==================== block 1
Block 1, a small window of the routed layout:
Scale bar: 10 um. Region (20, 7) to (45, 32) um. Cells in gray, sequential cells in the stronger gray; small squares are vias.
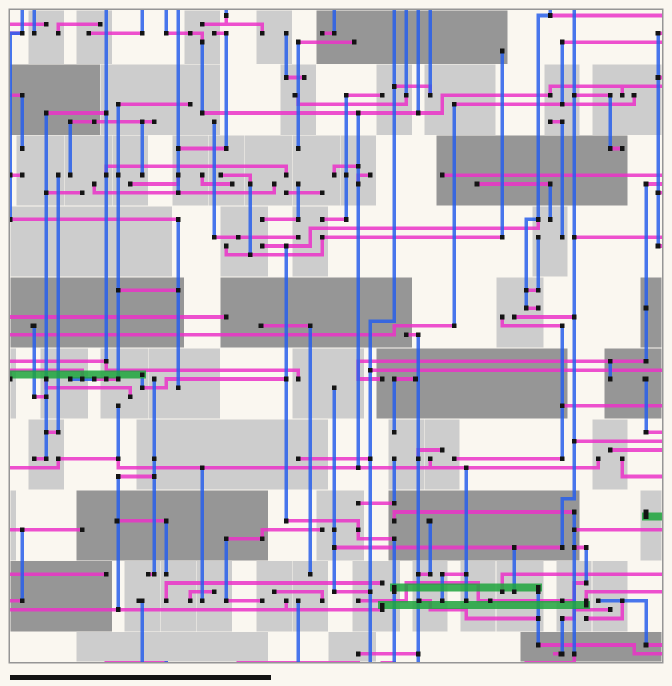

File: config.mk
export PLATFORM = sky130hd
export DESIGN_NAME = serial_subtractor
export DESIGN_NICKNAME = d
export VERILOG_FILES = /design/src/rtl/serial_subtractor.sv
export SDC_FILE = /design/constraint.sdc
export NUM_CORES = 1
export LEC_CHECK = 0
export ABC_AREA = 1
export CAP_MARGIN = 20
export CORE_MARGIN = 2
export CORE_UTILIZATION = 45
export CTS_CLUSTER_DIAMETER = 200
export DETAILED_ROUTE_END_ITERATION = 12
export HOLD_SLACK_MARGIN = 0.15
export PLACE_DENSITY = 0.67
export SETUP_SLACK_MARGIN = 0.05
export SLEW_MARGIN = 0
export SYNTH_ARGS = -nofsm -noshare
export SYNTH_HDL_FRONTEND = slang
export SYNTH_SLANG_ARGS = --single-unit
File: constraint.sdc
create_clock -name clk -period 1.6 [get_ports clk]
set_input_delay 0.48 -clock clk [delete_from_list [all_inputs] [get_ports clk]]
set_output_delay 0.48 -clock clk [all_outputs]
set_load 0.01 [all_outputs]
File: src/rtl/serial_subtractor.sv
// Bit-serial WIDTH-bit subtractor: diff = a - b - bin, LSB first, one bit per clock.
// Define SERIAL_SUB_OVF_EN to add the signed-overflow output ovf.
module serial_subtractor #(
    parameter int WIDTH = 8
) (
    input  logic             clk,
    input  logic             rst_n,
    input  logic             start,
    input  logic [WIDTH-1:0] a,
    input  logic [WIDTH-1:0] b,
    input  logic             bin,
    output logic             busy,
    output logic             done,
    output logic [WIDTH-1:0] diff,
    output logic             bout
`ifdef SERIAL_SUB_OVF_EN
    ,
    output logic             ovf
`endif
);

    // One extra bit so the counter can never wrap inside an operation.
    localparam int CW = $clog2(WIDTH) + 1;

    typedef enum logic [1:0] {IDLE, RUN, DONE} state_t;

    state_t           state, state_nxt;
    logic [WIDTH-1:0] a_sr, b_sr, res_sr;
    logic             br;
    logic [CW-1:0]    cnt;
    logic             d, br_nxt, last;

    // Single full-subtractor cell working on the current LSBs.
    assign d      = a_sr[0] ^ b_sr[0] ^ br;
    assign br_nxt = (~a_sr[0] & b_sr[0]) | (~a_sr[0] & br) | (b_sr[0] & br);
    assign last   = (cnt == CW'(WIDTH - 1));

    // NOTE: sequential state uses non-blocking assignments so every flop samples pre-edge values.
    always_ff @(posedge clk) begin
        if (!rst_n) begin
            state <= IDLE;
        end else begin
            state <= state_nxt;
        end
    end

    // NOTE: default assignment first so no path through the case leaves state_nxt unassigned (no latch).
    always_comb begin
        state_nxt = state;
        case (state)
            IDLE:    if (start) state_nxt = RUN;
            RUN:     if (last)  state_nxt = DONE;
            DONE:    state_nxt = IDLE;
            default: state_nxt = IDLE;
        endcase
    end

    always_comb begin
        busy = (state == RUN);
        done = (state == DONE);
    end

    // NOTE: the shift registers are plain flops, not a memory, so they are cleared by reset like the rest.
    always_ff @(posedge clk) begin
        if (!rst_n) begin
            a_sr   <= '0;
            b_sr   <= '0;
            res_sr <= '0;
            br     <= 1'b0;
            cnt    <= '0;
            diff   <= '0;
            bout   <= 1'b0;
`ifdef SERIAL_SUB_OVF_EN
            ovf    <= 1'b0;
`endif
        end else begin
            case (state)
                IDLE: begin
                    if (start) begin
                        a_sr <= a;
                        b_sr <= b;
                        br   <= bin;
                        cnt  <= '0;
                    end
                end
                RUN: begin
                    a_sr   <= a_sr >> 1;
                    b_sr   <= b_sr >> 1;
                    res_sr <= {d, res_sr[WIDTH-1:1]};
                    br     <= br_nxt;
                    cnt    <= cnt + CW'(1);
                    if (last) begin
                        diff <= {d, res_sr[WIDTH-1:1]};
                        bout <= br_nxt;
`ifdef SERIAL_SUB_OVF_EN
                        // On the last bit the operand LSBs are the original MSBs and d is the result MSB.
                        ovf  <= (a_sr[0] != b_sr[0]) && (d != a_sr[0]);
`endif
                    end
                end
                default: ;
            endcase
        end
    end

endmodule

==================== block 2
File: config.mk
export PLATFORM = sky130hd
export DESIGN_NAME = gate_bist
export DESIGN_NICKNAME = d
export VERILOG_FILES = /design/src/rtl/gate_bist.sv
export SDC_FILE = /design/constraint.sdc
export NUM_CORES = 1
export LEC_CHECK = 0
export CAP_MARGIN = 10
export CORE_UTILIZATION = 51
export CTS_CLUSTER_SIZE = 24
export DETAILED_ROUTE_END_ITERATION = 10
export HOLD_SLACK_MARGIN = 0.06
export PLACE_DENSITY = 0.77
export SLEW_MARGIN = 20
export SYNTH_ARGS = -nofsm -noshare
export SYNTH_HDL_FRONTEND = slang
export SYNTH_SLANG_ARGS = --single-unit
File: constraint.sdc
create_clock -name clk -period 4.65 [get_ports clk]
set_input_delay 0.465 -clock clk [delete_from_list [all_inputs] [get_ports clk]]
set_output_delay 0.465 -clock clk [all_outputs]
set_load 0.01 [all_outputs]
File: src/rtl/gate_bist.sv
// rtl/gate_bist.sv - BIST sequencer for a two-input gate
// Sweeps {a,b} through 00..11, samples tst_y after SETTLE cycles and scores against func.
module gate_bist #(
  parameter int SETTLE = 2,
  parameter int LOOPS  = 1,
  parameter int ERR_W  = 8
) (
  input  logic             clk,
  input  logic             rst_n,
  input  logic             start,
  input  logic             abort,
  input  logic [2:0]       func,
  output logic             tst_a,
  output logic             tst_b,
  input  logic             tst_y,
  output logic             busy,
  output logic             done,
  output logic             pass,
  output logic [ERR_W-1:0] err_cnt,
  output logic             fail_seen,
  output logic [1:0]       fail_vec
);

  localparam int CW = (SETTLE > 1) ? $clog2(SETTLE) : 1;
  localparam int LW = (LOOPS > 1) ? $clog2(LOOPS) : 1;
  localparam logic [CW-1:0]    C_RELOAD = CW'(SETTLE - 1);
  localparam logic [LW-1:0]    L_LAST   = LW'(LOOPS - 1);
  localparam logic [ERR_W-1:0] E_MAX    = {ERR_W{1'b1}};

  typedef enum logic {S_IDLE, S_RUN} state_t;

  state_t           r_state, w_state;
  logic [2:0]       r_func, w_func;
  logic [1:0]       r_vec, w_vec;
  logic [CW-1:0]    r_cnt, w_cnt;
  logic [LW-1:0]    r_loop, w_loop;
  logic             r_busy, w_busy;
  logic             r_done, w_done;
  logic             r_pass, w_pass;
  logic [ERR_W-1:0] r_err, w_err, w_err_s;
  logic             r_fail_seen, w_fail_seen;
  logic [1:0]       r_fail_vec, w_fail_vec;
  logic             w_exp, w_mismatch;

  always_comb begin
    w_exp = 1'b0;
    case (r_func)
      3'd0: w_exp = r_vec[1] & r_vec[0];
      3'd1: w_exp = ~(r_vec[1] & r_vec[0]);
      3'd2: w_exp = r_vec[1] | r_vec[0];
      3'd3: w_exp = ~(r_vec[1] | r_vec[0]);
      3'd4: w_exp = r_vec[1] ^ r_vec[0];
      3'd5: w_exp = ~(r_vec[1] ^ r_vec[0]);
      3'd6: w_exp = r_vec[1];
      default: w_exp = ~r_vec[1];
    endcase
    w_mismatch = (tst_y != w_exp);
    // err count including the sample on this edge, saturating
    if (w_mismatch && (r_err != E_MAX)) w_err_s = r_err + ERR_W'(1);
    else                                w_err_s = r_err;
  end

  always_comb begin
    w_state     = r_state;
    w_func      = r_func;
    w_vec       = r_vec;
    w_cnt       = r_cnt;
    w_loop      = r_loop;
    w_busy      = r_busy;
    w_done      = 1'b0;
    w_pass      = r_pass;
    w_err       = r_err;
    w_fail_seen = r_fail_seen;
    w_fail_vec  = r_fail_vec;
    case (r_state)
      S_IDLE: begin
        if (start) begin
          w_state     = S_RUN;
          w_func      = func;
          w_err       = '0;
          w_fail_seen = 1'b0;
          w_fail_vec  = 2'b00;
          w_pass      = 1'b0;
          w_vec       = 2'b00;
          w_loop      = '0;
          w_cnt       = C_RELOAD;
          w_busy      = 1'b1;
        end
      end
      default: begin
        if (abort) begin
          w_state = S_IDLE;
          w_busy  = 1'b0;
          w_vec   = 2'b00;
          w_pass  = 1'b0;
        end else if (r_cnt != '0) begin
          w_cnt = r_cnt - CW'(1);
        end else begin
          w_err = w_err_s;
          if (w_mismatch && !r_fail_seen) begin
            w_fail_seen = 1'b1;
            w_fail_vec  = r_vec;
          end
          if (r_vec != 2'b11) begin
            w_vec = r_vec + 2'b01;
            w_cnt = C_RELOAD;
          end else if (r_loop != L_LAST) begin
            w_loop = r_loop + LW'(1);
            w_vec  = 2'b00;
            w_cnt  = C_RELOAD;
          end else begin
            w_state = S_IDLE;
            w_busy  = 1'b0;
            w_done  = 1'b1;
            w_pass  = (w_err_s == '0);
            w_vec   = 2'b00;
          end
        end
      end
    endcase
  end

  always_ff @(posedge clk or negedge rst_n) begin
    if (!rst_n) begin
      r_state     <= S_IDLE;
      r_func      <= 3'd0;
      r_vec       <= 2'b00;
      r_cnt       <= '0;
      r_loop      <= '0;
      r_busy      <= 1'b0;
      r_done      <= 1'b0;
      r_pass      <= 1'b0;
      r_err       <= '0;
      r_fail_seen <= 1'b0;
      r_fail_vec  <= 2'b00;
    end else begin
      r_state     <= w_state;
      r_func      <= w_func;
      r_vec       <= w_vec;
      r_cnt       <= w_cnt;
      r_loop      <= w_loop;
      r_busy      <= w_busy;
      r_done      <= w_done;
      r_pass      <= w_pass;
      r_err       <= w_err;
      r_fail_seen <= w_fail_seen;
      r_fail_vec  <= w_fail_vec;
    end
  end

  assign tst_a     = r_vec[1];
  assign tst_b     = r_vec[0];
  assign busy      = r_busy;
  assign done      = r_done;
  assign pass      = r_pass;
  assign err_cnt   = r_err;
  assign fail_seen = r_fail_seen;
  assign fail_vec  = r_fail_vec;

endmodule

==================== block 3
<file path="src/rtl/inst_fetch_queue_pkg.sv">
// -----------------------------------------------------------------------------
// inst_fetch_queue_pkg
// Shared definitions for the instruction fetch queue: FSM state encoding and
// default geometry (queue depth, address width, instruction width).
// No ports; imported by fq_ring and inst_fetch_queue.
// -----------------------------------------------------------------------------
package inst_fetch_queue_pkg;

   localparam int FQ_DEPTH_DEF  = 4;
   localparam int FQ_ADDR_W_DEF = 32;
   localparam int FQ_DATA_W_DEF = 32;

   // RUN: normal operation. DRAIN: discarding responses of flushed fetches.
   typedef enum logic {
      FQ_RUN   = 1'b0,
      FQ_DRAIN = 1'b1
   } fq_state_t;

endpackage

</file>
<file path="src/rtl/inst_fetch_queue_fq_ring.sv">
// -----------------------------------------------------------------------------
// fq_ring
// DEPTH x W register array with one write port and one asynchronous read
// port, addressed by independent pointers. Used for both the PC ring and the
// instruction data ring of the fetch queue. Contents clear on Reset so the
// read port shows zero until an entry is written.
//
// Ports:
//   CLK      in   clock
//   Reset    in   synchronous active-high reset, clears all entries
//   we       in   write enable
//   wr_ptr   in   write index
//   wr_data  in   write data
//   rd_ptr   in   read index
//   rd_data  out  entry at rd_ptr (combinational)
// -----------------------------------------------------------------------------
module fq_ring
   import inst_fetch_queue_pkg::*;
#(
   parameter int DEPTH = FQ_DEPTH_DEF,
   parameter int W     = FQ_DATA_W_DEF
) (
   input  logic                     CLK,
   input  logic                     Reset,
   input  logic                     we,
   input  logic [$clog2(DEPTH)-1:0] wr_ptr,
   input  logic [W-1:0]             wr_data,
   input  logic [$clog2(DEPTH)-1:0] rd_ptr,
   output logic [W-1:0]             rd_data
);

   logic [W-1:0] mem_reg [DEPTH];

   always_ff @(posedge CLK) begin
      if (Reset) begin
         for (int i = 0; i < DEPTH; i++) begin
            mem_reg[i] <= '0;
         end
      end else if (we) begin
         mem_reg[wr_ptr] <= wr_data;
      end
   end

   // Read must be combinational: the head entry is presented in the same
   // cycle its filled bit is seen.
   assign rd_data = mem_reg[rd_ptr];

endmodule

</file>
<file path="src/rtl/inst_fetch_queue.sv">
// -----------------------------------------------------------------------------
// inst_fetch_queue
// Accepts fetch addresses from the PC stage, issues in-order reads to
// instruction memory and buffers the returned words with their PCs in a
// DEPTH-entry queue presented to decode. A flush discards queued entries and
// drops responses of fetches still in flight.
//
// Optional feature macro: FETCH_PERF_CNT_EN
//   defined   -> stall_cnt counts cycles with pc_valid && !pc_ready (saturating,
//                cleared by Reset only)
//   undefined -> stall_cnt is tied to zero
//
// Ports:
//   CLK, Reset               clock, synchronous active-high reset
//   pc_addr/pc_valid/pc_ready  fetch request handshake from the PC stage
//   imem_req/imem_addr       memory read strobe and address
//   imem_rvalid/imem_rdata   in-order memory responses (latency >= 1)
//   flush                    redirect: discard queued and in-flight fetches
//   inst_valid/inst_ready    head-entry handshake to decode
//   inst_pc/inst_data        head-entry PC and instruction
//   fq_err                   sticky: response arrived with nothing outstanding
//   stall_cnt                issue-stall cycle counter (see macro above)
// -----------------------------------------------------------------------------
module inst_fetch_queue
   import inst_fetch_queue_pkg::*;
#(
   parameter int DEPTH  = FQ_DEPTH_DEF,
   parameter int ADDR_W = FQ_ADDR_W_DEF,
   parameter int DATA_W = FQ_DATA_W_DEF
) (
   input  logic              CLK,
   input  logic              Reset,
   input  logic [ADDR_W-1:0] pc_addr,
   input  logic              pc_valid,
   output logic              pc_ready,
   output logic              imem_req,
   output logic [ADDR_W-1:0] imem_addr,
   input  logic              imem_rvalid,
   input  logic [DATA_W-1:0] imem_rdata,
   input  logic              flush,
   output logic              inst_valid,
   input  logic              inst_ready,
   output logic [ADDR_W-1:0] inst_pc,
   output logic [DATA_W-1:0] inst_data,
   output logic              fq_err,
   output logic [31:0]       stall_cnt
);

   localparam int PW = $clog2(DEPTH);
   localparam int CW = PW + 1;
   localparam logic [CW:0] SUM_ONE = 1;

   fq_state_t        state_reg, state_next;
   logic [PW-1:0]    wr_ptr_reg, wr_ptr_next;
   logic [PW-1:0]    fill_ptr_reg, fill_ptr_next;
   logic [PW-1:0]    rd_ptr_reg, rd_ptr_next;
   logic [CW-1:0]    alloc_cnt_reg, alloc_cnt_next;
   logic [CW-1:0]    pend_cnt_reg, pend_cnt_next;
   logic [CW-1:0]    drop_cnt_reg, drop_cnt_next;
   logic [DEPTH-1:0] filled_reg, filled_next;
   logic             fq_err_reg, fq_err_next;
   logic [CW:0]      drop_sum;

   logic             issue, pop, resp_fill;
   logic [ADDR_W-1:0] ring_pc;
   logic [DATA_W-1:0] ring_data;

   // Outputs are forced low while Reset is held, before the first reset edge
   // has cleared the state.
   assign pc_ready   = !Reset && (state_reg == FQ_RUN) && !flush &&
                       (alloc_cnt_reg < CW'(DEPTH));
   assign issue      = pc_valid && pc_ready;
   assign imem_req   = issue;
   assign imem_addr  = pc_addr;
   assign inst_valid = !Reset && filled_reg[rd_ptr_reg];
   assign inst_pc    = Reset ? '0 : ring_pc;
   assign inst_data  = Reset ? '0 : ring_data;
   assign fq_err     = fq_err_reg;

   // Flush overrides pop; responses are only written while a fetch is pending.
   assign pop       = inst_valid && inst_ready && !flush;
   assign resp_fill = imem_rvalid && !flush && (state_reg == FQ_RUN) &&
                      (pend_cnt_reg != '0);

   assign drop_sum = {1'b0, drop_cnt_reg} + {1'b0, pend_cnt_reg};

   always_comb begin
      state_next     = state_reg;
      wr_ptr_next    = wr_ptr_reg;
      fill_ptr_next  = fill_ptr_reg;
      rd_ptr_next    = rd_ptr_reg;
      alloc_cnt_next = alloc_cnt_reg;
      pend_cnt_next  = pend_cnt_reg;
      drop_cnt_next  = drop_cnt_reg;
      filled_next    = filled_reg;
      fq_err_next    = fq_err_reg;

      if (flush) begin
         filled_next    = '0;
         alloc_cnt_next = '0;
         pend_cnt_next  = '0;
         wr_ptr_next    = '0;
         fill_ptr_next  = '0;
         rd_ptr_next    = '0;
         // Everything still pending becomes a response to discard; a response
         // arriving in the flush cycle itself is discarded immediately.
         if (imem_rvalid) begin
            if (drop_sum == '0) begin
               fq_err_next   = 1'b1;
               drop_cnt_next = '0;
            end else begin
               drop_cnt_next = CW'(drop_sum - SUM_ONE);
            end
         end else begin
            drop_cnt_next = CW'(drop_sum);
         end
         state_next = (drop_cnt_next != '0) ? FQ_DRAIN : FQ_RUN;
      end else begin
         if (issue) begin
            wr_ptr_next = wr_ptr_reg + PW'(1);
         end
         if (pop) begin
            filled_next[rd_ptr_reg] = 1'b0;
            rd_ptr_next             = rd_ptr_reg + PW'(1);
         end
         if (imem_rvalid) begin
            if (state_reg == FQ_DRAIN) begin
               if (drop_cnt_reg <= CW'(1)) begin
                  drop_cnt_next = '0;
                  state_next    = FQ_RUN;
               end else begin
                  drop_cnt_next = drop_cnt_reg - CW'(1);
               end
            end else if (pend_cnt_reg != '0) begin
               filled_next[fill_ptr_reg] = 1'b1;
               fill_ptr_next             = fill_ptr_reg + PW'(1);
            end else begin
               fq_err_next = 1'b1;
            end
         end
         alloc_cnt_next = alloc_cnt_reg + CW'(issue) - CW'(pop);
         pend_cnt_next  = pend_cnt_reg + CW'(issue) - CW'(resp_fill);
      end
   end

   always_ff @(posedge CLK) begin
      if (Reset) begin
         state_reg     <= FQ_RUN;
         wr_ptr_reg    <= '0;
         fill_ptr_reg  <= '0;
         rd_ptr_reg    <= '0;
         alloc_cnt_reg <= '0;
         pend_cnt_reg  <= '0;
         drop_cnt_reg  <= '0;
         filled_reg    <= '0;
         fq_err_reg    <= 1'b0;
      end else begin
         state_reg     <= state_next;
         wr_ptr_reg    <= wr_ptr_next;
         fill_ptr_reg  <= fill_ptr_next;
         rd_ptr_reg    <= rd_ptr_next;
         alloc_cnt_reg <= alloc_cnt_next;
         pend_cnt_reg  <= pend_cnt_next;
         drop_cnt_reg  <= drop_cnt_next;
         filled_reg    <= filled_next;
         fq_err_reg    <= fq_err_next;
      end
   end

   fq_ring #(
      .DEPTH (DEPTH),
      .W     (ADDR_W)
   ) u_pc_ring (
      .CLK     (CLK),
      .Reset   (Reset),
      .we      (issue),
      .wr_ptr  (wr_ptr_reg),
      .wr_data (pc_addr),
      .rd_ptr  (rd_ptr_reg),
      .rd_data (ring_pc)
   );

   fq_ring #(
      .DEPTH (DEPTH),
      .W     (DATA_W)
   ) u_data_ring (
      .CLK     (CLK),
      .Reset   (Reset),
      .we      (resp_fill),
      .wr_ptr  (fill_ptr_reg),
      .wr_data (imem_rdata),
      .rd_ptr  (rd_ptr_reg),
      .rd_data (ring_data)
   );

`ifdef FETCH_PERF_CNT_EN
   logic [31:0] stall_cnt_reg;

   // Not cleared by flush: counts every cycle the PC stage was held back.
   always_ff @(posedge CLK) begin
      if (Reset) begin
         stall_cnt_reg <= '0;
      end else if (pc_valid && !pc_ready && (stall_cnt_reg != 32'hFFFF_FFFF)) begin
         stall_cnt_reg <= stall_cnt_reg + 32'd1;
      end
   end

   assign stall_cnt = stall_cnt_reg;
`else
   assign stall_cnt = '0;
`endif

endmodule

</file>
<file path="config.mk">
export PLATFORM = sky130hd
export DESIGN_NAME = inst_fetch_queue
export DESIGN_NICKNAME = d
export VERILOG_FILES = /design/src/rtl/inst_fetch_queue_pkg.sv /design/src/rtl/inst_fetch_queue_fq_ring.sv /design/src/rtl/inst_fetch_queue.sv
export SDC_FILE = /design/constraint.sdc
export NUM_CORES = 1
export LEC_CHECK = 0
export CAP_MARGIN = 10
export CORE_MARGIN = 3
export CORE_UTILIZATION = 38
export CTS_BUF_LIST = sky130_fd_sc_hd__clkbuf_4 sky130_fd_sc_hd__clkbuf_8
export DETAILED_ROUTE_END_ITERATION = 7
export GPL_ROUTABILITY_DRIVEN = 0
export PLACE_DENSITY = 0.72
export SETUP_SLACK_MARGIN = 0.1
export SYNTH_ARGS = -nofsm -noshare
export SYNTH_HDL_FRONTEND = slang
export SYNTH_SLANG_ARGS = --single-unit
</file>
<file path="constraint.sdc">
create_clock -name CLK -period 2.4 [get_ports CLK]
set_input_delay 0.48 -clock CLK [delete_from_list [all_inputs] [get_ports CLK]]
set_output_delay 0.48 -clock CLK [all_outputs]
set_load 0.1 [all_outputs]
</file>
Block 1, wiring heat map:
The die is cut into 13 by 13 equal tiles; black is low, pale yellow is high, scaled to the fullest tile. Values are wire area over tile area, all layers added.
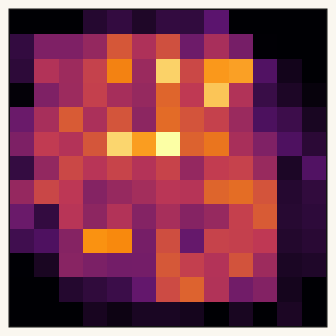
nearly empty tiles	14%
fullest tile	0.40
tiles over half the peak	27%
mean over tiles	0.13
densest ninth of the die	center
vias after detailed routing: 1575
final wirelength: 3610 um

Notes on 'a small window of the routed layout' of block 1 above:
layer	color
metal 3	green
metal 2	blue
metal 1	magenta
most frequent	nor2_1 (13), nand2_1 (9), dfxtp_1 (8)
netlist names of flops here include	`res_sr` (4), `cnt` (2)
cells with their middle in the window	52
sequential cells in the window	8

==> design notes, block 1 <==
Post-detailed-placement cell area: 0.00211 mm2. The design has 39 sequential cells. The height of the die is 65.7 um. The run gives 0.00431 mm2 as the total die area. For reference, the top logic cell family by area is simple AND/OR/NAND/NOR gates. The run gives 2490 um as the placed wire-length estimate. The largest stage delay on the critical path was 370 ps; the remaining antenna violation count was 0. The detailed router used layers up to and including met4. The ratio of cells with drive above 1 in the final layout was 9.86%; the die span in x was 65.7 um. Looking at the hold checks, the worst path lands on diff[3]. The most area-hungry cell type in the Yosys netlist was dfxtp_1. Per the detail_route report, routed wire per instance is 10.9 um. The number of setup buffers added after CTS is 0.

The flow ran to the end, and the final reports show no timing, DRC or antenna violations. CTS reports a maximum clock tree buffer depth of 2. Per the CTS log, the maximum H-tree level is 2. The switching power share of the total is 22.3%.

The run gives 19 as the number of different library cells in the post-synthesis netlist. The achievable frequency is 0.699 GHz.
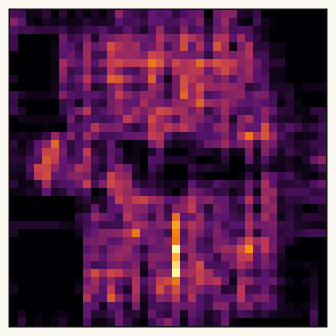
Block 3: wiring heat map
The die is cut into 39 by 39 equal tiles; black is low, pale yellow is high, scaled to the fullest tile. Values are wire area over tile area, all layers added.
mean over tiles	0.13
fullest tile	0.63
emptiest ninth of the die	lower left
tiles over half the peak	5.3%
densest ninth of the die	top center
nearly empty tiles	20%
vias after detailed routing: 7928
final wirelength: 30800 um
Avg WL per Cell: 19.0 um

Block 3, clock wires, drivers and flops:
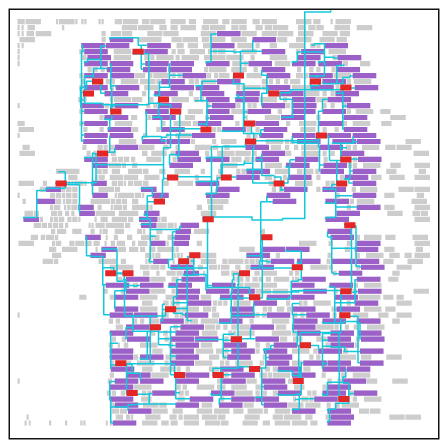
[clock wires] cyan | length: 3470 um
[clock drivers] red | count: 45
[flip-flops] purple | count: 279
routed clock nets	46
Clk Latency, worst-skew pair: 560 ps
clock tree skew after final layout: 39.8 ps
clock network power consumption: 4.18 mW
clock share of power: 35.8%

==> design notes, block 3 <==
The total power after layout came out at 11.7 mW. The mean area per synthesized cell was 14.6 um2. The setup slack after layout came out at -228 ps. The run gives 16.8% as the part of the total power dissipated in combinational logic. The net switching power of the design is 3.19 mW. Setup repair after global routing could not meet its margin everywhere. For the final setup violation count, the log shows 64.

According to the cell report, flip-flops and latches in the layout number 279. The area recorded from the Yosys report for this design is 0.0135 mm2. Share of flip-flops with an asynchronous set or reset after synthesis: 0%. After layout the clock buffers and inverters come to 4.96% of cell area. Most utilized layer in the global route result: met2. TritonCTS built the clock tree. Data on the critical path arrives at its endpoint at 2150 ps.

Summing every instance area after synthesis gives 0.0135 mm2. With the xor and xnor fraction of the mapped netlist area at 0.455%, the area share of the leading cell type in the synthesized netlist is 57.0%. Sorting the synthesized cells by how often they occur yields edfxtp_1 (256), and2_1 (228), nor2b_1 (68), mux4_2 (65), buf_4 (64).

The power in combinational cells came out at 1.96 mW. The most repeated cell in the gate-level netlist after synthesis is edfxtp_1. Global routing used 19.8% of the available met1 tracks.

Hold timing on the final database bottoms out at a slack of 206 ps. The flow ran to the end, but the final reports show violations. The largest single stage delay on the critical path is 500 ps. On the worst setup and hold paths after CTS, the clock-pin slew comes to 70 ps. Clock period minus final worst setup slack: 2630 ps. Per the cell usage report, the commonest logic cells after layout are edfxtp_1 (256), and2_1 (228), buf_12 (126). The clock tree has to reach 279 sinks.

The checks that failed: setup timing. Area fraction in full adders, half adders and majority gates: 2.02%.
Block 2, logic cells by family:
Scale bar: 20 um.
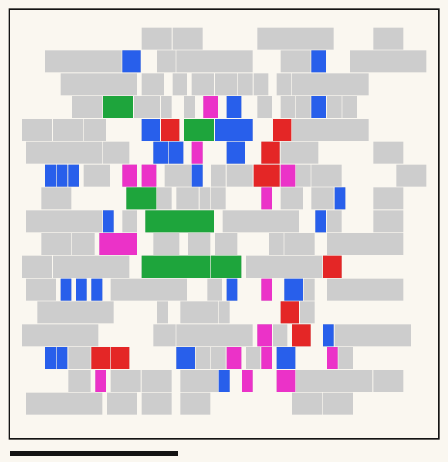
family	color	cells	most used
AND and OR gates	red	9	and3_1
NOR gates	magenta	15	nor2_1
multiplexers	green	6	mux2i_1
NAND gates	blue	27	nand2_1
filler-free cell count of the finished design: 183
most common cell after layout, fill and taps aside: clkdlybuf4s50_1
fraction of standard cell area in multi-input logic: 44.0%

==> design notes, block 2 <==
The run gives 179 for the total instance count after detailed placement. The run gives 975 ps for the transition at the pin with the smallest max-transition slack. The synthesis warning total is 0, and the fraction of power consumed by sequential logic is 52.0%. In the final report, the number of pins over their slew limit comes to 0.

Per the layout report, the design carries 4 clock buffers. Die span in x: 51.0 um. TritonCTS built the clock tree. The element type at the critical path end was a register. The number of antenna diodes in the final layout is 0. Design internal power: 0.287 mW. The flow reports that the clock network draws 20.7% of the design power.

Summed over all nets, the half-perimeter wirelength after detailed placement is 1850 um. Once routing completed, OpenROAD measured the worst setup slack at 2150 ps. The count of buffering cells on the critical path with inverters included was 1. Setup total negative slack on the finished layout was measured at 0 ps. In this run, the number of DRC markers left after iteration 0 of detailed routing was 25. The source-to-sink clock delay at the later pin of the worst-skew pair was 300 ps. Summed over all combinational cells, the power is 0.116 mW. With the depth of the most critical reg-to-reg path at 7, the well tap count is 28. The standard cell with the maximum stage delay on the critical path was mux4_2.

The run finished with clean final reports. Leaving out fill and tap cells, the most frequent cells in the layout are clkdlybuf4s50_1 (23), dfrtp_1 (21), nand2_1 (15). The data arrival time of the worst path was 2710 ps.

==================== block 4
[src/rtl/pi_bus_pkg.sv]
// -----------------------------------------------------------------------------
// pi_bus_pkg
// Shared definitions for peripherals that sit on the 8-bit CPU port bus.
// Holds the UART block decode constants, the UART register offsets, the
// STATUS/INT_EN bit positions, the TX/RX state encodings, and small helpers
// used by the UART slave.
// -----------------------------------------------------------------------------
package pi_bus_pkg;

    // Block decode: port_id[7:4] selects the block, UART_SEL_BIT is the
    // bit of the one-hot select vector that drives pi_blk_sel.
    localparam logic [3:0] UART_BLK_ADDR = 4'h5;
    localparam int         UART_SEL_BIT  = 5;

    // Register offsets (port_id[3:0])
    localparam logic [3:0] REG_DATA    = 4'h0;
    localparam logic [3:0] REG_STATUS  = 4'h1;
    localparam logic [3:0] REG_BAUD_LO = 4'h2;
    localparam logic [3:0] REG_BAUD_HI = 4'h3;
    localparam logic [3:0] REG_INT_EN  = 4'h4;

    // STATUS bit positions; [7:5] are the sticky error flags
    localparam int ST_RX_NE    = 0;
    localparam int ST_RX_FULL  = 1;
    localparam int ST_TX_EMPTY = 2;
    localparam int ST_TX_FULL  = 3;
    localparam int ST_TX_BUSY  = 4;
    localparam int ST_RX_OVR   = 5;
    localparam int ST_FRAME    = 6;
    localparam int ST_TX_OVF   = 7;

    // INT_EN bit positions
    localparam int IE_RX_NE    = 0;
    localparam int IE_TX_EMPTY = 1;
    localparam int IE_ERR      = 2;

    typedef enum logic [1:0] {
        TX_IDLE  = 2'd0,
        TX_START = 2'd1,
        TX_DATA  = 2'd2,
        TX_STOP  = 2'd3
    } tx_state_t;

    typedef enum logic [1:0] {
        RX_IDLE  = 2'd0,
        RX_START = 2'd1,
        RX_DATA  = 2'd2,
        RX_STOP  = 2'd3
    } rx_state_t;

    // True when a full port_id addresses the UART block.
    function automatic logic uart_blk_decode(input logic [7:0] port_id);
        return (port_id[7:4] == UART_BLK_ADDR);
    endfunction

    // Write-1-to-clear sticky update where a same-cycle set beats the clear.
    function automatic logic sticky_next(input logic cur, input logic clr, input logic set);
        return (cur & ~clr) | set;
    endfunction

endpackage

[src/rtl/sync_fifo.sv]
// -----------------------------------------------------------------------------
// sync_fifo
// Single-clock first-word-fall-through FIFO. rd_data always shows the head
// entry; pop advances it. A push while full is accepted only when a pop
// happens in the same cycle, otherwise it is dropped and contents are kept.
// Ports:
//   clk, rst        clock, synchronous active-high reset (empties the FIFO)
//   push, wr_data   write request and data
//   pop             read request (ignored when empty)
//   rd_data         head entry
//   full, empty     occupancy flags
// -----------------------------------------------------------------------------
module sync_fifo #(
    parameter int WIDTH = 8,
    parameter int DEPTH = 16
) (
    input  logic             clk,
    input  logic             rst,
    input  logic             push,
    input  logic [WIDTH-1:0] wr_data,
    input  logic             pop,
    output logic [WIDTH-1:0] rd_data,
    output logic             full,
    output logic             empty
);

    localparam int AW = $clog2(DEPTH);

    logic [WIDTH-1:0] mem_r [DEPTH];
    // One extra pointer bit distinguishes full from empty.
    logic [AW:0]      wr_ptr_r;
    logic [AW:0]      rd_ptr_r;
    logic             do_push_s;
    logic             do_pop_s;

    assign empty     = (wr_ptr_r == rd_ptr_r);
    assign full      = (wr_ptr_r[AW] != rd_ptr_r[AW]) &&
                       (wr_ptr_r[AW-1:0] == rd_ptr_r[AW-1:0]);
    assign do_pop_s  = pop & ~empty;
    assign do_push_s = push & (~full | do_pop_s);
    assign rd_data   = mem_r[rd_ptr_r[AW-1:0]];

    // Pointer update
    always_ff @(posedge clk) begin
        if (rst) begin
            wr_ptr_r <= '0;
            rd_ptr_r <= '0;
        end else begin
            if (do_push_s) begin
                wr_ptr_r <= wr_ptr_r + (AW+1)'(1);
            end
            if (do_pop_s) begin
                rd_ptr_r <= rd_ptr_r + (AW+1)'(1);
            end
        end
    end

    // Storage write; contents need no reset because the pointers gate them
    always_ff @(posedge clk) begin
        if (do_push_s) begin
            mem_r[wr_ptr_r[AW-1:0]] <= wr_data;
        end
    end

endmodule

[src/rtl/uart_pi_slave.sv]
// -----------------------------------------------------------------------------
// uart_pi_slave
// 8N1 UART with TX/RX FIFOs, exposed as a register slave on the CPU port bus.
// Registers: 0 DATA (W: push TX, R: pop RX), 1 STATUS, 2 BAUD_LO, 3 BAUD_HI,
// 4 INT_EN[2:0]. Bit period is BAUD_DIV+1 clock cycles.
// Ports:
//   clk, rst                 clock, synchronous active-high reset
//   pi_blk_sel, pi_addr      block select and register offset
//   pi_wr_en, pi_wr_data     CPU write strobe and data
//   pi_rd_en, pi_rd_data     CPU read strobe and registered read data
//                            (0x00 whenever the block is not selected)
//   interrupt, interrupt_ack level interrupt to the CPU and its acknowledge
//   uart_txd, uart_rxd       serial line out (idle high) and in (async)
// -----------------------------------------------------------------------------
module uart_pi_slave #(
    parameter logic [15:0] DEFAULT_BAUD_DIV = 16'd433,
    parameter int          FIFO_DEPTH       = 16
) (
    input  logic       clk,
    input  logic       rst,
    input  logic       pi_blk_sel,
    input  logic [3:0] pi_addr,
    input  logic       pi_wr_en,
    input  logic       pi_rd_en,
    input  logic [7:0] pi_wr_data,
    output logic [7:0] pi_rd_data,
    output logic       interrupt,
    input  logic       interrupt_ack,
    output logic       uart_txd,
    input  logic       uart_rxd
);

    import pi_bus_pkg::*;

    // Bus qualifiers
    logic        wr_s;
    logic        rd_s;

    // Control registers
    logic [15:0] baud_div_r;
    logic [2:0]  int_en_r;
    logic        rx_ovr_r;
    logic        frame_err_r;
    logic        tx_ovf_r;
    logic [7:0]  rd_data_r;
    logic        irq_r;
    logic        rx_ne_prev_r;
    logic        tx_empty_prev_r;

    // FIFO interfaces
    logic        tx_push_s;
    logic        tx_pop_s;
    logic        tx_full_s;
    logic        tx_empty_s;
    logic [7:0]  tx_head_s;
    logic        rx_pop_s;
    logic        rx_full_s;
    logic        rx_empty_s;
    logic [7:0]  rx_head_s;

    // TX datapath
    tx_state_t   tx_state_r;
    logic [15:0] tx_cnt_r;
    logic [15:0] tx_div_r;
    logic [2:0]  tx_bit_r;
    logic [7:0]  tx_shift_r;
    logic        txd_r;
    logic        tx_bit_end_s;

    // RX datapath
    rx_state_t   rx_state_r;
    logic        rx_meta_r;
    logic        rx_sync_r;
    logic        rx_prev_r;
    logic [15:0] rx_cnt_r;
    logic [15:0] rx_div_r;
    logic [2:0]  rx_bit_r;
    logic [7:0]  rx_shift_r;
    logic        rx_push_r;
    logic        rx_ferr_r;

    // Status, events and read mux
    logic [7:0]  status_s;
    logic [2:0]  sticky_clr_s;
    logic        tx_ovf_set_s;
    logic        rx_ovr_set_s;
    logic        frame_err_set_s;
    logic        irq_event_s;
    logic [7:0]  rd_mux_s;

    assign wr_s = pi_blk_sel & pi_wr_en;
    assign rd_s = pi_blk_sel & pi_rd_en;

    assign tx_push_s = wr_s & (pi_addr == REG_DATA);
    // Reading DATA while RX is empty must not move the FIFO
    assign rx_pop_s  = rd_s & (pi_addr == REG_DATA) & ~rx_empty_s;

    sync_fifo #(.WIDTH(8), .DEPTH(FIFO_DEPTH)) u_tx_fifo (
        .clk     (clk),
        .rst     (rst),
        .push    (tx_push_s),
        .wr_data (pi_wr_data),
        .pop     (tx_pop_s),
        .rd_data (tx_head_s),
        .full    (tx_full_s),
        .empty   (tx_empty_s)
    );

    sync_fifo #(.WIDTH(8), .DEPTH(FIFO_DEPTH)) u_rx_fifo (
        .clk     (clk),
        .rst     (rst),
        .push    (rx_push_r),
        .wr_data (rx_shift_r),
        .pop     (rx_pop_s),
        .rd_data (rx_head_s),
        .full    (rx_full_s),
        .empty   (rx_empty_s)
    );

    // ---------------------------------------------------------------- TX ----
    assign tx_bit_end_s = (tx_cnt_r == tx_div_r);

    // TX FIFO pop: when a frame starts from idle or chains straight after a stop bit
    always_comb begin
        tx_pop_s = 1'b0;
        case (tx_state_r)
            TX_IDLE: tx_pop_s = ~tx_empty_s;
            TX_STOP: tx_pop_s = tx_bit_end_s & ~tx_empty_s;
            default: tx_pop_s = 1'b0;
        endcase
    end

    // TX frame sequencer; the divisor is latched at each frame start
    always_ff @(posedge clk) begin
        if (rst) begin
            tx_state_r <= TX_IDLE;
            tx_cnt_r   <= 16'd0;
            tx_div_r   <= 16'd0;
            tx_bit_r   <= 3'd0;
            tx_shift_r <= 8'h00;
            txd_r      <= 1'b1;
        end else begin
            case (tx_state_r)
                TX_IDLE: begin
                    if (!tx_empty_s) begin
                        tx_state_r <= TX_START;
                        tx_cnt_r   <= 16'd0;
                        tx_div_r   <= baud_div_r;
                        tx_shift_r <= tx_head_s;
                        txd_r      <= 1'b0;
                    end else begin
                        txd_r      <= 1'b1;
                    end
                end
                TX_START: begin
                    if (tx_bit_end_s) begin
                        tx_state_r <= TX_DATA;
                        tx_cnt_r   <= 16'd0;
                        tx_bit_r   <= 3'd0;
                        txd_r      <= tx_shift_r[0];
                        tx_shift_r <= {1'b0, tx_shift_r[7:1]};
                    end else begin
                        tx_cnt_r   <= tx_cnt_r + 16'd1;
                    end
                end
                TX_DATA: begin
                    if (tx_bit_end_s) begin
                        tx_cnt_r <= 16'd0;
                        if (tx_bit_r == 3'd7) begin
                            tx_state_r <= TX_STOP;
                            txd_r      <= 1'b1;
                        end else begin
                            tx_bit_r   <= tx_bit_r + 3'd1;
                            txd_r      <= tx_shift_r[0];
                            tx_shift_r <= {1'b0, tx_shift_r[7:1]};
                        end
                    end else begin
                        tx_cnt_r <= tx_cnt_r + 16'd1;
                    end
                end
                TX_STOP: begin
                    if (tx_bit_end_s) begin
                        tx_cnt_r <= 16'd0;
                        if (!tx_empty_s) begin
                            // Back-to-back frame: start bit follows the stop bit directly
                            tx_state_r <= TX_START;
                            tx_div_r   <= baud_div_r;
                            tx_shift_r <= tx_head_s;
                            txd_r      <= 1'b0;
                        end else begin
                            tx_state_r <= TX_IDLE;
                            txd_r      <= 1'b1;
                        end
                    end else begin
                        tx_cnt_r <= tx_cnt_r + 16'd1;
                    end
                end
                default: begin
                    tx_state_r <= TX_IDLE;
                    txd_r      <= 1'b1;
                end
            endcase
        end
    end

    // ---------------------------------------------------------------- RX ----
    // RX synchronizer and frame sequencer; the received byte is pushed one
    // cycle after the stop-bit sample, together with its framing flag
    always_ff @(posedge clk) begin
        if (rst) begin
            rx_meta_r  <= 1'b1;
            rx_sync_r  <= 1'b1;
            rx_prev_r  <= 1'b1;
            rx_state_r <= RX_IDLE;
            rx_cnt_r   <= 16'd0;
            rx_div_r   <= 16'd0;
            rx_bit_r   <= 3'd0;
            rx_shift_r <= 8'h00;
            rx_push_r  <= 1'b0;
            rx_ferr_r  <= 1'b0;
        end else begin
            rx_meta_r <= uart_rxd;
            rx_sync_r <= rx_meta_r;
            rx_prev_r <= rx_sync_r;
            rx_push_r <= 1'b0;
            rx_ferr_r <= 1'b0;
            case (rx_state_r)
                RX_IDLE: begin
                    if (rx_prev_r && !rx_sync_r) begin
                        rx_state_r <= RX_START;
                        rx_cnt_r   <= 16'd0;
                        rx_div_r   <= baud_div_r;
                    end else begin
                        rx_cnt_r   <= 16'd0;
                    end
                end
                RX_START: begin
                    // Half a bit in: still low means a real start bit
                    if (rx_cnt_r == {1'b0, rx_div_r[15:1]}) begin
                        rx_cnt_r <= 16'd0;
                        rx_bit_r <= 3'd0;
                        if (!rx_sync_r) begin
                            rx_state_r <= RX_DATA;
                        end else begin
                            rx_state_r <= RX_IDLE;
                        end
                    end else begin
                        rx_cnt_r <= rx_cnt_r + 16'd1;
                    end
                end
                RX_DATA: begin
                    if (rx_cnt_r == rx_div_r) begin
                        rx_cnt_r   <= 16'd0;
                        rx_shift_r <= {rx_sync_r, rx_shift_r[7:1]};
                        if (rx_bit_r == 3'd7) begin
                            rx_state_r <= RX_STOP;
                        end else begin
                            rx_bit_r   <= rx_bit_r + 3'd1;
                        end
                    end else begin
                        rx_cnt_r <= rx_cnt_r + 16'd1;
                    end
                end
                RX_STOP: begin
                    if (rx_cnt_r == rx_div_r) begin
                        rx_cnt_r   <= 16'd0;
                        rx_push_r  <= 1'b1;
                        rx_ferr_r  <= ~rx_sync_r;
                        rx_state_r <= RX_IDLE;
                    end else begin
                        rx_cnt_r <= rx_cnt_r + 16'd1;
                    end
                end
                default: begin
                    rx_state_r <= RX_IDLE;
                    rx_cnt_r   <= 16'd0;
                end
            endcase
        end
    end

    // ------------------------------------------------------ status / irq ----
    assign tx_ovf_set_s    = tx_push_s & tx_full_s & ~tx_pop_s;
    assign rx_ovr_set_s    = rx_push_r & rx_full_s & ~rx_pop_s;
    assign frame_err_set_s = rx_push_r & rx_ferr_r;
    assign sticky_clr_s    = (wr_s && (pi_addr == REG_STATUS)) ? pi_wr_data[7:5] : 3'b000;

    assign status_s[ST_RX_NE]    = ~rx_empty_s;
    assign status_s[ST_RX_FULL]  = rx_full_s;
    assign status_s[ST_TX_EMPTY] = tx_empty_s;
    assign status_s[ST_TX_FULL]  = tx_full_s;
    assign status_s[ST_TX_BUSY]  = (tx_state_r != TX_IDLE);
    assign status_s[ST_RX_OVR]   = rx_ovr_r;
    assign status_s[ST_FRAME]    = frame_err_r;
    assign status_s[ST_TX_OVF]   = tx_ovf_r;

    assign irq_event_s = (int_en_r[IE_RX_NE]    & ~rx_empty_s & ~rx_ne_prev_r) |
                         (int_en_r[IE_TX_EMPTY] & tx_empty_s & ~tx_empty_prev_r) |
                         (int_en_r[IE_ERR]      & (tx_ovf_set_s | rx_ovr_set_s | frame_err_set_s));

    // Read data selection for the addressed register
    always_comb begin
        rd_mux_s = 8'h00;
        case (pi_addr)
            REG_DATA:    rd_mux_s = rx_empty_s ? 8'h00 : rx_head_s;
            REG_STATUS:  rd_mux_s = status_s;
            REG_BAUD_LO: rd_mux_s = baud_div_r[7:0];
            REG_BAUD_HI: rd_mux_s = baud_div_r[15:8];
            REG_INT_EN:  rd_mux_s = {5'b00000, int_en_r};
            default:     rd_mux_s = 8'h00;
        endcase
    end

    // Control registers, sticky flags, read data and interrupt
    always_ff @(posedge clk) begin
        if (rst) begin
            baud_div_r      <= DEFAULT_BAUD_DIV;
            int_en_r        <= 3'b000;
            rx_ovr_r        <= 1'b0;
            frame_err_r     <= 1'b0;
            tx_ovf_r        <= 1'b0;
            rd_data_r       <= 8'h00;
            irq_r           <= 1'b0;
            rx_ne_prev_r    <= 1'b0;
            tx_empty_prev_r <= 1'b1;
        end else begin
            if (wr_s && (pi_addr == REG_BAUD_LO)) begin
                baud_div_r[7:0] <= pi_wr_data;
            end
            if (wr_s && (pi_addr == REG_BAUD_HI)) begin
                baud_div_r[15:8] <= pi_wr_data;
            end
            if (wr_s && (pi_addr == REG_INT_EN)) begin
                int_en_r <= pi_wr_data[2:0];
            end
            rx_ovr_r        <= sticky_next(rx_ovr_r,    sticky_clr_s[0], rx_ovr_set_s);
            frame_err_r     <= sticky_next(frame_err_r, sticky_clr_s[1], frame_err_set_s);
            tx_ovf_r        <= sticky_next(tx_ovf_r,    sticky_clr_s[2], tx_ovf_set_s);
            rd_data_r       <= pi_blk_sel ? rd_mux_s : 8'h00;
            rx_ne_prev_r    <= ~rx_empty_s;
            tx_empty_prev_r <= tx_empty_s;
            // A new event in the acknowledge cycle keeps the request up
            if (irq_event_s) begin
                irq_r <= 1'b1;
            end else if (interrupt_ack) begin
                irq_r <= 1'b0;
            end
        end
    end

    assign pi_rd_data = rd_data_r;
    assign interrupt  = irq_r;
    assign uart_txd   = txd_r;

endmodule
[config.mk]
export PLATFORM = sky130hd
export DESIGN_NAME = uart_pi_slave
export DESIGN_NICKNAME = d
export VERILOG_FILES = /design/src/rtl/pi_bus_pkg.sv /design/src/rtl/sync_fifo.sv /design/src/rtl/uart_pi_slave.sv
export SDC_FILE = /design/constraint.sdc
export NUM_CORES = 1
export LEC_CHECK = 0
export CAP_MARGIN = 20
export CORE_ASPECT_RATIO = 1.5
export CORE_MARGIN = 5
export CORE_UTILIZATION = 33
export CTS_CLUSTER_SIZE = 40
export DETAILED_ROUTE_END_ITERATION = 10
export SYNTH_ARGS = -nofsm -noshare
export SYNTH_HDL_FRONTEND = slang
export SYNTH_SLANG_ARGS = --single-unit
[constraint.sdc]
create_clock -name clk -period 8.55 [get_ports clk]
set_clock_uncertainty 0.15 [all_clocks]
set_input_delay 2.1375 -clock clk [delete_from_list [all_inputs] [get_ports clk]]
set_output_delay 2.1375 -clock clk [all_outputs]
set_load 0.05 [all_outputs]
==================== block 5
--- src/rtl/fetch_ctrl.sv ---
// Instruction fetch controller: single-entry output register, redirect, halt and fault handling.
// Optional transfer counter enabled by defining FETCH_PERF_EN; state output codes: 0 RUN, 1 HALT, 2 FAULT.
module fetch_ctrl #(
    parameter logic [31:0] RESET_PC = 32'h0000_0000,
    parameter int          AW       = 6
) (
    input  logic          clk,
    input  logic          reset_n,
    output logic [AW-1:0] imem_a,
    input  logic [31:0]   imem_rd,
    output logic          out_valid,
    input  logic          out_ready,
    output logic [31:0]   out_instr,
    output logic [31:0]   out_pc,
    input  logic          redirect_valid,
    input  logic [31:0]   redirect_pc,
    input  logic          halt_req,
    output logic          fault,
    output logic [31:0]   fetch_count,
    output logic [1:0]    state
);

    localparam logic [1:0] RUN   = 2'd0;
    localparam logic [1:0] HALT  = 2'd1;
    localparam logic [1:0] FAULT = 2'd2;

    logic [31:0] pc;
    logic [31:0] fetch_addr;
    logic        fetch_due;
    logic        redir_ok;
    logic        pc_ok;

    function automatic logic in_range(input logic [31:0] a);
        return (a[1:0] == 2'b00) && (a[31:AW+2] == '0);
    endfunction

    // Handshake: out_instr/out_pc are consumed when out_valid && out_ready on a rising edge;
    // while out_valid && !out_ready the output register and pc hold (redirect excepted).
    always_comb begin
        fetch_addr = redirect_valid ? redirect_pc : pc;
        imem_a     = fetch_addr[AW+1:2];
        fetch_due  = !out_valid || out_ready;
        redir_ok   = in_range(redirect_pc);
        pc_ok      = in_range(pc);
    end

    always_ff @(posedge clk or negedge reset_n) begin
        if (!reset_n) begin
            pc        <= RESET_PC;
            state     <= RUN;
            out_valid <= 1'b0;
            out_instr <= '0;
            out_pc    <= '0;
            fault     <= 1'b0;
        end else if (redirect_valid) begin
            // Redirect overrides everything, including a stalled instruction and halt.
            if (redir_ok) begin
                out_instr <= imem_rd;
                out_pc    <= redirect_pc;
                out_valid <= 1'b1;
                pc        <= redirect_pc + 32'd4;
                state     <= RUN;
                fault     <= 1'b0;
            end else begin
                out_valid <= 1'b0;
                fault     <= 1'b1;
                state     <= FAULT;
            end
        end else begin
            case (state)
                RUN: begin
                    if (fetch_due) begin
                        if (pc_ok) begin
                            out_instr <= imem_rd;
                            out_pc    <= pc;
                            out_valid <= 1'b1;
                            pc        <= pc + 32'd4;
                            if (halt_req) state <= HALT;
                        end else begin
                            out_valid <= 1'b0;
                            fault     <= 1'b1;
                            state     <= FAULT;
                        end
                    end else if (halt_req) begin
                        state <= HALT;
                    end
                end
                default: begin
                    // HALT/FAULT: no fetches, a held instruction still drains.
                    if (out_ready) out_valid <= 1'b0;
                end
            endcase
        end
    end

`ifdef FETCH_PERF_EN
    logic [31:0] count_q;

    always_ff @(posedge clk or negedge reset_n) begin
        if (!reset_n) begin
            count_q <= '0;
        end else if (out_valid && out_ready) begin
            count_q <= count_q + 32'd1;
        end
    end

    assign fetch_count = count_q;
`else
    assign fetch_count = '0;
`endif

endmodule

--- config.mk ---
export PLATFORM = sky130hd
export DESIGN_NAME = fetch_ctrl
export DESIGN_NICKNAME = d
export VERILOG_FILES = /design/src/rtl/fetch_ctrl.sv
export SDC_FILE = /design/constraint.sdc
export NUM_CORES = 1
export LEC_CHECK = 0
export CORE_UTILIZATION = 65
export CTS_BUF_LIST = sky130_fd_sc_hd__clkbuf_2 sky130_fd_sc_hd__clkbuf_4 sky130_fd_sc_hd__clkbuf_8
export DETAILED_ROUTE_END_ITERATION = 8
export DONT_BUFFER_PORTS = 1
export GPL_TIMING_DRIVEN = 0
export MAX_ROUTING_LAYER = met4
export PLACE_DENSITY = 0.81
export SYNTH_ARGS = -nofsm -noshare
export SYNTH_HDL_FRONTEND = slang
export SYNTH_SLANG_ARGS = --single-unit
--- constraint.sdc ---
create_clock -name clk -period 2.2 [get_ports clk]
set_input_delay 0.33 -clock clk [delete_from_list [all_inputs] [get_ports clk]]
set_output_delay 0.33 -clock clk [all_outputs]
set_load 0.01 [all_outputs]
Block 4, wiring heat map:
The die is cut into 20 by 29 equal tiles; black is low, pale yellow is high, scaled to the fullest tile. Values are wire area over tile area, all layers added.
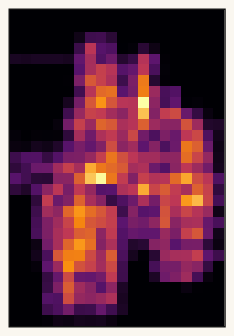
fullest tile	0.47
mean over tiles	0.11
densest ninth of the die	center
tiles over half the peak	16%
nearly empty tiles	36%
Avg WL per Cell: 19.7 um
overall routing resource usage: 13.7%

Block 4, logic cells by family:
Scale bar: 50 um.
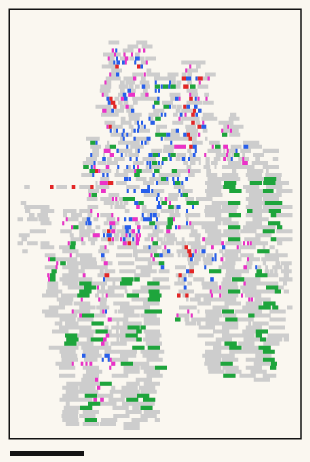
family	color	cells	most used
NAND gates	blue	188	nand2_1
NOR gates	magenta	157	nor2_1
multiplexers	green	137	mux4_2
AND and OR gates	red	34	and3_1
fraction of standard cell area in multi-input logic: 30.7%
filler-free cell count of the finished design: 1990

==> design notes, block 4 <==
For this design the total switching power over the nets is 1.13 mW. Looking at the worst setup and hold paths, the clock pins of their registers show a slew of 60 ps. For the total overflow reported by the global router, the log shows 0.

Ranking logic cells in the layout by count gives the top entries edfxtp_1 (256), dfxtp_1 (155), nand2_1 (135). By area, the class that comes first in the final layout consists of flip-flops and latches. The via density per instance was 5.01; the fraction of power consumed by sequential logic was 47.6%.

The detailed router reports a met3 wire length of 1820 um. The sequential cells in the finished layout cover a total of 0.0108 mm2. The run finished with clean final reports. The tools report the routed wire length as 39200 um. Cells fill 38.0% of the core in the end.

In this run the power density over the cells is 232 mW/mm2. Endpoints with negative setup slack in the final report add up to 0. Counting flops with a built-in enable in the synthesized netlist gives 256. The synthesis stat section lists a flop and latch total of 413. For reference, compound AND-OR and OR-AND cells occupy 5.55% of the area reported after synthesis. The die span in x was 197 um; the placed wire-length estimate was 27000 um.
Block 5, a small window of the routed layout:
Scale bar: 10 um. Region (29, 12) to (54, 37) um. Cells in gray, sequential cells in the stronger gray; small squares are vias.
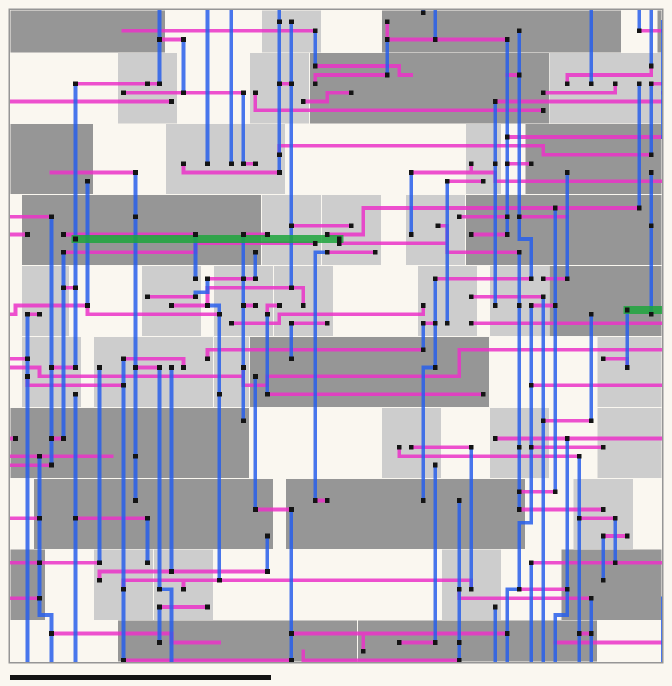
layer	color
metal 3	green
metal 2	blue
metal 1	magenta
most frequent	and2_1 (16), dfrtp_1 (12), nor4_2 (3)
cells with their middle in the window	37
netlist names of flops here include	`pc` (12)
sequential cells in the window	12

==> design notes, block 5 <==
In the final report, the number of hold violations comes to 100. By area, the class that comes first in the final layout consists of flip-flops and latches. The synthesized netlist has a Yosys-reported chip area of 0.00429 mm2. Net switching is 30.4% of the power. The global routing usage on met1 was 29.9%. The checks that failed: hold timing. For the data arrival time of the worst path, the log shows 2330 ps.

The run finished, with violations left. Looking at the VDD voltage map, the peak drop is 0.966 mV. The fraction of final cell area spent on non-clock buffers in this run is 8.88%. The area share of the leading cell type in the synthesized netlist was 58.3%; the number of global-route vias before repair was 2404.

The tools report the final hold slack as -345 ps. With the initial antenna violation count at 1, the remaining antenna violation count is 0. The number of antenna cells inserted is 1. Signal routing reaches up to met4. The simple-gate share of the synthesized area was 12.1%. Once iteration 0 of detailed routing completed, the report listed 160 DRC markers. For the net switching power of the design, the log shows 1.54 mW.

Synthesis-to-finish area growth: 10.6%. The routed design has 7730 um of wire.

==> screenshots <==
Clock wires, drivers and flops.
picture 1
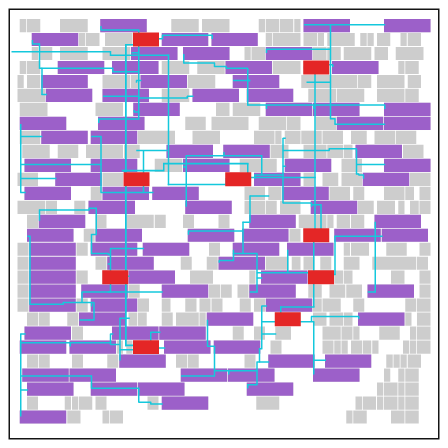
picture 2
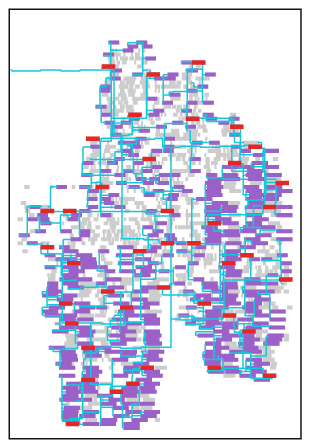
- picture 1 = block 5
- picture 2 = block 4
- most sequential cells: picture 2

Key to picture 2:
[flip-flops] purple | count: 413
[clock drivers] red | count: 41
[clock wires] cyan | length: 5100 um
routed clock nets	42


==================== block 6
Block 6, logic cells by family:
Scale bar: 20 um.
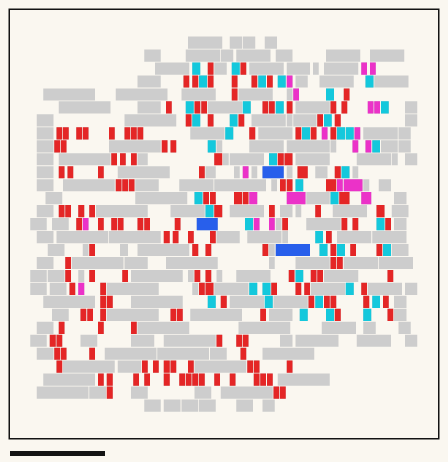

[src/rtl/serial_subtractor_pkg.sv]
// Shared definitions for the serial arithmetic blocks: FSM state encodings
// and a constant-foldable ceil(log2) helper for sizing counters.
package serial_arith_defs;

    typedef enum logic [1:0] {
        ST_IDLE = 2'd0,
        ST_RUN  = 2'd1,
        ST_DONE = 2'd2
    } state_t;

    function automatic int clog2(input int value);
        int result;
        result = 0;
        for (int i = 0; i < 31; i++) begin
            if ((1 << i) < value) begin
                result = i + 1;
            end
        end
        return result;
    endfunction

endpackage

[src/rtl/serial_subtractor_full_subtractor.sv]
// One-bit full-subtractor gate cell: d = x - y - bi with borrow out.
module full_subtractor (
    input  logic x,
    input  logic y,
    input  logic bi,
    output logic d,
    output logic bo
);

    assign d  = x ^ y ^ bi;
    assign bo = (~x & y) | (~(x ^ y) & bi);

endmodule

[src/rtl/serial_subtractor.sv]
// Multi-cycle subtractor: diff = a - b - borrow_in, DIGIT bits per clock,
// LSB first, with valid/ready handshakes on both operand and result sides.
module serial_subtractor
    import serial_arith_defs::*;
#(
    parameter int N     = 16,
    parameter int DIGIT = 1
) (
    input  logic         clk,
    input  logic         rst_n,
    input  logic         in_valid,
    output logic         in_ready,
    input  logic [N-1:0] a,
    input  logic [N-1:0] b,
    input  logic         borrow_in,
    output logic         out_valid,
    input  logic         out_ready,
    output logic [N-1:0] diff,
    output logic         borrow_out,
    output logic         overflow
);

    localparam int STEPS = N / DIGIT;
    localparam int CNT_W = clog2(STEPS) + 1;
    localparam logic [CNT_W-1:0] LAST = CNT_W'(STEPS - 1);

    generate
        if ((N % DIGIT) != 0) begin : g_bad_digit
            $error("serial_subtractor: N must be a multiple of DIGIT");
        end
    endgenerate

    state_t             r_state;
    state_t             w_next_state;
    logic [N-1:0]       r_a;
    logic [N-1:0]       r_b;
    logic [N-1:0]       r_acc;
    logic               r_a_msb;
    logic               r_b_msb;
    logic               r_borrow;
    logic [CNT_W-1:0]   r_cnt;
    logic [N-1:0]       r_diff;
    logic               r_bout;
    logic               r_ovf;

    logic [DIGIT:0]     w_bchain;
    logic [DIGIT-1:0]   w_d;
    logic [N-1:0]       w_acc_next;
    logic               w_last;
    logic               w_accept;
    logic               w_in_ready;
    logic               w_out_valid;

    assign w_bchain[0] = r_borrow;

    generate
        for (genvar g = 0; g < DIGIT; g++) begin : g_cell
            full_subtractor u_fs (
                .x  (r_a[g]),
                .y  (r_b[g]),
                .bi (w_bchain[g]),
                .d  (w_d[g]),
                .bo (w_bchain[g+1])
            );
        end
    endgenerate

    // New slice enters at the top; after STEPS shifts slice 0 sits at bit 0.
    assign w_acc_next = (N'(w_d) << (N - DIGIT)) | (r_acc >> DIGIT);
    assign w_last     = (r_cnt == LAST);
    assign w_accept   = in_valid && w_in_ready;

    always_comb begin
        w_next_state = r_state;
        w_in_ready   = 1'b0;
        w_out_valid  = 1'b0;
        case (r_state)
            ST_IDLE: begin
                w_in_ready = 1'b1;
                if (in_valid) begin
                    w_next_state = ST_RUN;
                end
            end
            ST_RUN: begin
                if (w_last) begin
                    w_next_state = ST_DONE;
                end
            end
            ST_DONE: begin
                w_out_valid = 1'b1;
                if (out_ready) begin
                    w_next_state = ST_IDLE;
                end
            end
            default: begin
                w_next_state = ST_IDLE;
            end
        endcase
    end

    always_ff @(posedge clk) begin
        if (!rst_n) begin
            r_state <= ST_IDLE;
        end else begin
            r_state <= w_next_state;
        end
    end

    always_ff @(posedge clk) begin
        if (!rst_n) begin
            r_cnt    <= '0;
            r_borrow <= 1'b0;
            r_diff   <= '0;
            r_bout   <= 1'b0;
            r_ovf    <= 1'b0;
        end else if (w_accept) begin
            r_cnt    <= '0;
            r_borrow <= borrow_in;
        end else if (r_state == ST_RUN) begin
            r_cnt    <= r_cnt + CNT_W'(1);
            r_borrow <= w_bchain[DIGIT];
            if (w_last) begin
                r_diff <= w_acc_next;
                r_bout <= w_bchain[DIGIT];
                r_ovf  <= (r_a_msb != r_b_msb) && (w_acc_next[N-1] != r_a_msb);
            end
        end
    end

    // Operand and accumulator datapath; contents are meaningless outside RUN.
    always_ff @(posedge clk) begin
        if (w_accept) begin
            r_a     <= a;
            r_b     <= b;
            r_a_msb <= a[N-1];
            r_b_msb <= b[N-1];
            r_acc   <= '0;
        end else if (r_state == ST_RUN) begin
            r_a   <= r_a >> DIGIT;
            r_b   <= r_b >> DIGIT;
            r_acc <= w_acc_next;
        end
    end

    assign in_ready   = w_in_ready;
    assign out_valid  = w_out_valid;
    assign diff       = r_diff;
    assign borrow_out = r_bout;
    assign overflow   = r_ovf;

endmodule

[config.mk]
export PLATFORM = sky130hd
export DESIGN_NAME = serial_subtractor
export DESIGN_NICKNAME = d
export VERILOG_FILES = /design/src/rtl/serial_subtractor_pkg.sv /design/src/rtl/serial_subtractor_full_subtractor.sv /design/src/rtl/serial_subtractor.sv
export SDC_FILE = /design/constraint.sdc
export NUM_CORES = 1
export LEC_CHECK = 0
export ABC_AREA = 1
export CAP_MARGIN = 10
export CORE_MARGIN = 4
export CORE_UTILIZATION = 45
export DETAILED_ROUTE_END_ITERATION = 10
export HOLD_SLACK_MARGIN = 0.02
export PLACE_DENSITY = 0.71
export SYNTH_ARGS = -nofsm -noshare
export SYNTH_HDL_FRONTEND = slang
export SYNTH_HIERARCHICAL = 1
export SYNTH_SLANG_ARGS = --single-unit
export TNS_END_PERCENT = 20
[constraint.sdc]
create_clock -name clk -period 2.16 [get_ports clk]
set_input_delay 0.324 -clock clk [delete_from_list [all_inputs] [get_ports clk]]
set_output_delay 0.324 -clock clk [all_outputs]
set_load 0.1 [all_outputs]
==================== block 7
`src/rtl/array_max_scanner.sv`:
```
// Post-run result engine: walks a fixed array of signed words in data memory
// and reports the maximum value and the index where it first occurs.
module array_max_scanner #(
    parameter logic [31:0] BASE_ADDR  = 32'd1000,
    parameter int unsigned LEN        = 20,
    parameter int unsigned WORD_BYTES = 4
) (
    input  logic        clk,
    input  logic        rst,
    input  logic        start,
    output logic [31:0] memAddress,
    output logic        memRead,
    input  logic [31:0] memReadData,
    output logic [31:0] max,
    output logic [31:0] maxIndex,
    output logic        busy,
    output logic        done
);

    localparam int unsigned IDX_W = 16;
    localparam logic [IDX_W-1:0] LAST_IDX = IDX_W'(LEN - 1);
    localparam logic [31:0] STRIDE = 32'(WORD_BYTES);

    typedef enum logic [1:0] {
        IDLE,
        SCAN,
        FINISH
    } state_e;

    state_e             state_q, state_d;
    logic [IDX_W-1:0]   idx_q, idx_d;
    logic [31:0]        max_q, max_d;
    logic [IDX_W-1:0]   max_idx_q, max_idx_d;
    logic               busy_q, busy_d;
    logic               done_q, done_d;

    // Next-state, datapath updates and the combinational memory request.
    always_comb begin
        state_d    = state_q;
        idx_d      = idx_q;
        max_d      = max_q;
        max_idx_d  = max_idx_q;
        busy_d     = 1'b0;
        done_d     = 1'b0;
        memRead    = 1'b0;
        memAddress = 32'd0;

        case (state_q)
            IDLE: begin
                if (start) begin
                    if (LEN > 0) begin
                        state_d = SCAN;
                        idx_d   = '0;
                        busy_d  = 1'b1;
                    end else begin
                        state_d   = FINISH;
                        max_d     = 32'd0;
                        max_idx_d = '0;
                        done_d    = 1'b1;
                    end
                end
            end
            SCAN: begin
                memRead    = 1'b1;
                memAddress = BASE_ADDR + 32'(idx_q) * STRIDE;
                // Strict compare: equal values keep the earlier index.
                if ((idx_q == '0) || ($signed(memReadData) > $signed(max_q))) begin
                    max_d     = memReadData;
                    max_idx_d = idx_q;
                end
                if (idx_q == LAST_IDX) begin
                    state_d = FINISH;
                    done_d  = 1'b1;
                end else begin
                    idx_d  = idx_q + IDX_W'(1);
                    busy_d = 1'b1;
                end
            end
            FINISH: begin
                state_d = IDLE;
            end
            default: begin
                state_d = IDLE;
            end
        endcase
    end

    always_ff @(posedge clk) begin
        if (rst) begin
            state_q   <= IDLE;
            idx_q     <= '0;
            max_q     <= 32'd0;
            max_idx_q <= '0;
            busy_q    <= 1'b0;
            done_q    <= 1'b0;
        end else begin
            state_q   <= state_d;
            idx_q     <= idx_d;
            max_q     <= max_d;
            max_idx_q <= max_idx_d;
            busy_q    <= busy_d;
            done_q    <= done_d;
        end
    end

    assign max      = max_q;
    assign maxIndex = 32'(max_idx_q);
    assign busy     = busy_q;
    assign done     = done_q;

endmodule

```
`config.mk`:
```
export PLATFORM = sky130hd
export DESIGN_NAME = array_max_scanner
export DESIGN_NICKNAME = d
export VERILOG_FILES = /design/src/rtl/array_max_scanner.sv
export SDC_FILE = /design/constraint.sdc
export NUM_CORES = 1
export LEC_CHECK = 0
export CAP_MARGIN = 20
export CORE_MARGIN = 8
export CORE_UTILIZATION = 48
export DETAILED_ROUTE_END_ITERATION = 8
export PLACE_DENSITY = 0.82
export SLEW_MARGIN = 25
export SYNTH_ARGS = -nofsm -noshare
export SYNTH_HDL_FRONTEND = slang
export SYNTH_SLANG_ARGS = --single-unit
export TNS_END_PERCENT = 10
```
`constraint.sdc`:
```
create_clock -name clk -period 3 [get_ports clk]
set_clock_uncertainty 0.05 [all_clocks]
set_input_delay 0.45 -clock clk [delete_from_list [all_inputs] [get_ports clk]]
set_output_delay 0.45 -clock clk [all_outputs]
set_load 0.01 [all_outputs]
```
==================== block 8
**config.mk**
```make
export PLATFORM = sky130hd
export DESIGN_NAME = bj_auto_player_flat
export DESIGN_NICKNAME = d
export VERILOG_FILES = /design/src/rtl/bj_auto_player_pkg.sv /design/src/rtl/bj_auto_player_if.sv /design/src/rtl/bj_cycle_timer.sv /design/src/rtl/bj_auto_player.sv /design/src/flat_wrapper.sv
export SDC_FILE = /design/constraint.sdc
export NUM_CORES = 1
export LEC_CHECK = 0
export ABC_AREA = 0
export CAP_MARGIN = 20
export CORE_UTILIZATION = 30
export CTS_BUF_LIST = sky130_fd_sc_hd__clkbuf_2 sky130_fd_sc_hd__clkbuf_4 sky130_fd_sc_hd__clkbuf_8
export DETAILED_ROUTE_END_ITERATION = 7
export PLACE_DENSITY = 0.64
export SETUP_SLACK_MARGIN = 0.05
export SYNTH_ARGS = -nofsm -noshare
export SYNTH_HDL_FRONTEND = slang
export SYNTH_HIERARCHICAL = 1
export SYNTH_SLANG_ARGS = --single-unit
export TNS_END_PERCENT = 1
```
**constraint.sdc**
```tcl
create_clock -name i_Clk -period 1.92 [get_ports i_Clk]
set_input_delay 0.288 -clock i_Clk [delete_from_list [all_inputs] [get_ports i_Clk]]
set_output_delay 0.288 -clock i_Clk [all_outputs]
set_load 0.03 [all_outputs]
```
**src/rtl/bj_auto_player_pkg.sv**
```systemverilog
`default_nettype none
// ============================================================================
// Module   : bj_auto_player_pkg
// Brief    : Shared FSM encodings, blackjack limits and button levels for the
//            scripted BlackJack player.
// Revision : 1.0 - initial release
// ============================================================================
package bj_auto_player_pkg;

    localparam int   c_HAND_W     = 5;
    localparam int   c_BUST_LIMIT = 21;
    localparam logic c_BTN_ACTIVE = 1'b0;

    typedef enum logic [2:0] {
        ST_IDLE       = 3'd0,
        ST_DECIDE     = 3'd1,
        ST_PRESS      = 3'd2,
        ST_RELEASE    = 3'd3,
        ST_WAIT_READY = 3'd4,
        ST_DONE       = 3'd5
    } state_t;

    typedef enum logic {
        SEL_HIT  = 1'b0,
        SEL_STAY = 1'b1
    } sel_t;

    function automatic int maxInt(input int a, input int b);
        return (a > b) ? a : b;
    endfunction

endpackage
`default_nettype wire

```
**src/rtl/bj_auto_player_if.sv**
```systemverilog
`default_nettype none
// ============================================================================
// Module   : bj_auto_player_if
// Brief    : Core-facing signal bundle of the scripted player; master is the
//            player, slave is the BlackJack core side.
// Revision : 1.0 - initial release
// ============================================================================
interface bj_auto_player_if
    import bj_auto_player_pkg::*;
#(
    parameter int HAND_W = c_HAND_W
) ();

    logic              i_Enable;
    logic              i_TurnActive;
    logic              i_Ready;
    logic [HAND_W-1:0] i_HandTotal;
    logic              o_Hit_n;
    logic              o_Stay_n;
    logic              o_Busy;
    logic              o_Done;
    logic              o_Bust;
    logic              o_Timeout;
    logic [3:0]        o_HitCount;

    modport master (
        input  i_Enable, i_TurnActive, i_Ready, i_HandTotal,
        output o_Hit_n, o_Stay_n, o_Busy, o_Done, o_Bust, o_Timeout, o_HitCount
    );

    modport slave (
        output i_Enable, i_TurnActive, i_Ready, i_HandTotal,
        input  o_Hit_n, o_Stay_n, o_Busy, o_Done, o_Bust, o_Timeout, o_HitCount
    );

endinterface
`default_nettype wire

```
**src/rtl/bj_cycle_timer.sv**
```systemverilog
`default_nettype none
// ============================================================================
// Module   : bj_cycle_timer
// Brief    : Loadable down-counter; expired while the count sits at zero.
// Revision : 1.0 - initial release
// ============================================================================
module bj_cycle_timer #(
    parameter int WIDTH = 2
) (
    input  logic             clk,
    input  logic             rst,
    input  logic             i_load,
    input  logic [WIDTH-1:0] i_loadValue,
    output logic             o_expired
);

    logic [WIDTH-1:0] r_count;

    always_ff @(posedge clk) begin
        if (rst) begin
            r_count <= '0;
        end else if (i_load) begin
            r_count <= i_loadValue;
        end else if (r_count != '0) begin
            r_count <= r_count - WIDTH'(1);
        end
    end

    assign o_expired = (r_count == '0);

endmodule
`default_nettype wire

```
**src/rtl/bj_auto_player.sv**
```systemverilog
`default_nettype none
// ============================================================================
// Module   : bj_auto_player
// Brief    : Scripted player driving the core's active-low Hit/Stay buttons
//            with a hit-below-threshold strategy. Optional WAIT_READY timeout
//            is built when BJ_AUTOPLAY_TIMEOUT_EN is defined.
// Revision : 1.0 - initial release
// ============================================================================
module bj_auto_player
    import bj_auto_player_pkg::*;
#(
    parameter int HAND_W         = c_HAND_W,
    parameter int HIT_THRESHOLD  = 17,
    parameter int HOLD_CYCLES    = 4,
    parameter int GAP_CYCLES     = 4,
    parameter int MAX_HITS       = 11,
    parameter int TIMEOUT_CYCLES = 64
) (
    input  logic             i_Clk,
    input  logic             i_Reset,
    bj_auto_player_if.master bus
);

`ifdef BJ_AUTOPLAY_TIMEOUT_EN
    localparam int c_TMR_MAX = maxInt(maxInt(HOLD_CYCLES, GAP_CYCLES), TIMEOUT_CYCLES);
`else
    localparam int c_TMR_MAX = maxInt(HOLD_CYCLES, GAP_CYCLES);
`endif
    localparam int c_TMR_W = (c_TMR_MAX > 1) ? $clog2(c_TMR_MAX) : 1;

    localparam logic [HAND_W-1:0] c_BUST      = HAND_W'(c_BUST_LIMIT);
    localparam logic [HAND_W-1:0] c_THRESHOLD = HAND_W'(HIT_THRESHOLD);
    localparam logic [3:0]        c_MAX_HITS  = 4'(MAX_HITS);

    generate
        if (HOLD_CYCLES < 1 || GAP_CYCLES < 1 || TIMEOUT_CYCLES < 1) begin : g_badParams
            $error("bj_auto_player: cycle counts must be at least 1");
        end
    endgenerate

    state_t               r_state, w_nextState;
    sel_t                 r_sel, w_nextSel;
    logic                 r_hitN, r_stayN, r_busy, r_done, r_bust;
    logic [3:0]           r_hitCount;
    logic                 w_active, w_setBust, w_incHit;
    logic                 w_timerLoad, w_timerExpired;
    logic [c_TMR_W-1:0]   w_timerValue;
`ifdef BJ_AUTOPLAY_TIMEOUT_EN
    logic                 r_timeout, w_setTimeout;
`endif

    bj_cycle_timer #(
        .WIDTH(c_TMR_W)
    ) u_timer (
        .clk        (i_Clk),
        .rst        (i_Reset),
        .i_load     (w_timerLoad),
        .i_loadValue(w_timerValue),
        .o_expired  (w_timerExpired)
    );

    assign w_active = bus.i_Enable && bus.i_TurnActive;

    always_comb begin
        w_nextState  = r_state;
        w_nextSel    = r_sel;
        w_timerLoad  = 1'b0;
        w_timerValue = '0;
        w_setBust    = 1'b0;
        w_incHit     = 1'b0;
`ifdef BJ_AUTOPLAY_TIMEOUT_EN
        w_setTimeout = 1'b0;
`endif
        case (r_state)
            ST_IDLE: begin
                if (w_active) w_nextState = ST_DECIDE;
            end
            ST_DECIDE: begin
                if (!w_active) begin
                    w_nextState = ST_IDLE;
                end else if (bus.i_HandTotal > c_BUST) begin
                    w_nextState = ST_DONE;
                    w_setBust   = 1'b1;
                end else begin
                    w_nextSel    = (bus.i_HandTotal < c_THRESHOLD && r_hitCount < c_MAX_HITS)
                                   ? SEL_HIT : SEL_STAY;
                    w_nextState  = ST_PRESS;
                    w_timerLoad  = 1'b1;
                    w_timerValue = c_TMR_W'(HOLD_CYCLES - 1);
                end
            end
            ST_PRESS: begin
                if (!w_active) begin
                    w_nextState = ST_IDLE;
                end else if (w_timerExpired) begin
                    w_nextState  = ST_RELEASE;
                    w_timerLoad  = 1'b1;
                    w_timerValue = c_TMR_W'(GAP_CYCLES - 1);
                    w_incHit     = (r_sel == SEL_HIT);
                end
            end
            ST_RELEASE: begin
                if (!w_active) begin
                    w_nextState = ST_IDLE;
                end else if (w_timerExpired) begin
                    if (r_sel == SEL_HIT) begin
                        w_nextState = ST_WAIT_READY;
`ifdef BJ_AUTOPLAY_TIMEOUT_EN
                        w_timerLoad  = 1'b1;
                        w_timerValue = c_TMR_W'(TIMEOUT_CYCLES - 1);
`endif
                    end else begin
                        w_nextState = ST_DONE;
                    end
                end
            end
            ST_WAIT_READY: begin
                if (!w_active) begin
                    w_nextState = ST_IDLE;
                end else if (bus.i_Ready) begin
                    w_nextState = ST_DECIDE;
`ifdef BJ_AUTOPLAY_TIMEOUT_EN
                end else if (w_timerExpired) begin
                    w_nextState  = ST_DONE;
                    w_setTimeout = 1'b1;
`endif
                end
            end
            ST_DONE: begin
                if (!w_active) w_nextState = ST_IDLE;
            end
            default: w_nextState = ST_IDLE;
        endcase
    end

    // Outputs are registered from the next state so buttons track the FSM edge-exactly.
    always_ff @(posedge i_Clk) begin
        if (i_Reset) begin
            r_state    <= ST_IDLE;
            r_sel      <= SEL_HIT;
            r_hitN     <= ~c_BTN_ACTIVE;
            r_stayN    <= ~c_BTN_ACTIVE;
            r_busy     <= 1'b0;
            r_done     <= 1'b0;
            r_bust     <= 1'b0;
            r_hitCount <= '0;
        end else begin
            r_state <= w_nextState;
            r_sel   <= w_nextSel;
            r_hitN  <= (w_nextState == ST_PRESS && w_nextSel == SEL_HIT)
                       ? c_BTN_ACTIVE : ~c_BTN_ACTIVE;
            r_stayN <= (w_nextState == ST_PRESS && w_nextSel == SEL_STAY)
                       ? c_BTN_ACTIVE : ~c_BTN_ACTIVE;
            r_busy  <= (w_nextState != ST_IDLE) && (w_nextState != ST_DONE);
            r_done  <= (w_nextState == ST_DONE);
            if (w_nextState == ST_IDLE) begin
                r_bust     <= 1'b0;
                r_hitCount <= '0;
            end else begin
                if (w_setBust) r_bust <= 1'b1;
                if (w_incHit && r_hitCount != c_MAX_HITS) r_hitCount <= r_hitCount + 4'd1;
            end
        end
    end

`ifdef BJ_AUTOPLAY_TIMEOUT_EN
    always_ff @(posedge i_Clk) begin
        if (i_Reset || w_nextState == ST_IDLE) begin
            r_timeout <= 1'b0;
        end else if (w_setTimeout) begin
            r_timeout <= 1'b1;
        end
    end
    assign bus.o_Timeout = r_timeout;
`else
    assign bus.o_Timeout = 1'b0;
`endif

    assign bus.o_Hit_n    = r_hitN;
    assign bus.o_Stay_n   = r_stayN;
    assign bus.o_Busy     = r_busy;
    assign bus.o_Done     = r_done;
    assign bus.o_Bust     = r_bust;
    assign bus.o_HitCount = r_hitCount;

endmodule
`default_nettype wire

```
**src/flat_wrapper.sv**
```systemverilog
// flat-port wrapper written by rule: the top's interface ports become plain ports
module bj_auto_player_flat import bj_auto_player_pkg::*;
#(
    parameter int HAND_W         = c_HAND_W,
    parameter int HIT_THRESHOLD  = 17,
    parameter int HOLD_CYCLES    = 4,
    parameter int GAP_CYCLES     = 4,
    parameter int MAX_HITS       = 11,
    parameter int TIMEOUT_CYCLES = 64
)
  (i_Clk, i_Reset, bus_i_Enable, bus_i_TurnActive, bus_i_Ready, bus_i_HandTotal, bus_o_Hit_n, bus_o_Stay_n, bus_o_Busy, bus_o_Done, bus_o_Bust, bus_o_Timeout, bus_o_HitCount);
  bj_auto_player_if #(.HAND_W(HAND_W)) bus_i ();
  input  logic i_Clk;
  input  logic i_Reset;
  input wire logic [$bits(bus_i.i_Enable)-1:0] bus_i_Enable;
  input wire logic [$bits(bus_i.i_TurnActive)-1:0] bus_i_TurnActive;
  input wire logic [$bits(bus_i.i_Ready)-1:0] bus_i_Ready;
  input wire logic [$bits(bus_i.i_HandTotal)-1:0] bus_i_HandTotal;
  output wire logic [$bits(bus_i.o_Hit_n)-1:0] bus_o_Hit_n;
  output wire logic [$bits(bus_i.o_Stay_n)-1:0] bus_o_Stay_n;
  output wire logic [$bits(bus_i.o_Busy)-1:0] bus_o_Busy;
  output wire logic [$bits(bus_i.o_Done)-1:0] bus_o_Done;
  output wire logic [$bits(bus_i.o_Bust)-1:0] bus_o_Bust;
  output wire logic [$bits(bus_i.o_Timeout)-1:0] bus_o_Timeout;
  output wire logic [$bits(bus_i.o_HitCount)-1:0] bus_o_HitCount;
  assign bus_i.i_Enable = bus_i_Enable;
  assign bus_i.i_TurnActive = bus_i_TurnActive;
  assign bus_i.i_Ready = bus_i_Ready;
  assign bus_i.i_HandTotal = bus_i_HandTotal;
  assign bus_o_Hit_n = bus_i.o_Hit_n;
  assign bus_o_Stay_n = bus_i.o_Stay_n;
  assign bus_o_Busy = bus_i.o_Busy;
  assign bus_o_Done = bus_i.o_Done;
  assign bus_o_Bust = bus_i.o_Bust;
  assign bus_o_Timeout = bus_i.o_Timeout;
  assign bus_o_HitCount = bus_i.o_HitCount;
  bj_auto_player #(.HAND_W(HAND_W), .HIT_THRESHOLD(HIT_THRESHOLD), .HOLD_CYCLES(HOLD_CYCLES), .GAP_CYCLES(GAP_CYCLES), .MAX_HITS(MAX_HITS), .TIMEOUT_CYCLES(TIMEOUT_CYCLES)) u_core (.i_Clk(i_Clk), .i_Reset(i_Reset), .bus(bus_i));
endmodule
```
==================== block 9
<file path="src/rtl/pip_mem_stage.sv">
// rtl/pip_mem_stage.sv - MEM pipeline stage: data-memory handshake, store lane steering, load formatting.
// Optional MEM_MISALIGN_TRAP_EN: misaligned H/W accesses trap instead of issuing dm_req.
module pip_mem_stage (
  input  logic        clk,
  input  logic        rst_n,
  input  logic        ex_valid,
  input  logic [31:0] ex_alu_out,
  input  logic [31:0] ex_store_data,
  input  logic [2:0]  ex_dmem_ctrl,
  input  logic [4:0]  ex_rd,
  input  logic        ex_rdEn,
  input  logic        ex_MemRead,
  input  logic        ex_DMwriteEn,
  output logic        stall,
  output logic        dm_req,
  output logic        dm_we,
  output logic [31:0] dm_addr,
  output logic [3:0]  dm_be,
  output logic [31:0] dm_wdata,
  input  logic        dm_ack,
  input  logic [31:0] dm_rdata,
  output logic        wb_valid,
  output logic [31:0] wb_data,
  output logic [4:0]  wb_rd,
  output logic        wb_rdEn,
  output logic        misalign_exc
);

  localparam logic ST_IDLE = 1'b0;
  localparam logic ST_REQ  = 1'b1;

  logic        state_q,    state_d;
  logic [31:0] alu_q,      alu_d;
  logic [31:0] wdata_q,    wdata_d;
  logic [3:0]  be_q,       be_d;
  logic [2:0]  ctrl_q,     ctrl_d;
  logic        we_q,       we_d;
  logic [4:0]  rd_q,       rd_d;
  logic        rden_q,     rden_d;
  logic        wb_valid_q, wb_valid_d;
  logic [31:0] wb_data_q,  wb_data_d;
  logic [4:0]  wb_rd_q,    wb_rd_d;
  logic        wb_rden_q,  wb_rden_d;
  logic        mis_q,      mis_d;

  logic        mem_op;
  logic        misaligned;
  logic [1:0]  ex_size;
  logic [3:0]  ex_be;
  logic [31:0] ex_wdata;
  logic [31:0] rdata_shifted;
  logic [15:0] rdata_half;
  logic [31:0] load_data;

  assign mem_op = ex_valid & (ex_MemRead | ex_DMwriteEn);

  // Size from funct3[1:0]: 0 byte, 1 half, anything else a word (covers undefined encodings).
  always_comb begin
    ex_size  = (ex_dmem_ctrl[1:0] == 2'b00) ? 2'd0 :
               (ex_dmem_ctrl[1:0] == 2'b01) ? 2'd1 : 2'd2;
    ex_be    = 4'b1111;
    ex_wdata = ex_store_data;
    case (ex_size)
      2'd0: begin
        ex_be    = 4'b0001 << ex_alu_out[1:0];
        ex_wdata = {4{ex_store_data[7:0]}};
      end
      2'd1: begin
        ex_be    = ex_alu_out[1] ? 4'b1100 : 4'b0011;
        ex_wdata = {2{ex_store_data[15:0]}};
      end
      default: begin
        ex_be    = 4'b1111;
        ex_wdata = ex_store_data;
      end
    endcase
  end

`ifdef MEM_MISALIGN_TRAP_EN
  assign misaligned = ((ex_size == 2'd1) && ex_alu_out[0]) ||
                      ((ex_size == 2'd2) && (ex_alu_out[1:0] != 2'b00));
`else
  assign misaligned = 1'b0;
`endif

  always_comb begin
    rdata_shifted = dm_rdata >> {alu_q[1:0], 3'b000};
    rdata_half    = alu_q[1] ? dm_rdata[31:16] : dm_rdata[15:0];
    case (ctrl_q)
      3'b000:  load_data = {{24{rdata_shifted[7]}}, rdata_shifted[7:0]};
      3'b001:  load_data = {{16{rdata_half[15]}}, rdata_half};
      3'b100:  load_data = {24'b0, rdata_shifted[7:0]};
      3'b101:  load_data = {16'b0, rdata_half};
      default: load_data = dm_rdata;
    endcase
  end

  always_ff @(posedge clk or negedge rst_n) begin
    if (!rst_n) begin
      state_q    <= ST_IDLE;
      alu_q      <= 32'b0;
      wdata_q    <= 32'b0;
      be_q       <= 4'b0;
      ctrl_q     <= 3'b0;
      we_q       <= 1'b0;
      rd_q       <= 5'b0;
      rden_q     <= 1'b0;
      wb_valid_q <= 1'b0;
      wb_data_q  <= 32'b0;
      wb_rd_q    <= 5'b0;
      wb_rden_q  <= 1'b0;
      mis_q      <= 1'b0;
    end else begin
      state_q    <= state_d;
      alu_q      <= alu_d;
      wdata_q    <= wdata_d;
      be_q       <= be_d;
      ctrl_q     <= ctrl_d;
      we_q       <= we_d;
      rd_q       <= rd_d;
      rden_q     <= rden_d;
      wb_valid_q <= wb_valid_d;
      wb_data_q  <= wb_data_d;
      wb_rd_q    <= wb_rd_d;
      wb_rden_q  <= wb_rden_d;
      mis_q      <= mis_d;
    end
  end

  always_comb begin
    state_d    = state_q;
    alu_d      = alu_q;
    wdata_d    = wdata_q;
    be_d       = be_q;
    ctrl_d     = ctrl_q;
    we_d       = we_q;
    rd_d       = rd_q;
    rden_d     = rden_q;
    wb_valid_d = 1'b0;
    wb_data_d  = wb_data_q;
    wb_rd_d    = wb_rd_q;
    wb_rden_d  = wb_rden_q;
    mis_d      = 1'b0;
    case (state_q)
      ST_IDLE: begin
        if (mem_op && !misaligned) begin
          state_d = ST_REQ;
          alu_d   = ex_alu_out;
          wdata_d = ex_wdata;
          be_d    = ex_be;
          ctrl_d  = ex_dmem_ctrl;
          we_d    = ex_DMwriteEn;
          rd_d    = ex_rd;
          rden_d  = ex_rdEn;
        end else if (mem_op) begin
          // Trapped access retires immediately with the faulting address and no regfile write.
          wb_valid_d = 1'b1;
          wb_data_d  = ex_alu_out;
          wb_rd_d    = ex_rd;
          wb_rden_d  = 1'b0;
          mis_d      = 1'b1;
        end else if (ex_valid) begin
          wb_valid_d = 1'b1;
          wb_data_d  = ex_alu_out;
          wb_rd_d    = ex_rd;
          wb_rden_d  = ex_rdEn;
        end
      end
      default: begin
        if (dm_ack) begin
          state_d    = ST_IDLE;
          wb_valid_d = 1'b1;
          wb_data_d  = we_q ? alu_q : load_data;
          wb_rd_d    = rd_q;
          wb_rden_d  = rden_q & ~we_q;
        end
      end
    endcase
  end

  always_comb begin
    dm_req = (state_q == ST_REQ);
    dm_we  = dm_req & we_q;
    dm_be  = dm_req ? be_q : 4'b0;
    if (state_q == ST_REQ) stall = rst_n & ~dm_ack;
    else                   stall = rst_n & mem_op & ~misaligned;
  end

  assign dm_addr      = {alu_q[31:2], 2'b00};
  assign dm_wdata     = wdata_q;
  assign wb_valid     = wb_valid_q;
  assign wb_data      = wb_data_q;
  assign wb_rd        = wb_rd_q;
  assign wb_rdEn      = wb_rden_q;
  assign misalign_exc = mis_q;

endmodule

</file>
<file path="config.mk">
export PLATFORM = sky130hd
export DESIGN_NAME = pip_mem_stage
export DESIGN_NICKNAME = d
export VERILOG_FILES = /design/src/rtl/pip_mem_stage.sv
export SDC_FILE = /design/constraint.sdc
export NUM_CORES = 1
export LEC_CHECK = 0
export CELL_PAD_IN_SITES_DETAIL_PLACEMENT = 1
export CELL_PAD_IN_SITES_GLOBAL_PLACEMENT = 1
export CORE_MARGIN = 2
export CORE_UTILIZATION = 35
export CTS_CLUSTER_DIAMETER = 150
export DETAILED_ROUTE_END_ITERATION = 10
export PLACE_DENSITY = 0.93
export SETUP_SLACK_MARGIN = 0.1
export SKIP_LAST_GASP = 1
export SYNTH_ARGS = -nofsm -noshare
export SYNTH_HDL_FRONTEND = slang
export SYNTH_SLANG_ARGS = --single-unit
</file>
<file path="constraint.sdc">
create_clock -name clk -period 4.47 [get_ports clk]
set_input_delay 0.894 -clock clk [delete_from_list [all_inputs] [get_ports clk]]
set_output_delay 0.894 -clock clk [all_outputs]
set_load 0.05 [all_outputs]
</file>
Block 7, logic cells by family:
Scale bar: 20 um.
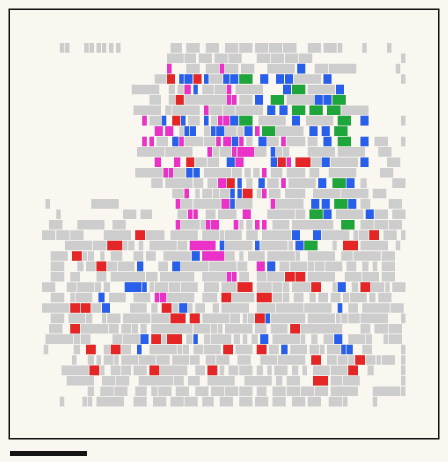
family	color	cells	most used
NOR gates	magenta	53	nor2_1
NAND gates	blue	80	nand2b_1
AND and OR gates	red	43	or4_1
multiplexers	green	17	mux2i_1
fraction of standard cell area in multi-input logic: 45.3%
most common cell after layout, fill and taps aside: clkdlybuf4s50_1
filler-free cell count of the finished design: 757

==> design notes, block 7 <==
The flow ran to the end, but the final reports show violations. The checks that failed: setup timing. Initial antenna violation count: 0. Counting tap cells, the placed design contains a total of 739 instances. Per the skew report, the later register of the worst-skew pair sees a clock latency of 350 ps. After global routing the overflow that remains totals 0.

Total power for the finished layout comes to 2.66 mW. The tools report the number of setup buffers added after CTS as 0. The number of gates resized after CTS was 6.

The buffer count excluding the clock tree in the final layout came out at 135. In the routed design, unresolved DRC markers number 0. For the setup slack after layout, the log shows -138 ps. OpenSTA lists the critical path endpoint as max[1]. Summed over all nets, wire length on met2 after detailed routing comes to 6280 um. For the final setup violation count, the log shows 1.

The report lists the number of standard-cell rows as 35. The run gives 21.5% for the global routing usage on met1.
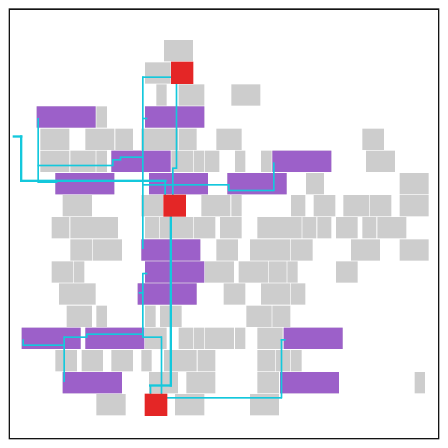
Block 8: clock wires, drivers and flops
[clock drivers] red | count: 3
[flip-flops] purple | count: 15
[clock wires] cyan | length: 206 um
routed clock nets	4
clock share of power: 27.3%
Clk Latency, worst-skew pair: 280 ps
clock network power consumption: 0.197 mW

Block 8, logic cells by family:
Scale bar: 20 um.
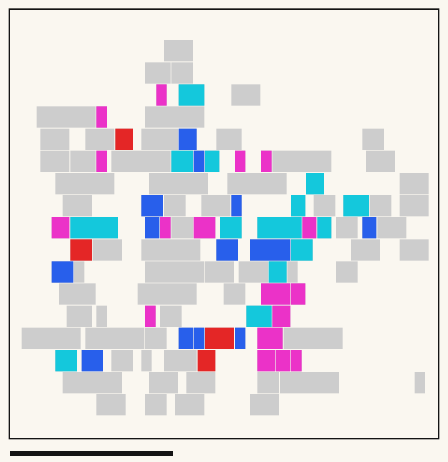
family	color	cells
inverting AOI/OAI gates	cyan	14
AND and OR gates	red	4
NOR gates	magenta	17
NAND gates	blue	13
fraction of standard cell area in multi-input logic: 41.2%
most common cell after layout, fill and taps aside: clkdlybuf4s50_1
filler-free cell count of the finished design: 138

==> design notes, block 8 <==
The flow ran to the end, and the final reports show no timing, DRC or antenna violations. Yosys reports the multiplexer fraction of the synthesized area as 2.61%. The initial antenna violation count came out at 0. With the final setup TNS at 0 ps, the number of buffers created by CTS is 3. The critical path in the final layout is reported with a setup slack of 217 ps.

Routed wire length: 1640 um. Start point of the worst min-delay path: u_core/bus.o_Bust. Counting pins that exceed their max-slew limit in the final report gives 0. Derived from the worst setup path, the maximum achievable clock frequency is 0.587 GHz.

The run gives 0 as the total overflow reported by the global router. Setup repair after global routing left no endpoint under its margin. In the hold timing report, the worst path depth is 2.

For the count of fill cells added during filler insertion, the log shows 233. Across the whole layout, storage elements account for 300 um2. The main kind of combinational logic by area is simple AND/OR/NAND/NOR gates. Once the clock tree was built, the resizer swapped 0 gates to a different size.

From the final report, the count of setup violators was given as 0. Pin placement for this block handled 20 I/O pins. The depth of the most critical reg-to-reg path was 6. For the slack of the worst reg-to-reg path, the log shows 250 ps.
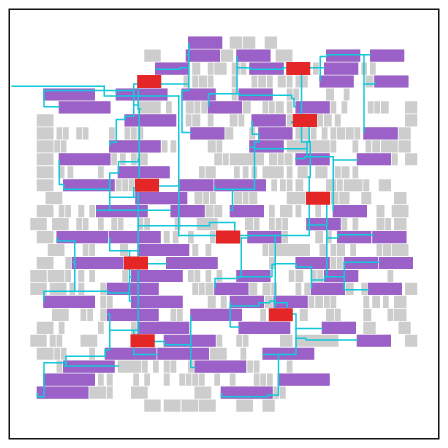
Block 6: clock wires, drivers and flops
[clock wires] cyan | length: 881 um
[flip-flops] purple | count: 75
[clock drivers] red | count: 9
flops lie	widely spread
routed clock nets	10
clock share of power: 36.5%
clock tree skew after final layout: 7.86 ps
clock network power consumption: 1.12 mW

Notes on 'logic cells by family' of block 6 above:
family	color	cells	most used
NAND gates	red	167	nand2_1
NOR gates	magenta	20	nor2_1
adder and majority cells	blue	3	ha_1
inverting AOI/OAI gates	cyan	43	a21oi_1
most common cell after layout, fill and taps aside: nand2_1
fraction of standard cell area in multi-input logic: 26.4%

==> design notes, block 6 <==
The flow ran to the end, and the final reports show no timing, DRC or antenna violations. The final timing report lists a hold violation count of 0. The dominant kind of cell by area was flip-flops and latches. The clock buffer and inverter area fraction after layout is 5.70%.

The total die area came out at 0.00806 mm2. The run gives 385 as the floorplan net count. Measured along the y axis, the die boundary spans 89.8 um. The standard cell with the maximum stage delay on the critical path is dfxtp_1. The launch point of the worst min-delay path is recorded as diff[9]. The run gives 53.3% as the fraction of power consumed by sequential logic.

The layer flagged by global routing as most heavily used is met2. The run gives 10.2% as the part of the total power dissipated in combinational logic. The completed layout was analyzed and its total power is 3.06 mW.

The switching power share of the total was 23.2%. Buffer type at the clock tree root: clkbuf_8. The run gives 48.5% for the sequential portion of the cell area.

For the required time of the critical path, the log shows 2430 ps. Counting distinct cell types in the post-synthesis netlist gives 21. In the per-layer breakdown of the detailed-route log, met1 shows 2890 um. Power spread over the standard cell area amounts to 806 mW/mm2.
Block 9, logic cells by family:
Scale bar: 50 um.
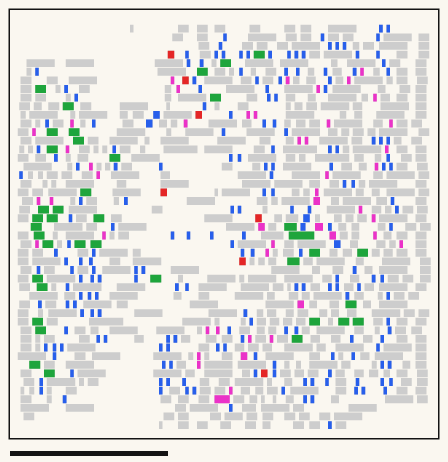
family	color	cells	most used
AND and OR gates	red	7	and2_1
NOR gates	magenta	47	nor2_1
NAND gates	blue	197	nand2_1
multiplexers	green	39	mux2i_1
filler-free cell count of the finished design: 1071
most common cell after layout, fill and taps aside: clkdlybuf4s50_1
fraction of standard cell area in multi-input logic: 30.0%

==> design notes, block 9 <==
By area the synthesized netlist is led by dfrtp_1 (49%), nand2_1 (12%), mux2i_1 (6.0%), a221oi_1 (4.4%), buf_4 (4.1%). Most repeated cell in the gate-level netlist after synthesis: nand2_1. Listed in order, past its start point the critical path passes nand2_1, inv_1, clkdlybuf4s50_1. met1 track demand over resource after global routing is 31.2%.

Measured against the total synthesized area, the mux share comes to 6.74%. The netlist uses 38 different library cells. The met1 wire length was 9120 um; the total of buffers placed on input and output ports was 218. Net switching is 43.6% of the power. The tools report the pin count of the biggest net entering global routing as 99. The number of setup buffers added after CTS was 0; the vias after detailed routing was 5937.

The run gives 4 as the depth of the CTS H-tree. The flow ran to the end, and the final reports show no timing, DRC or antenna violations. The most utilized layer in the global route result was met2. For the layout multi-input combinational cell count, the log shows 466.

==> notes/layouts.md <==
Pictures saved along the way, in no particular order.

Cell placement.
shot_01.png
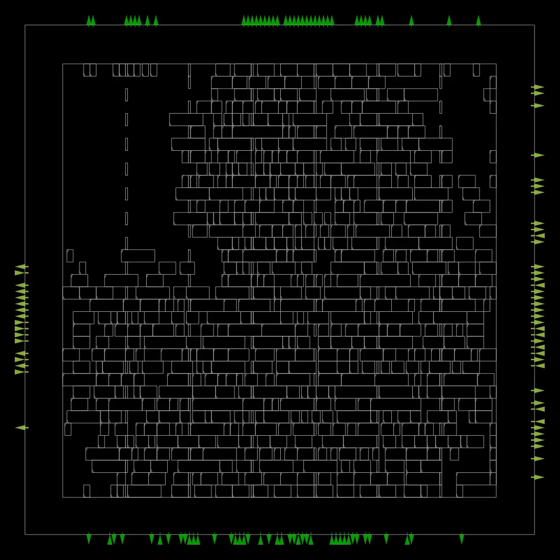
shot_02.png
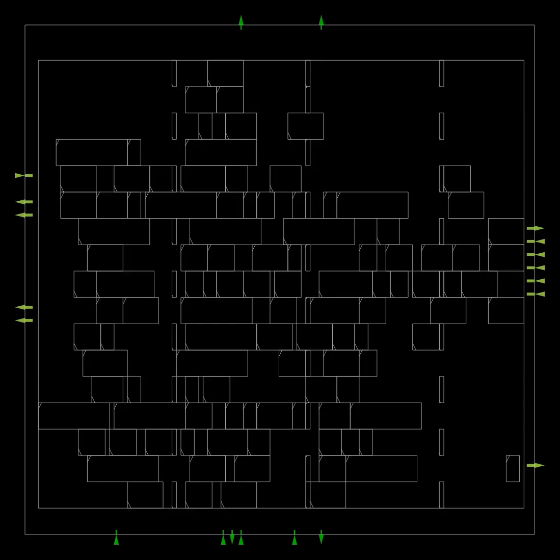
shot_03.png
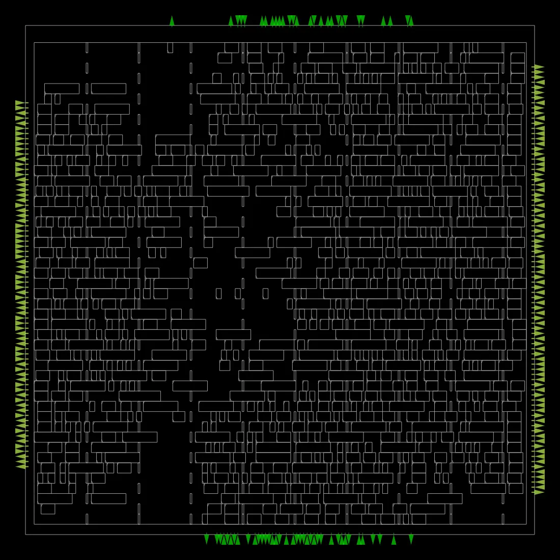
shot_04.png
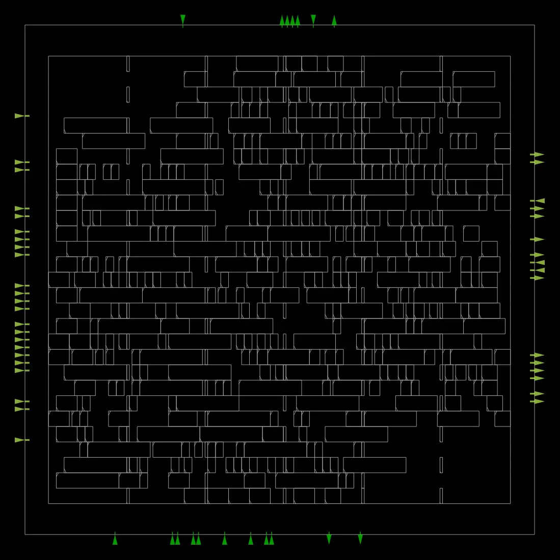
Of these, fewest sequential cells: shot_02.png
Block 8 is shot_02.png.
Block 6 is shot_04.png.
Block 7 is shot_01.png.
Block 9 is shot_03.png.



==> notes/layouts.md <==
Pictures saved along the way, in no particular order.

Wiring heat map.
(a)
The die is cut into 10 by 10 equal tiles; black is low, pale yellow is high, scaled to the fullest tile. Values are wire area over tile area, all layers added.
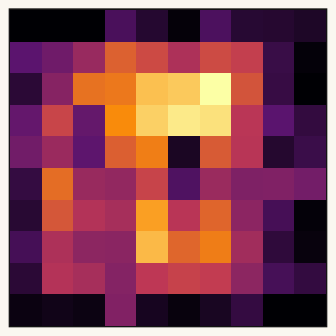
(b)
The die is cut into 11 by 11 equal tiles; black is low, pale yellow is high, scaled to the fullest tile. Values are wire area over tile area, all layers added.
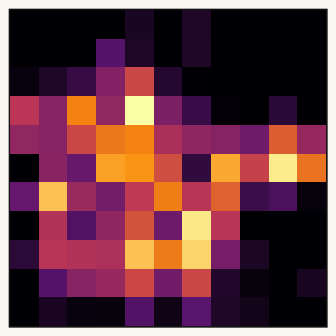
(c)
The die is cut into 18 by 18 equal tiles; black is low, pale yellow is high, scaled to the fullest tile. Values are wire area over tile area, all layers added.
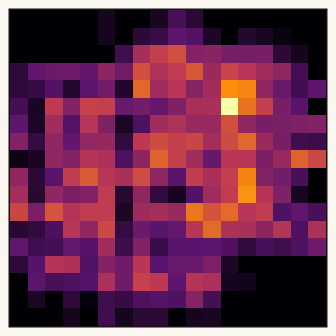
(d)
The die is cut into 22 by 22 equal tiles; black is low, pale yellow is high, scaled to the fullest tile. Values are wire area over tile area, all layers added.
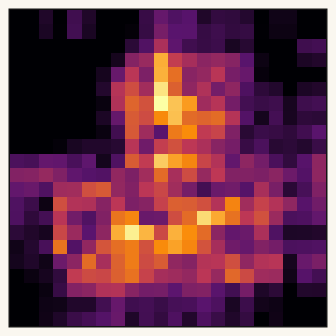
(e)
The die is cut into 27 by 27 equal tiles; black is low, pale yellow is high, scaled to the fullest tile. Values are wire area over tile area, all layers added.
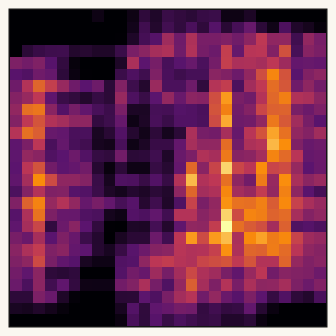
(f)
The die is cut into 17 by 17 equal tiles; black is low, pale yellow is high, scaled to the fullest tile. Values are wire area over tile area, all layers added.
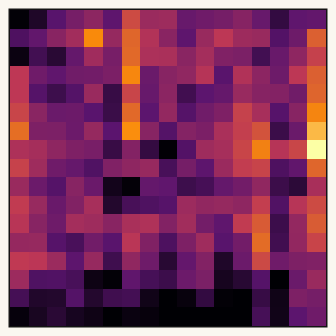
(c) is block 6.
(f) is block 5.
(a) is block 2.
(d) is block 7.
(e) is block 9.
(b) is block 8.

Key to (b):
fullest tile	0.35
emptiest ninth of the die	upper right
densest ninth of the die	center
tiles over half the peak	21%


==> notes/layouts.md <==
Pictures saved along the way, in no particular order.

Logic cells by family.
image #1
Scale bar: 50 um.
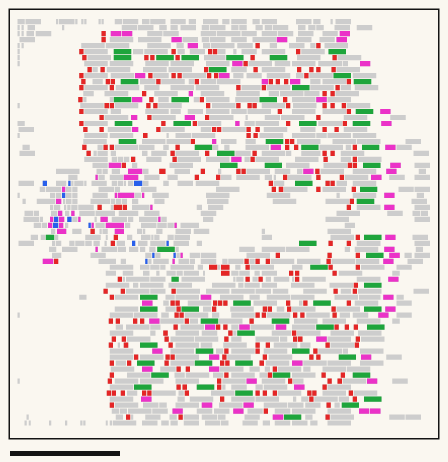
image #2
Scale bar: 20 um.
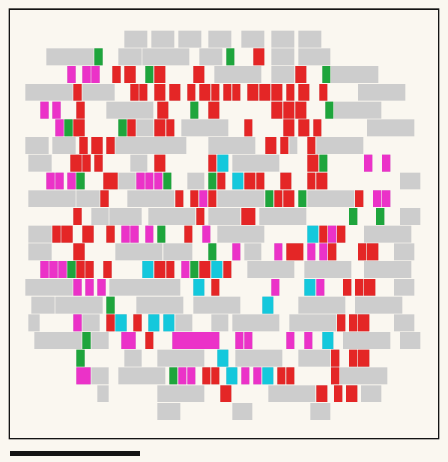
image #3
Scale bar: 20 um.
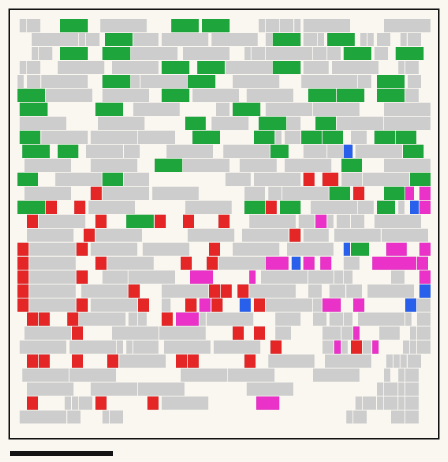
- largest die: image #1
- fewest cells: image #2
Image #1 is block 3.
Image #3 is block 5.
Image #2 is block 1.

Power is estimated from default activity; no workload was simulated.
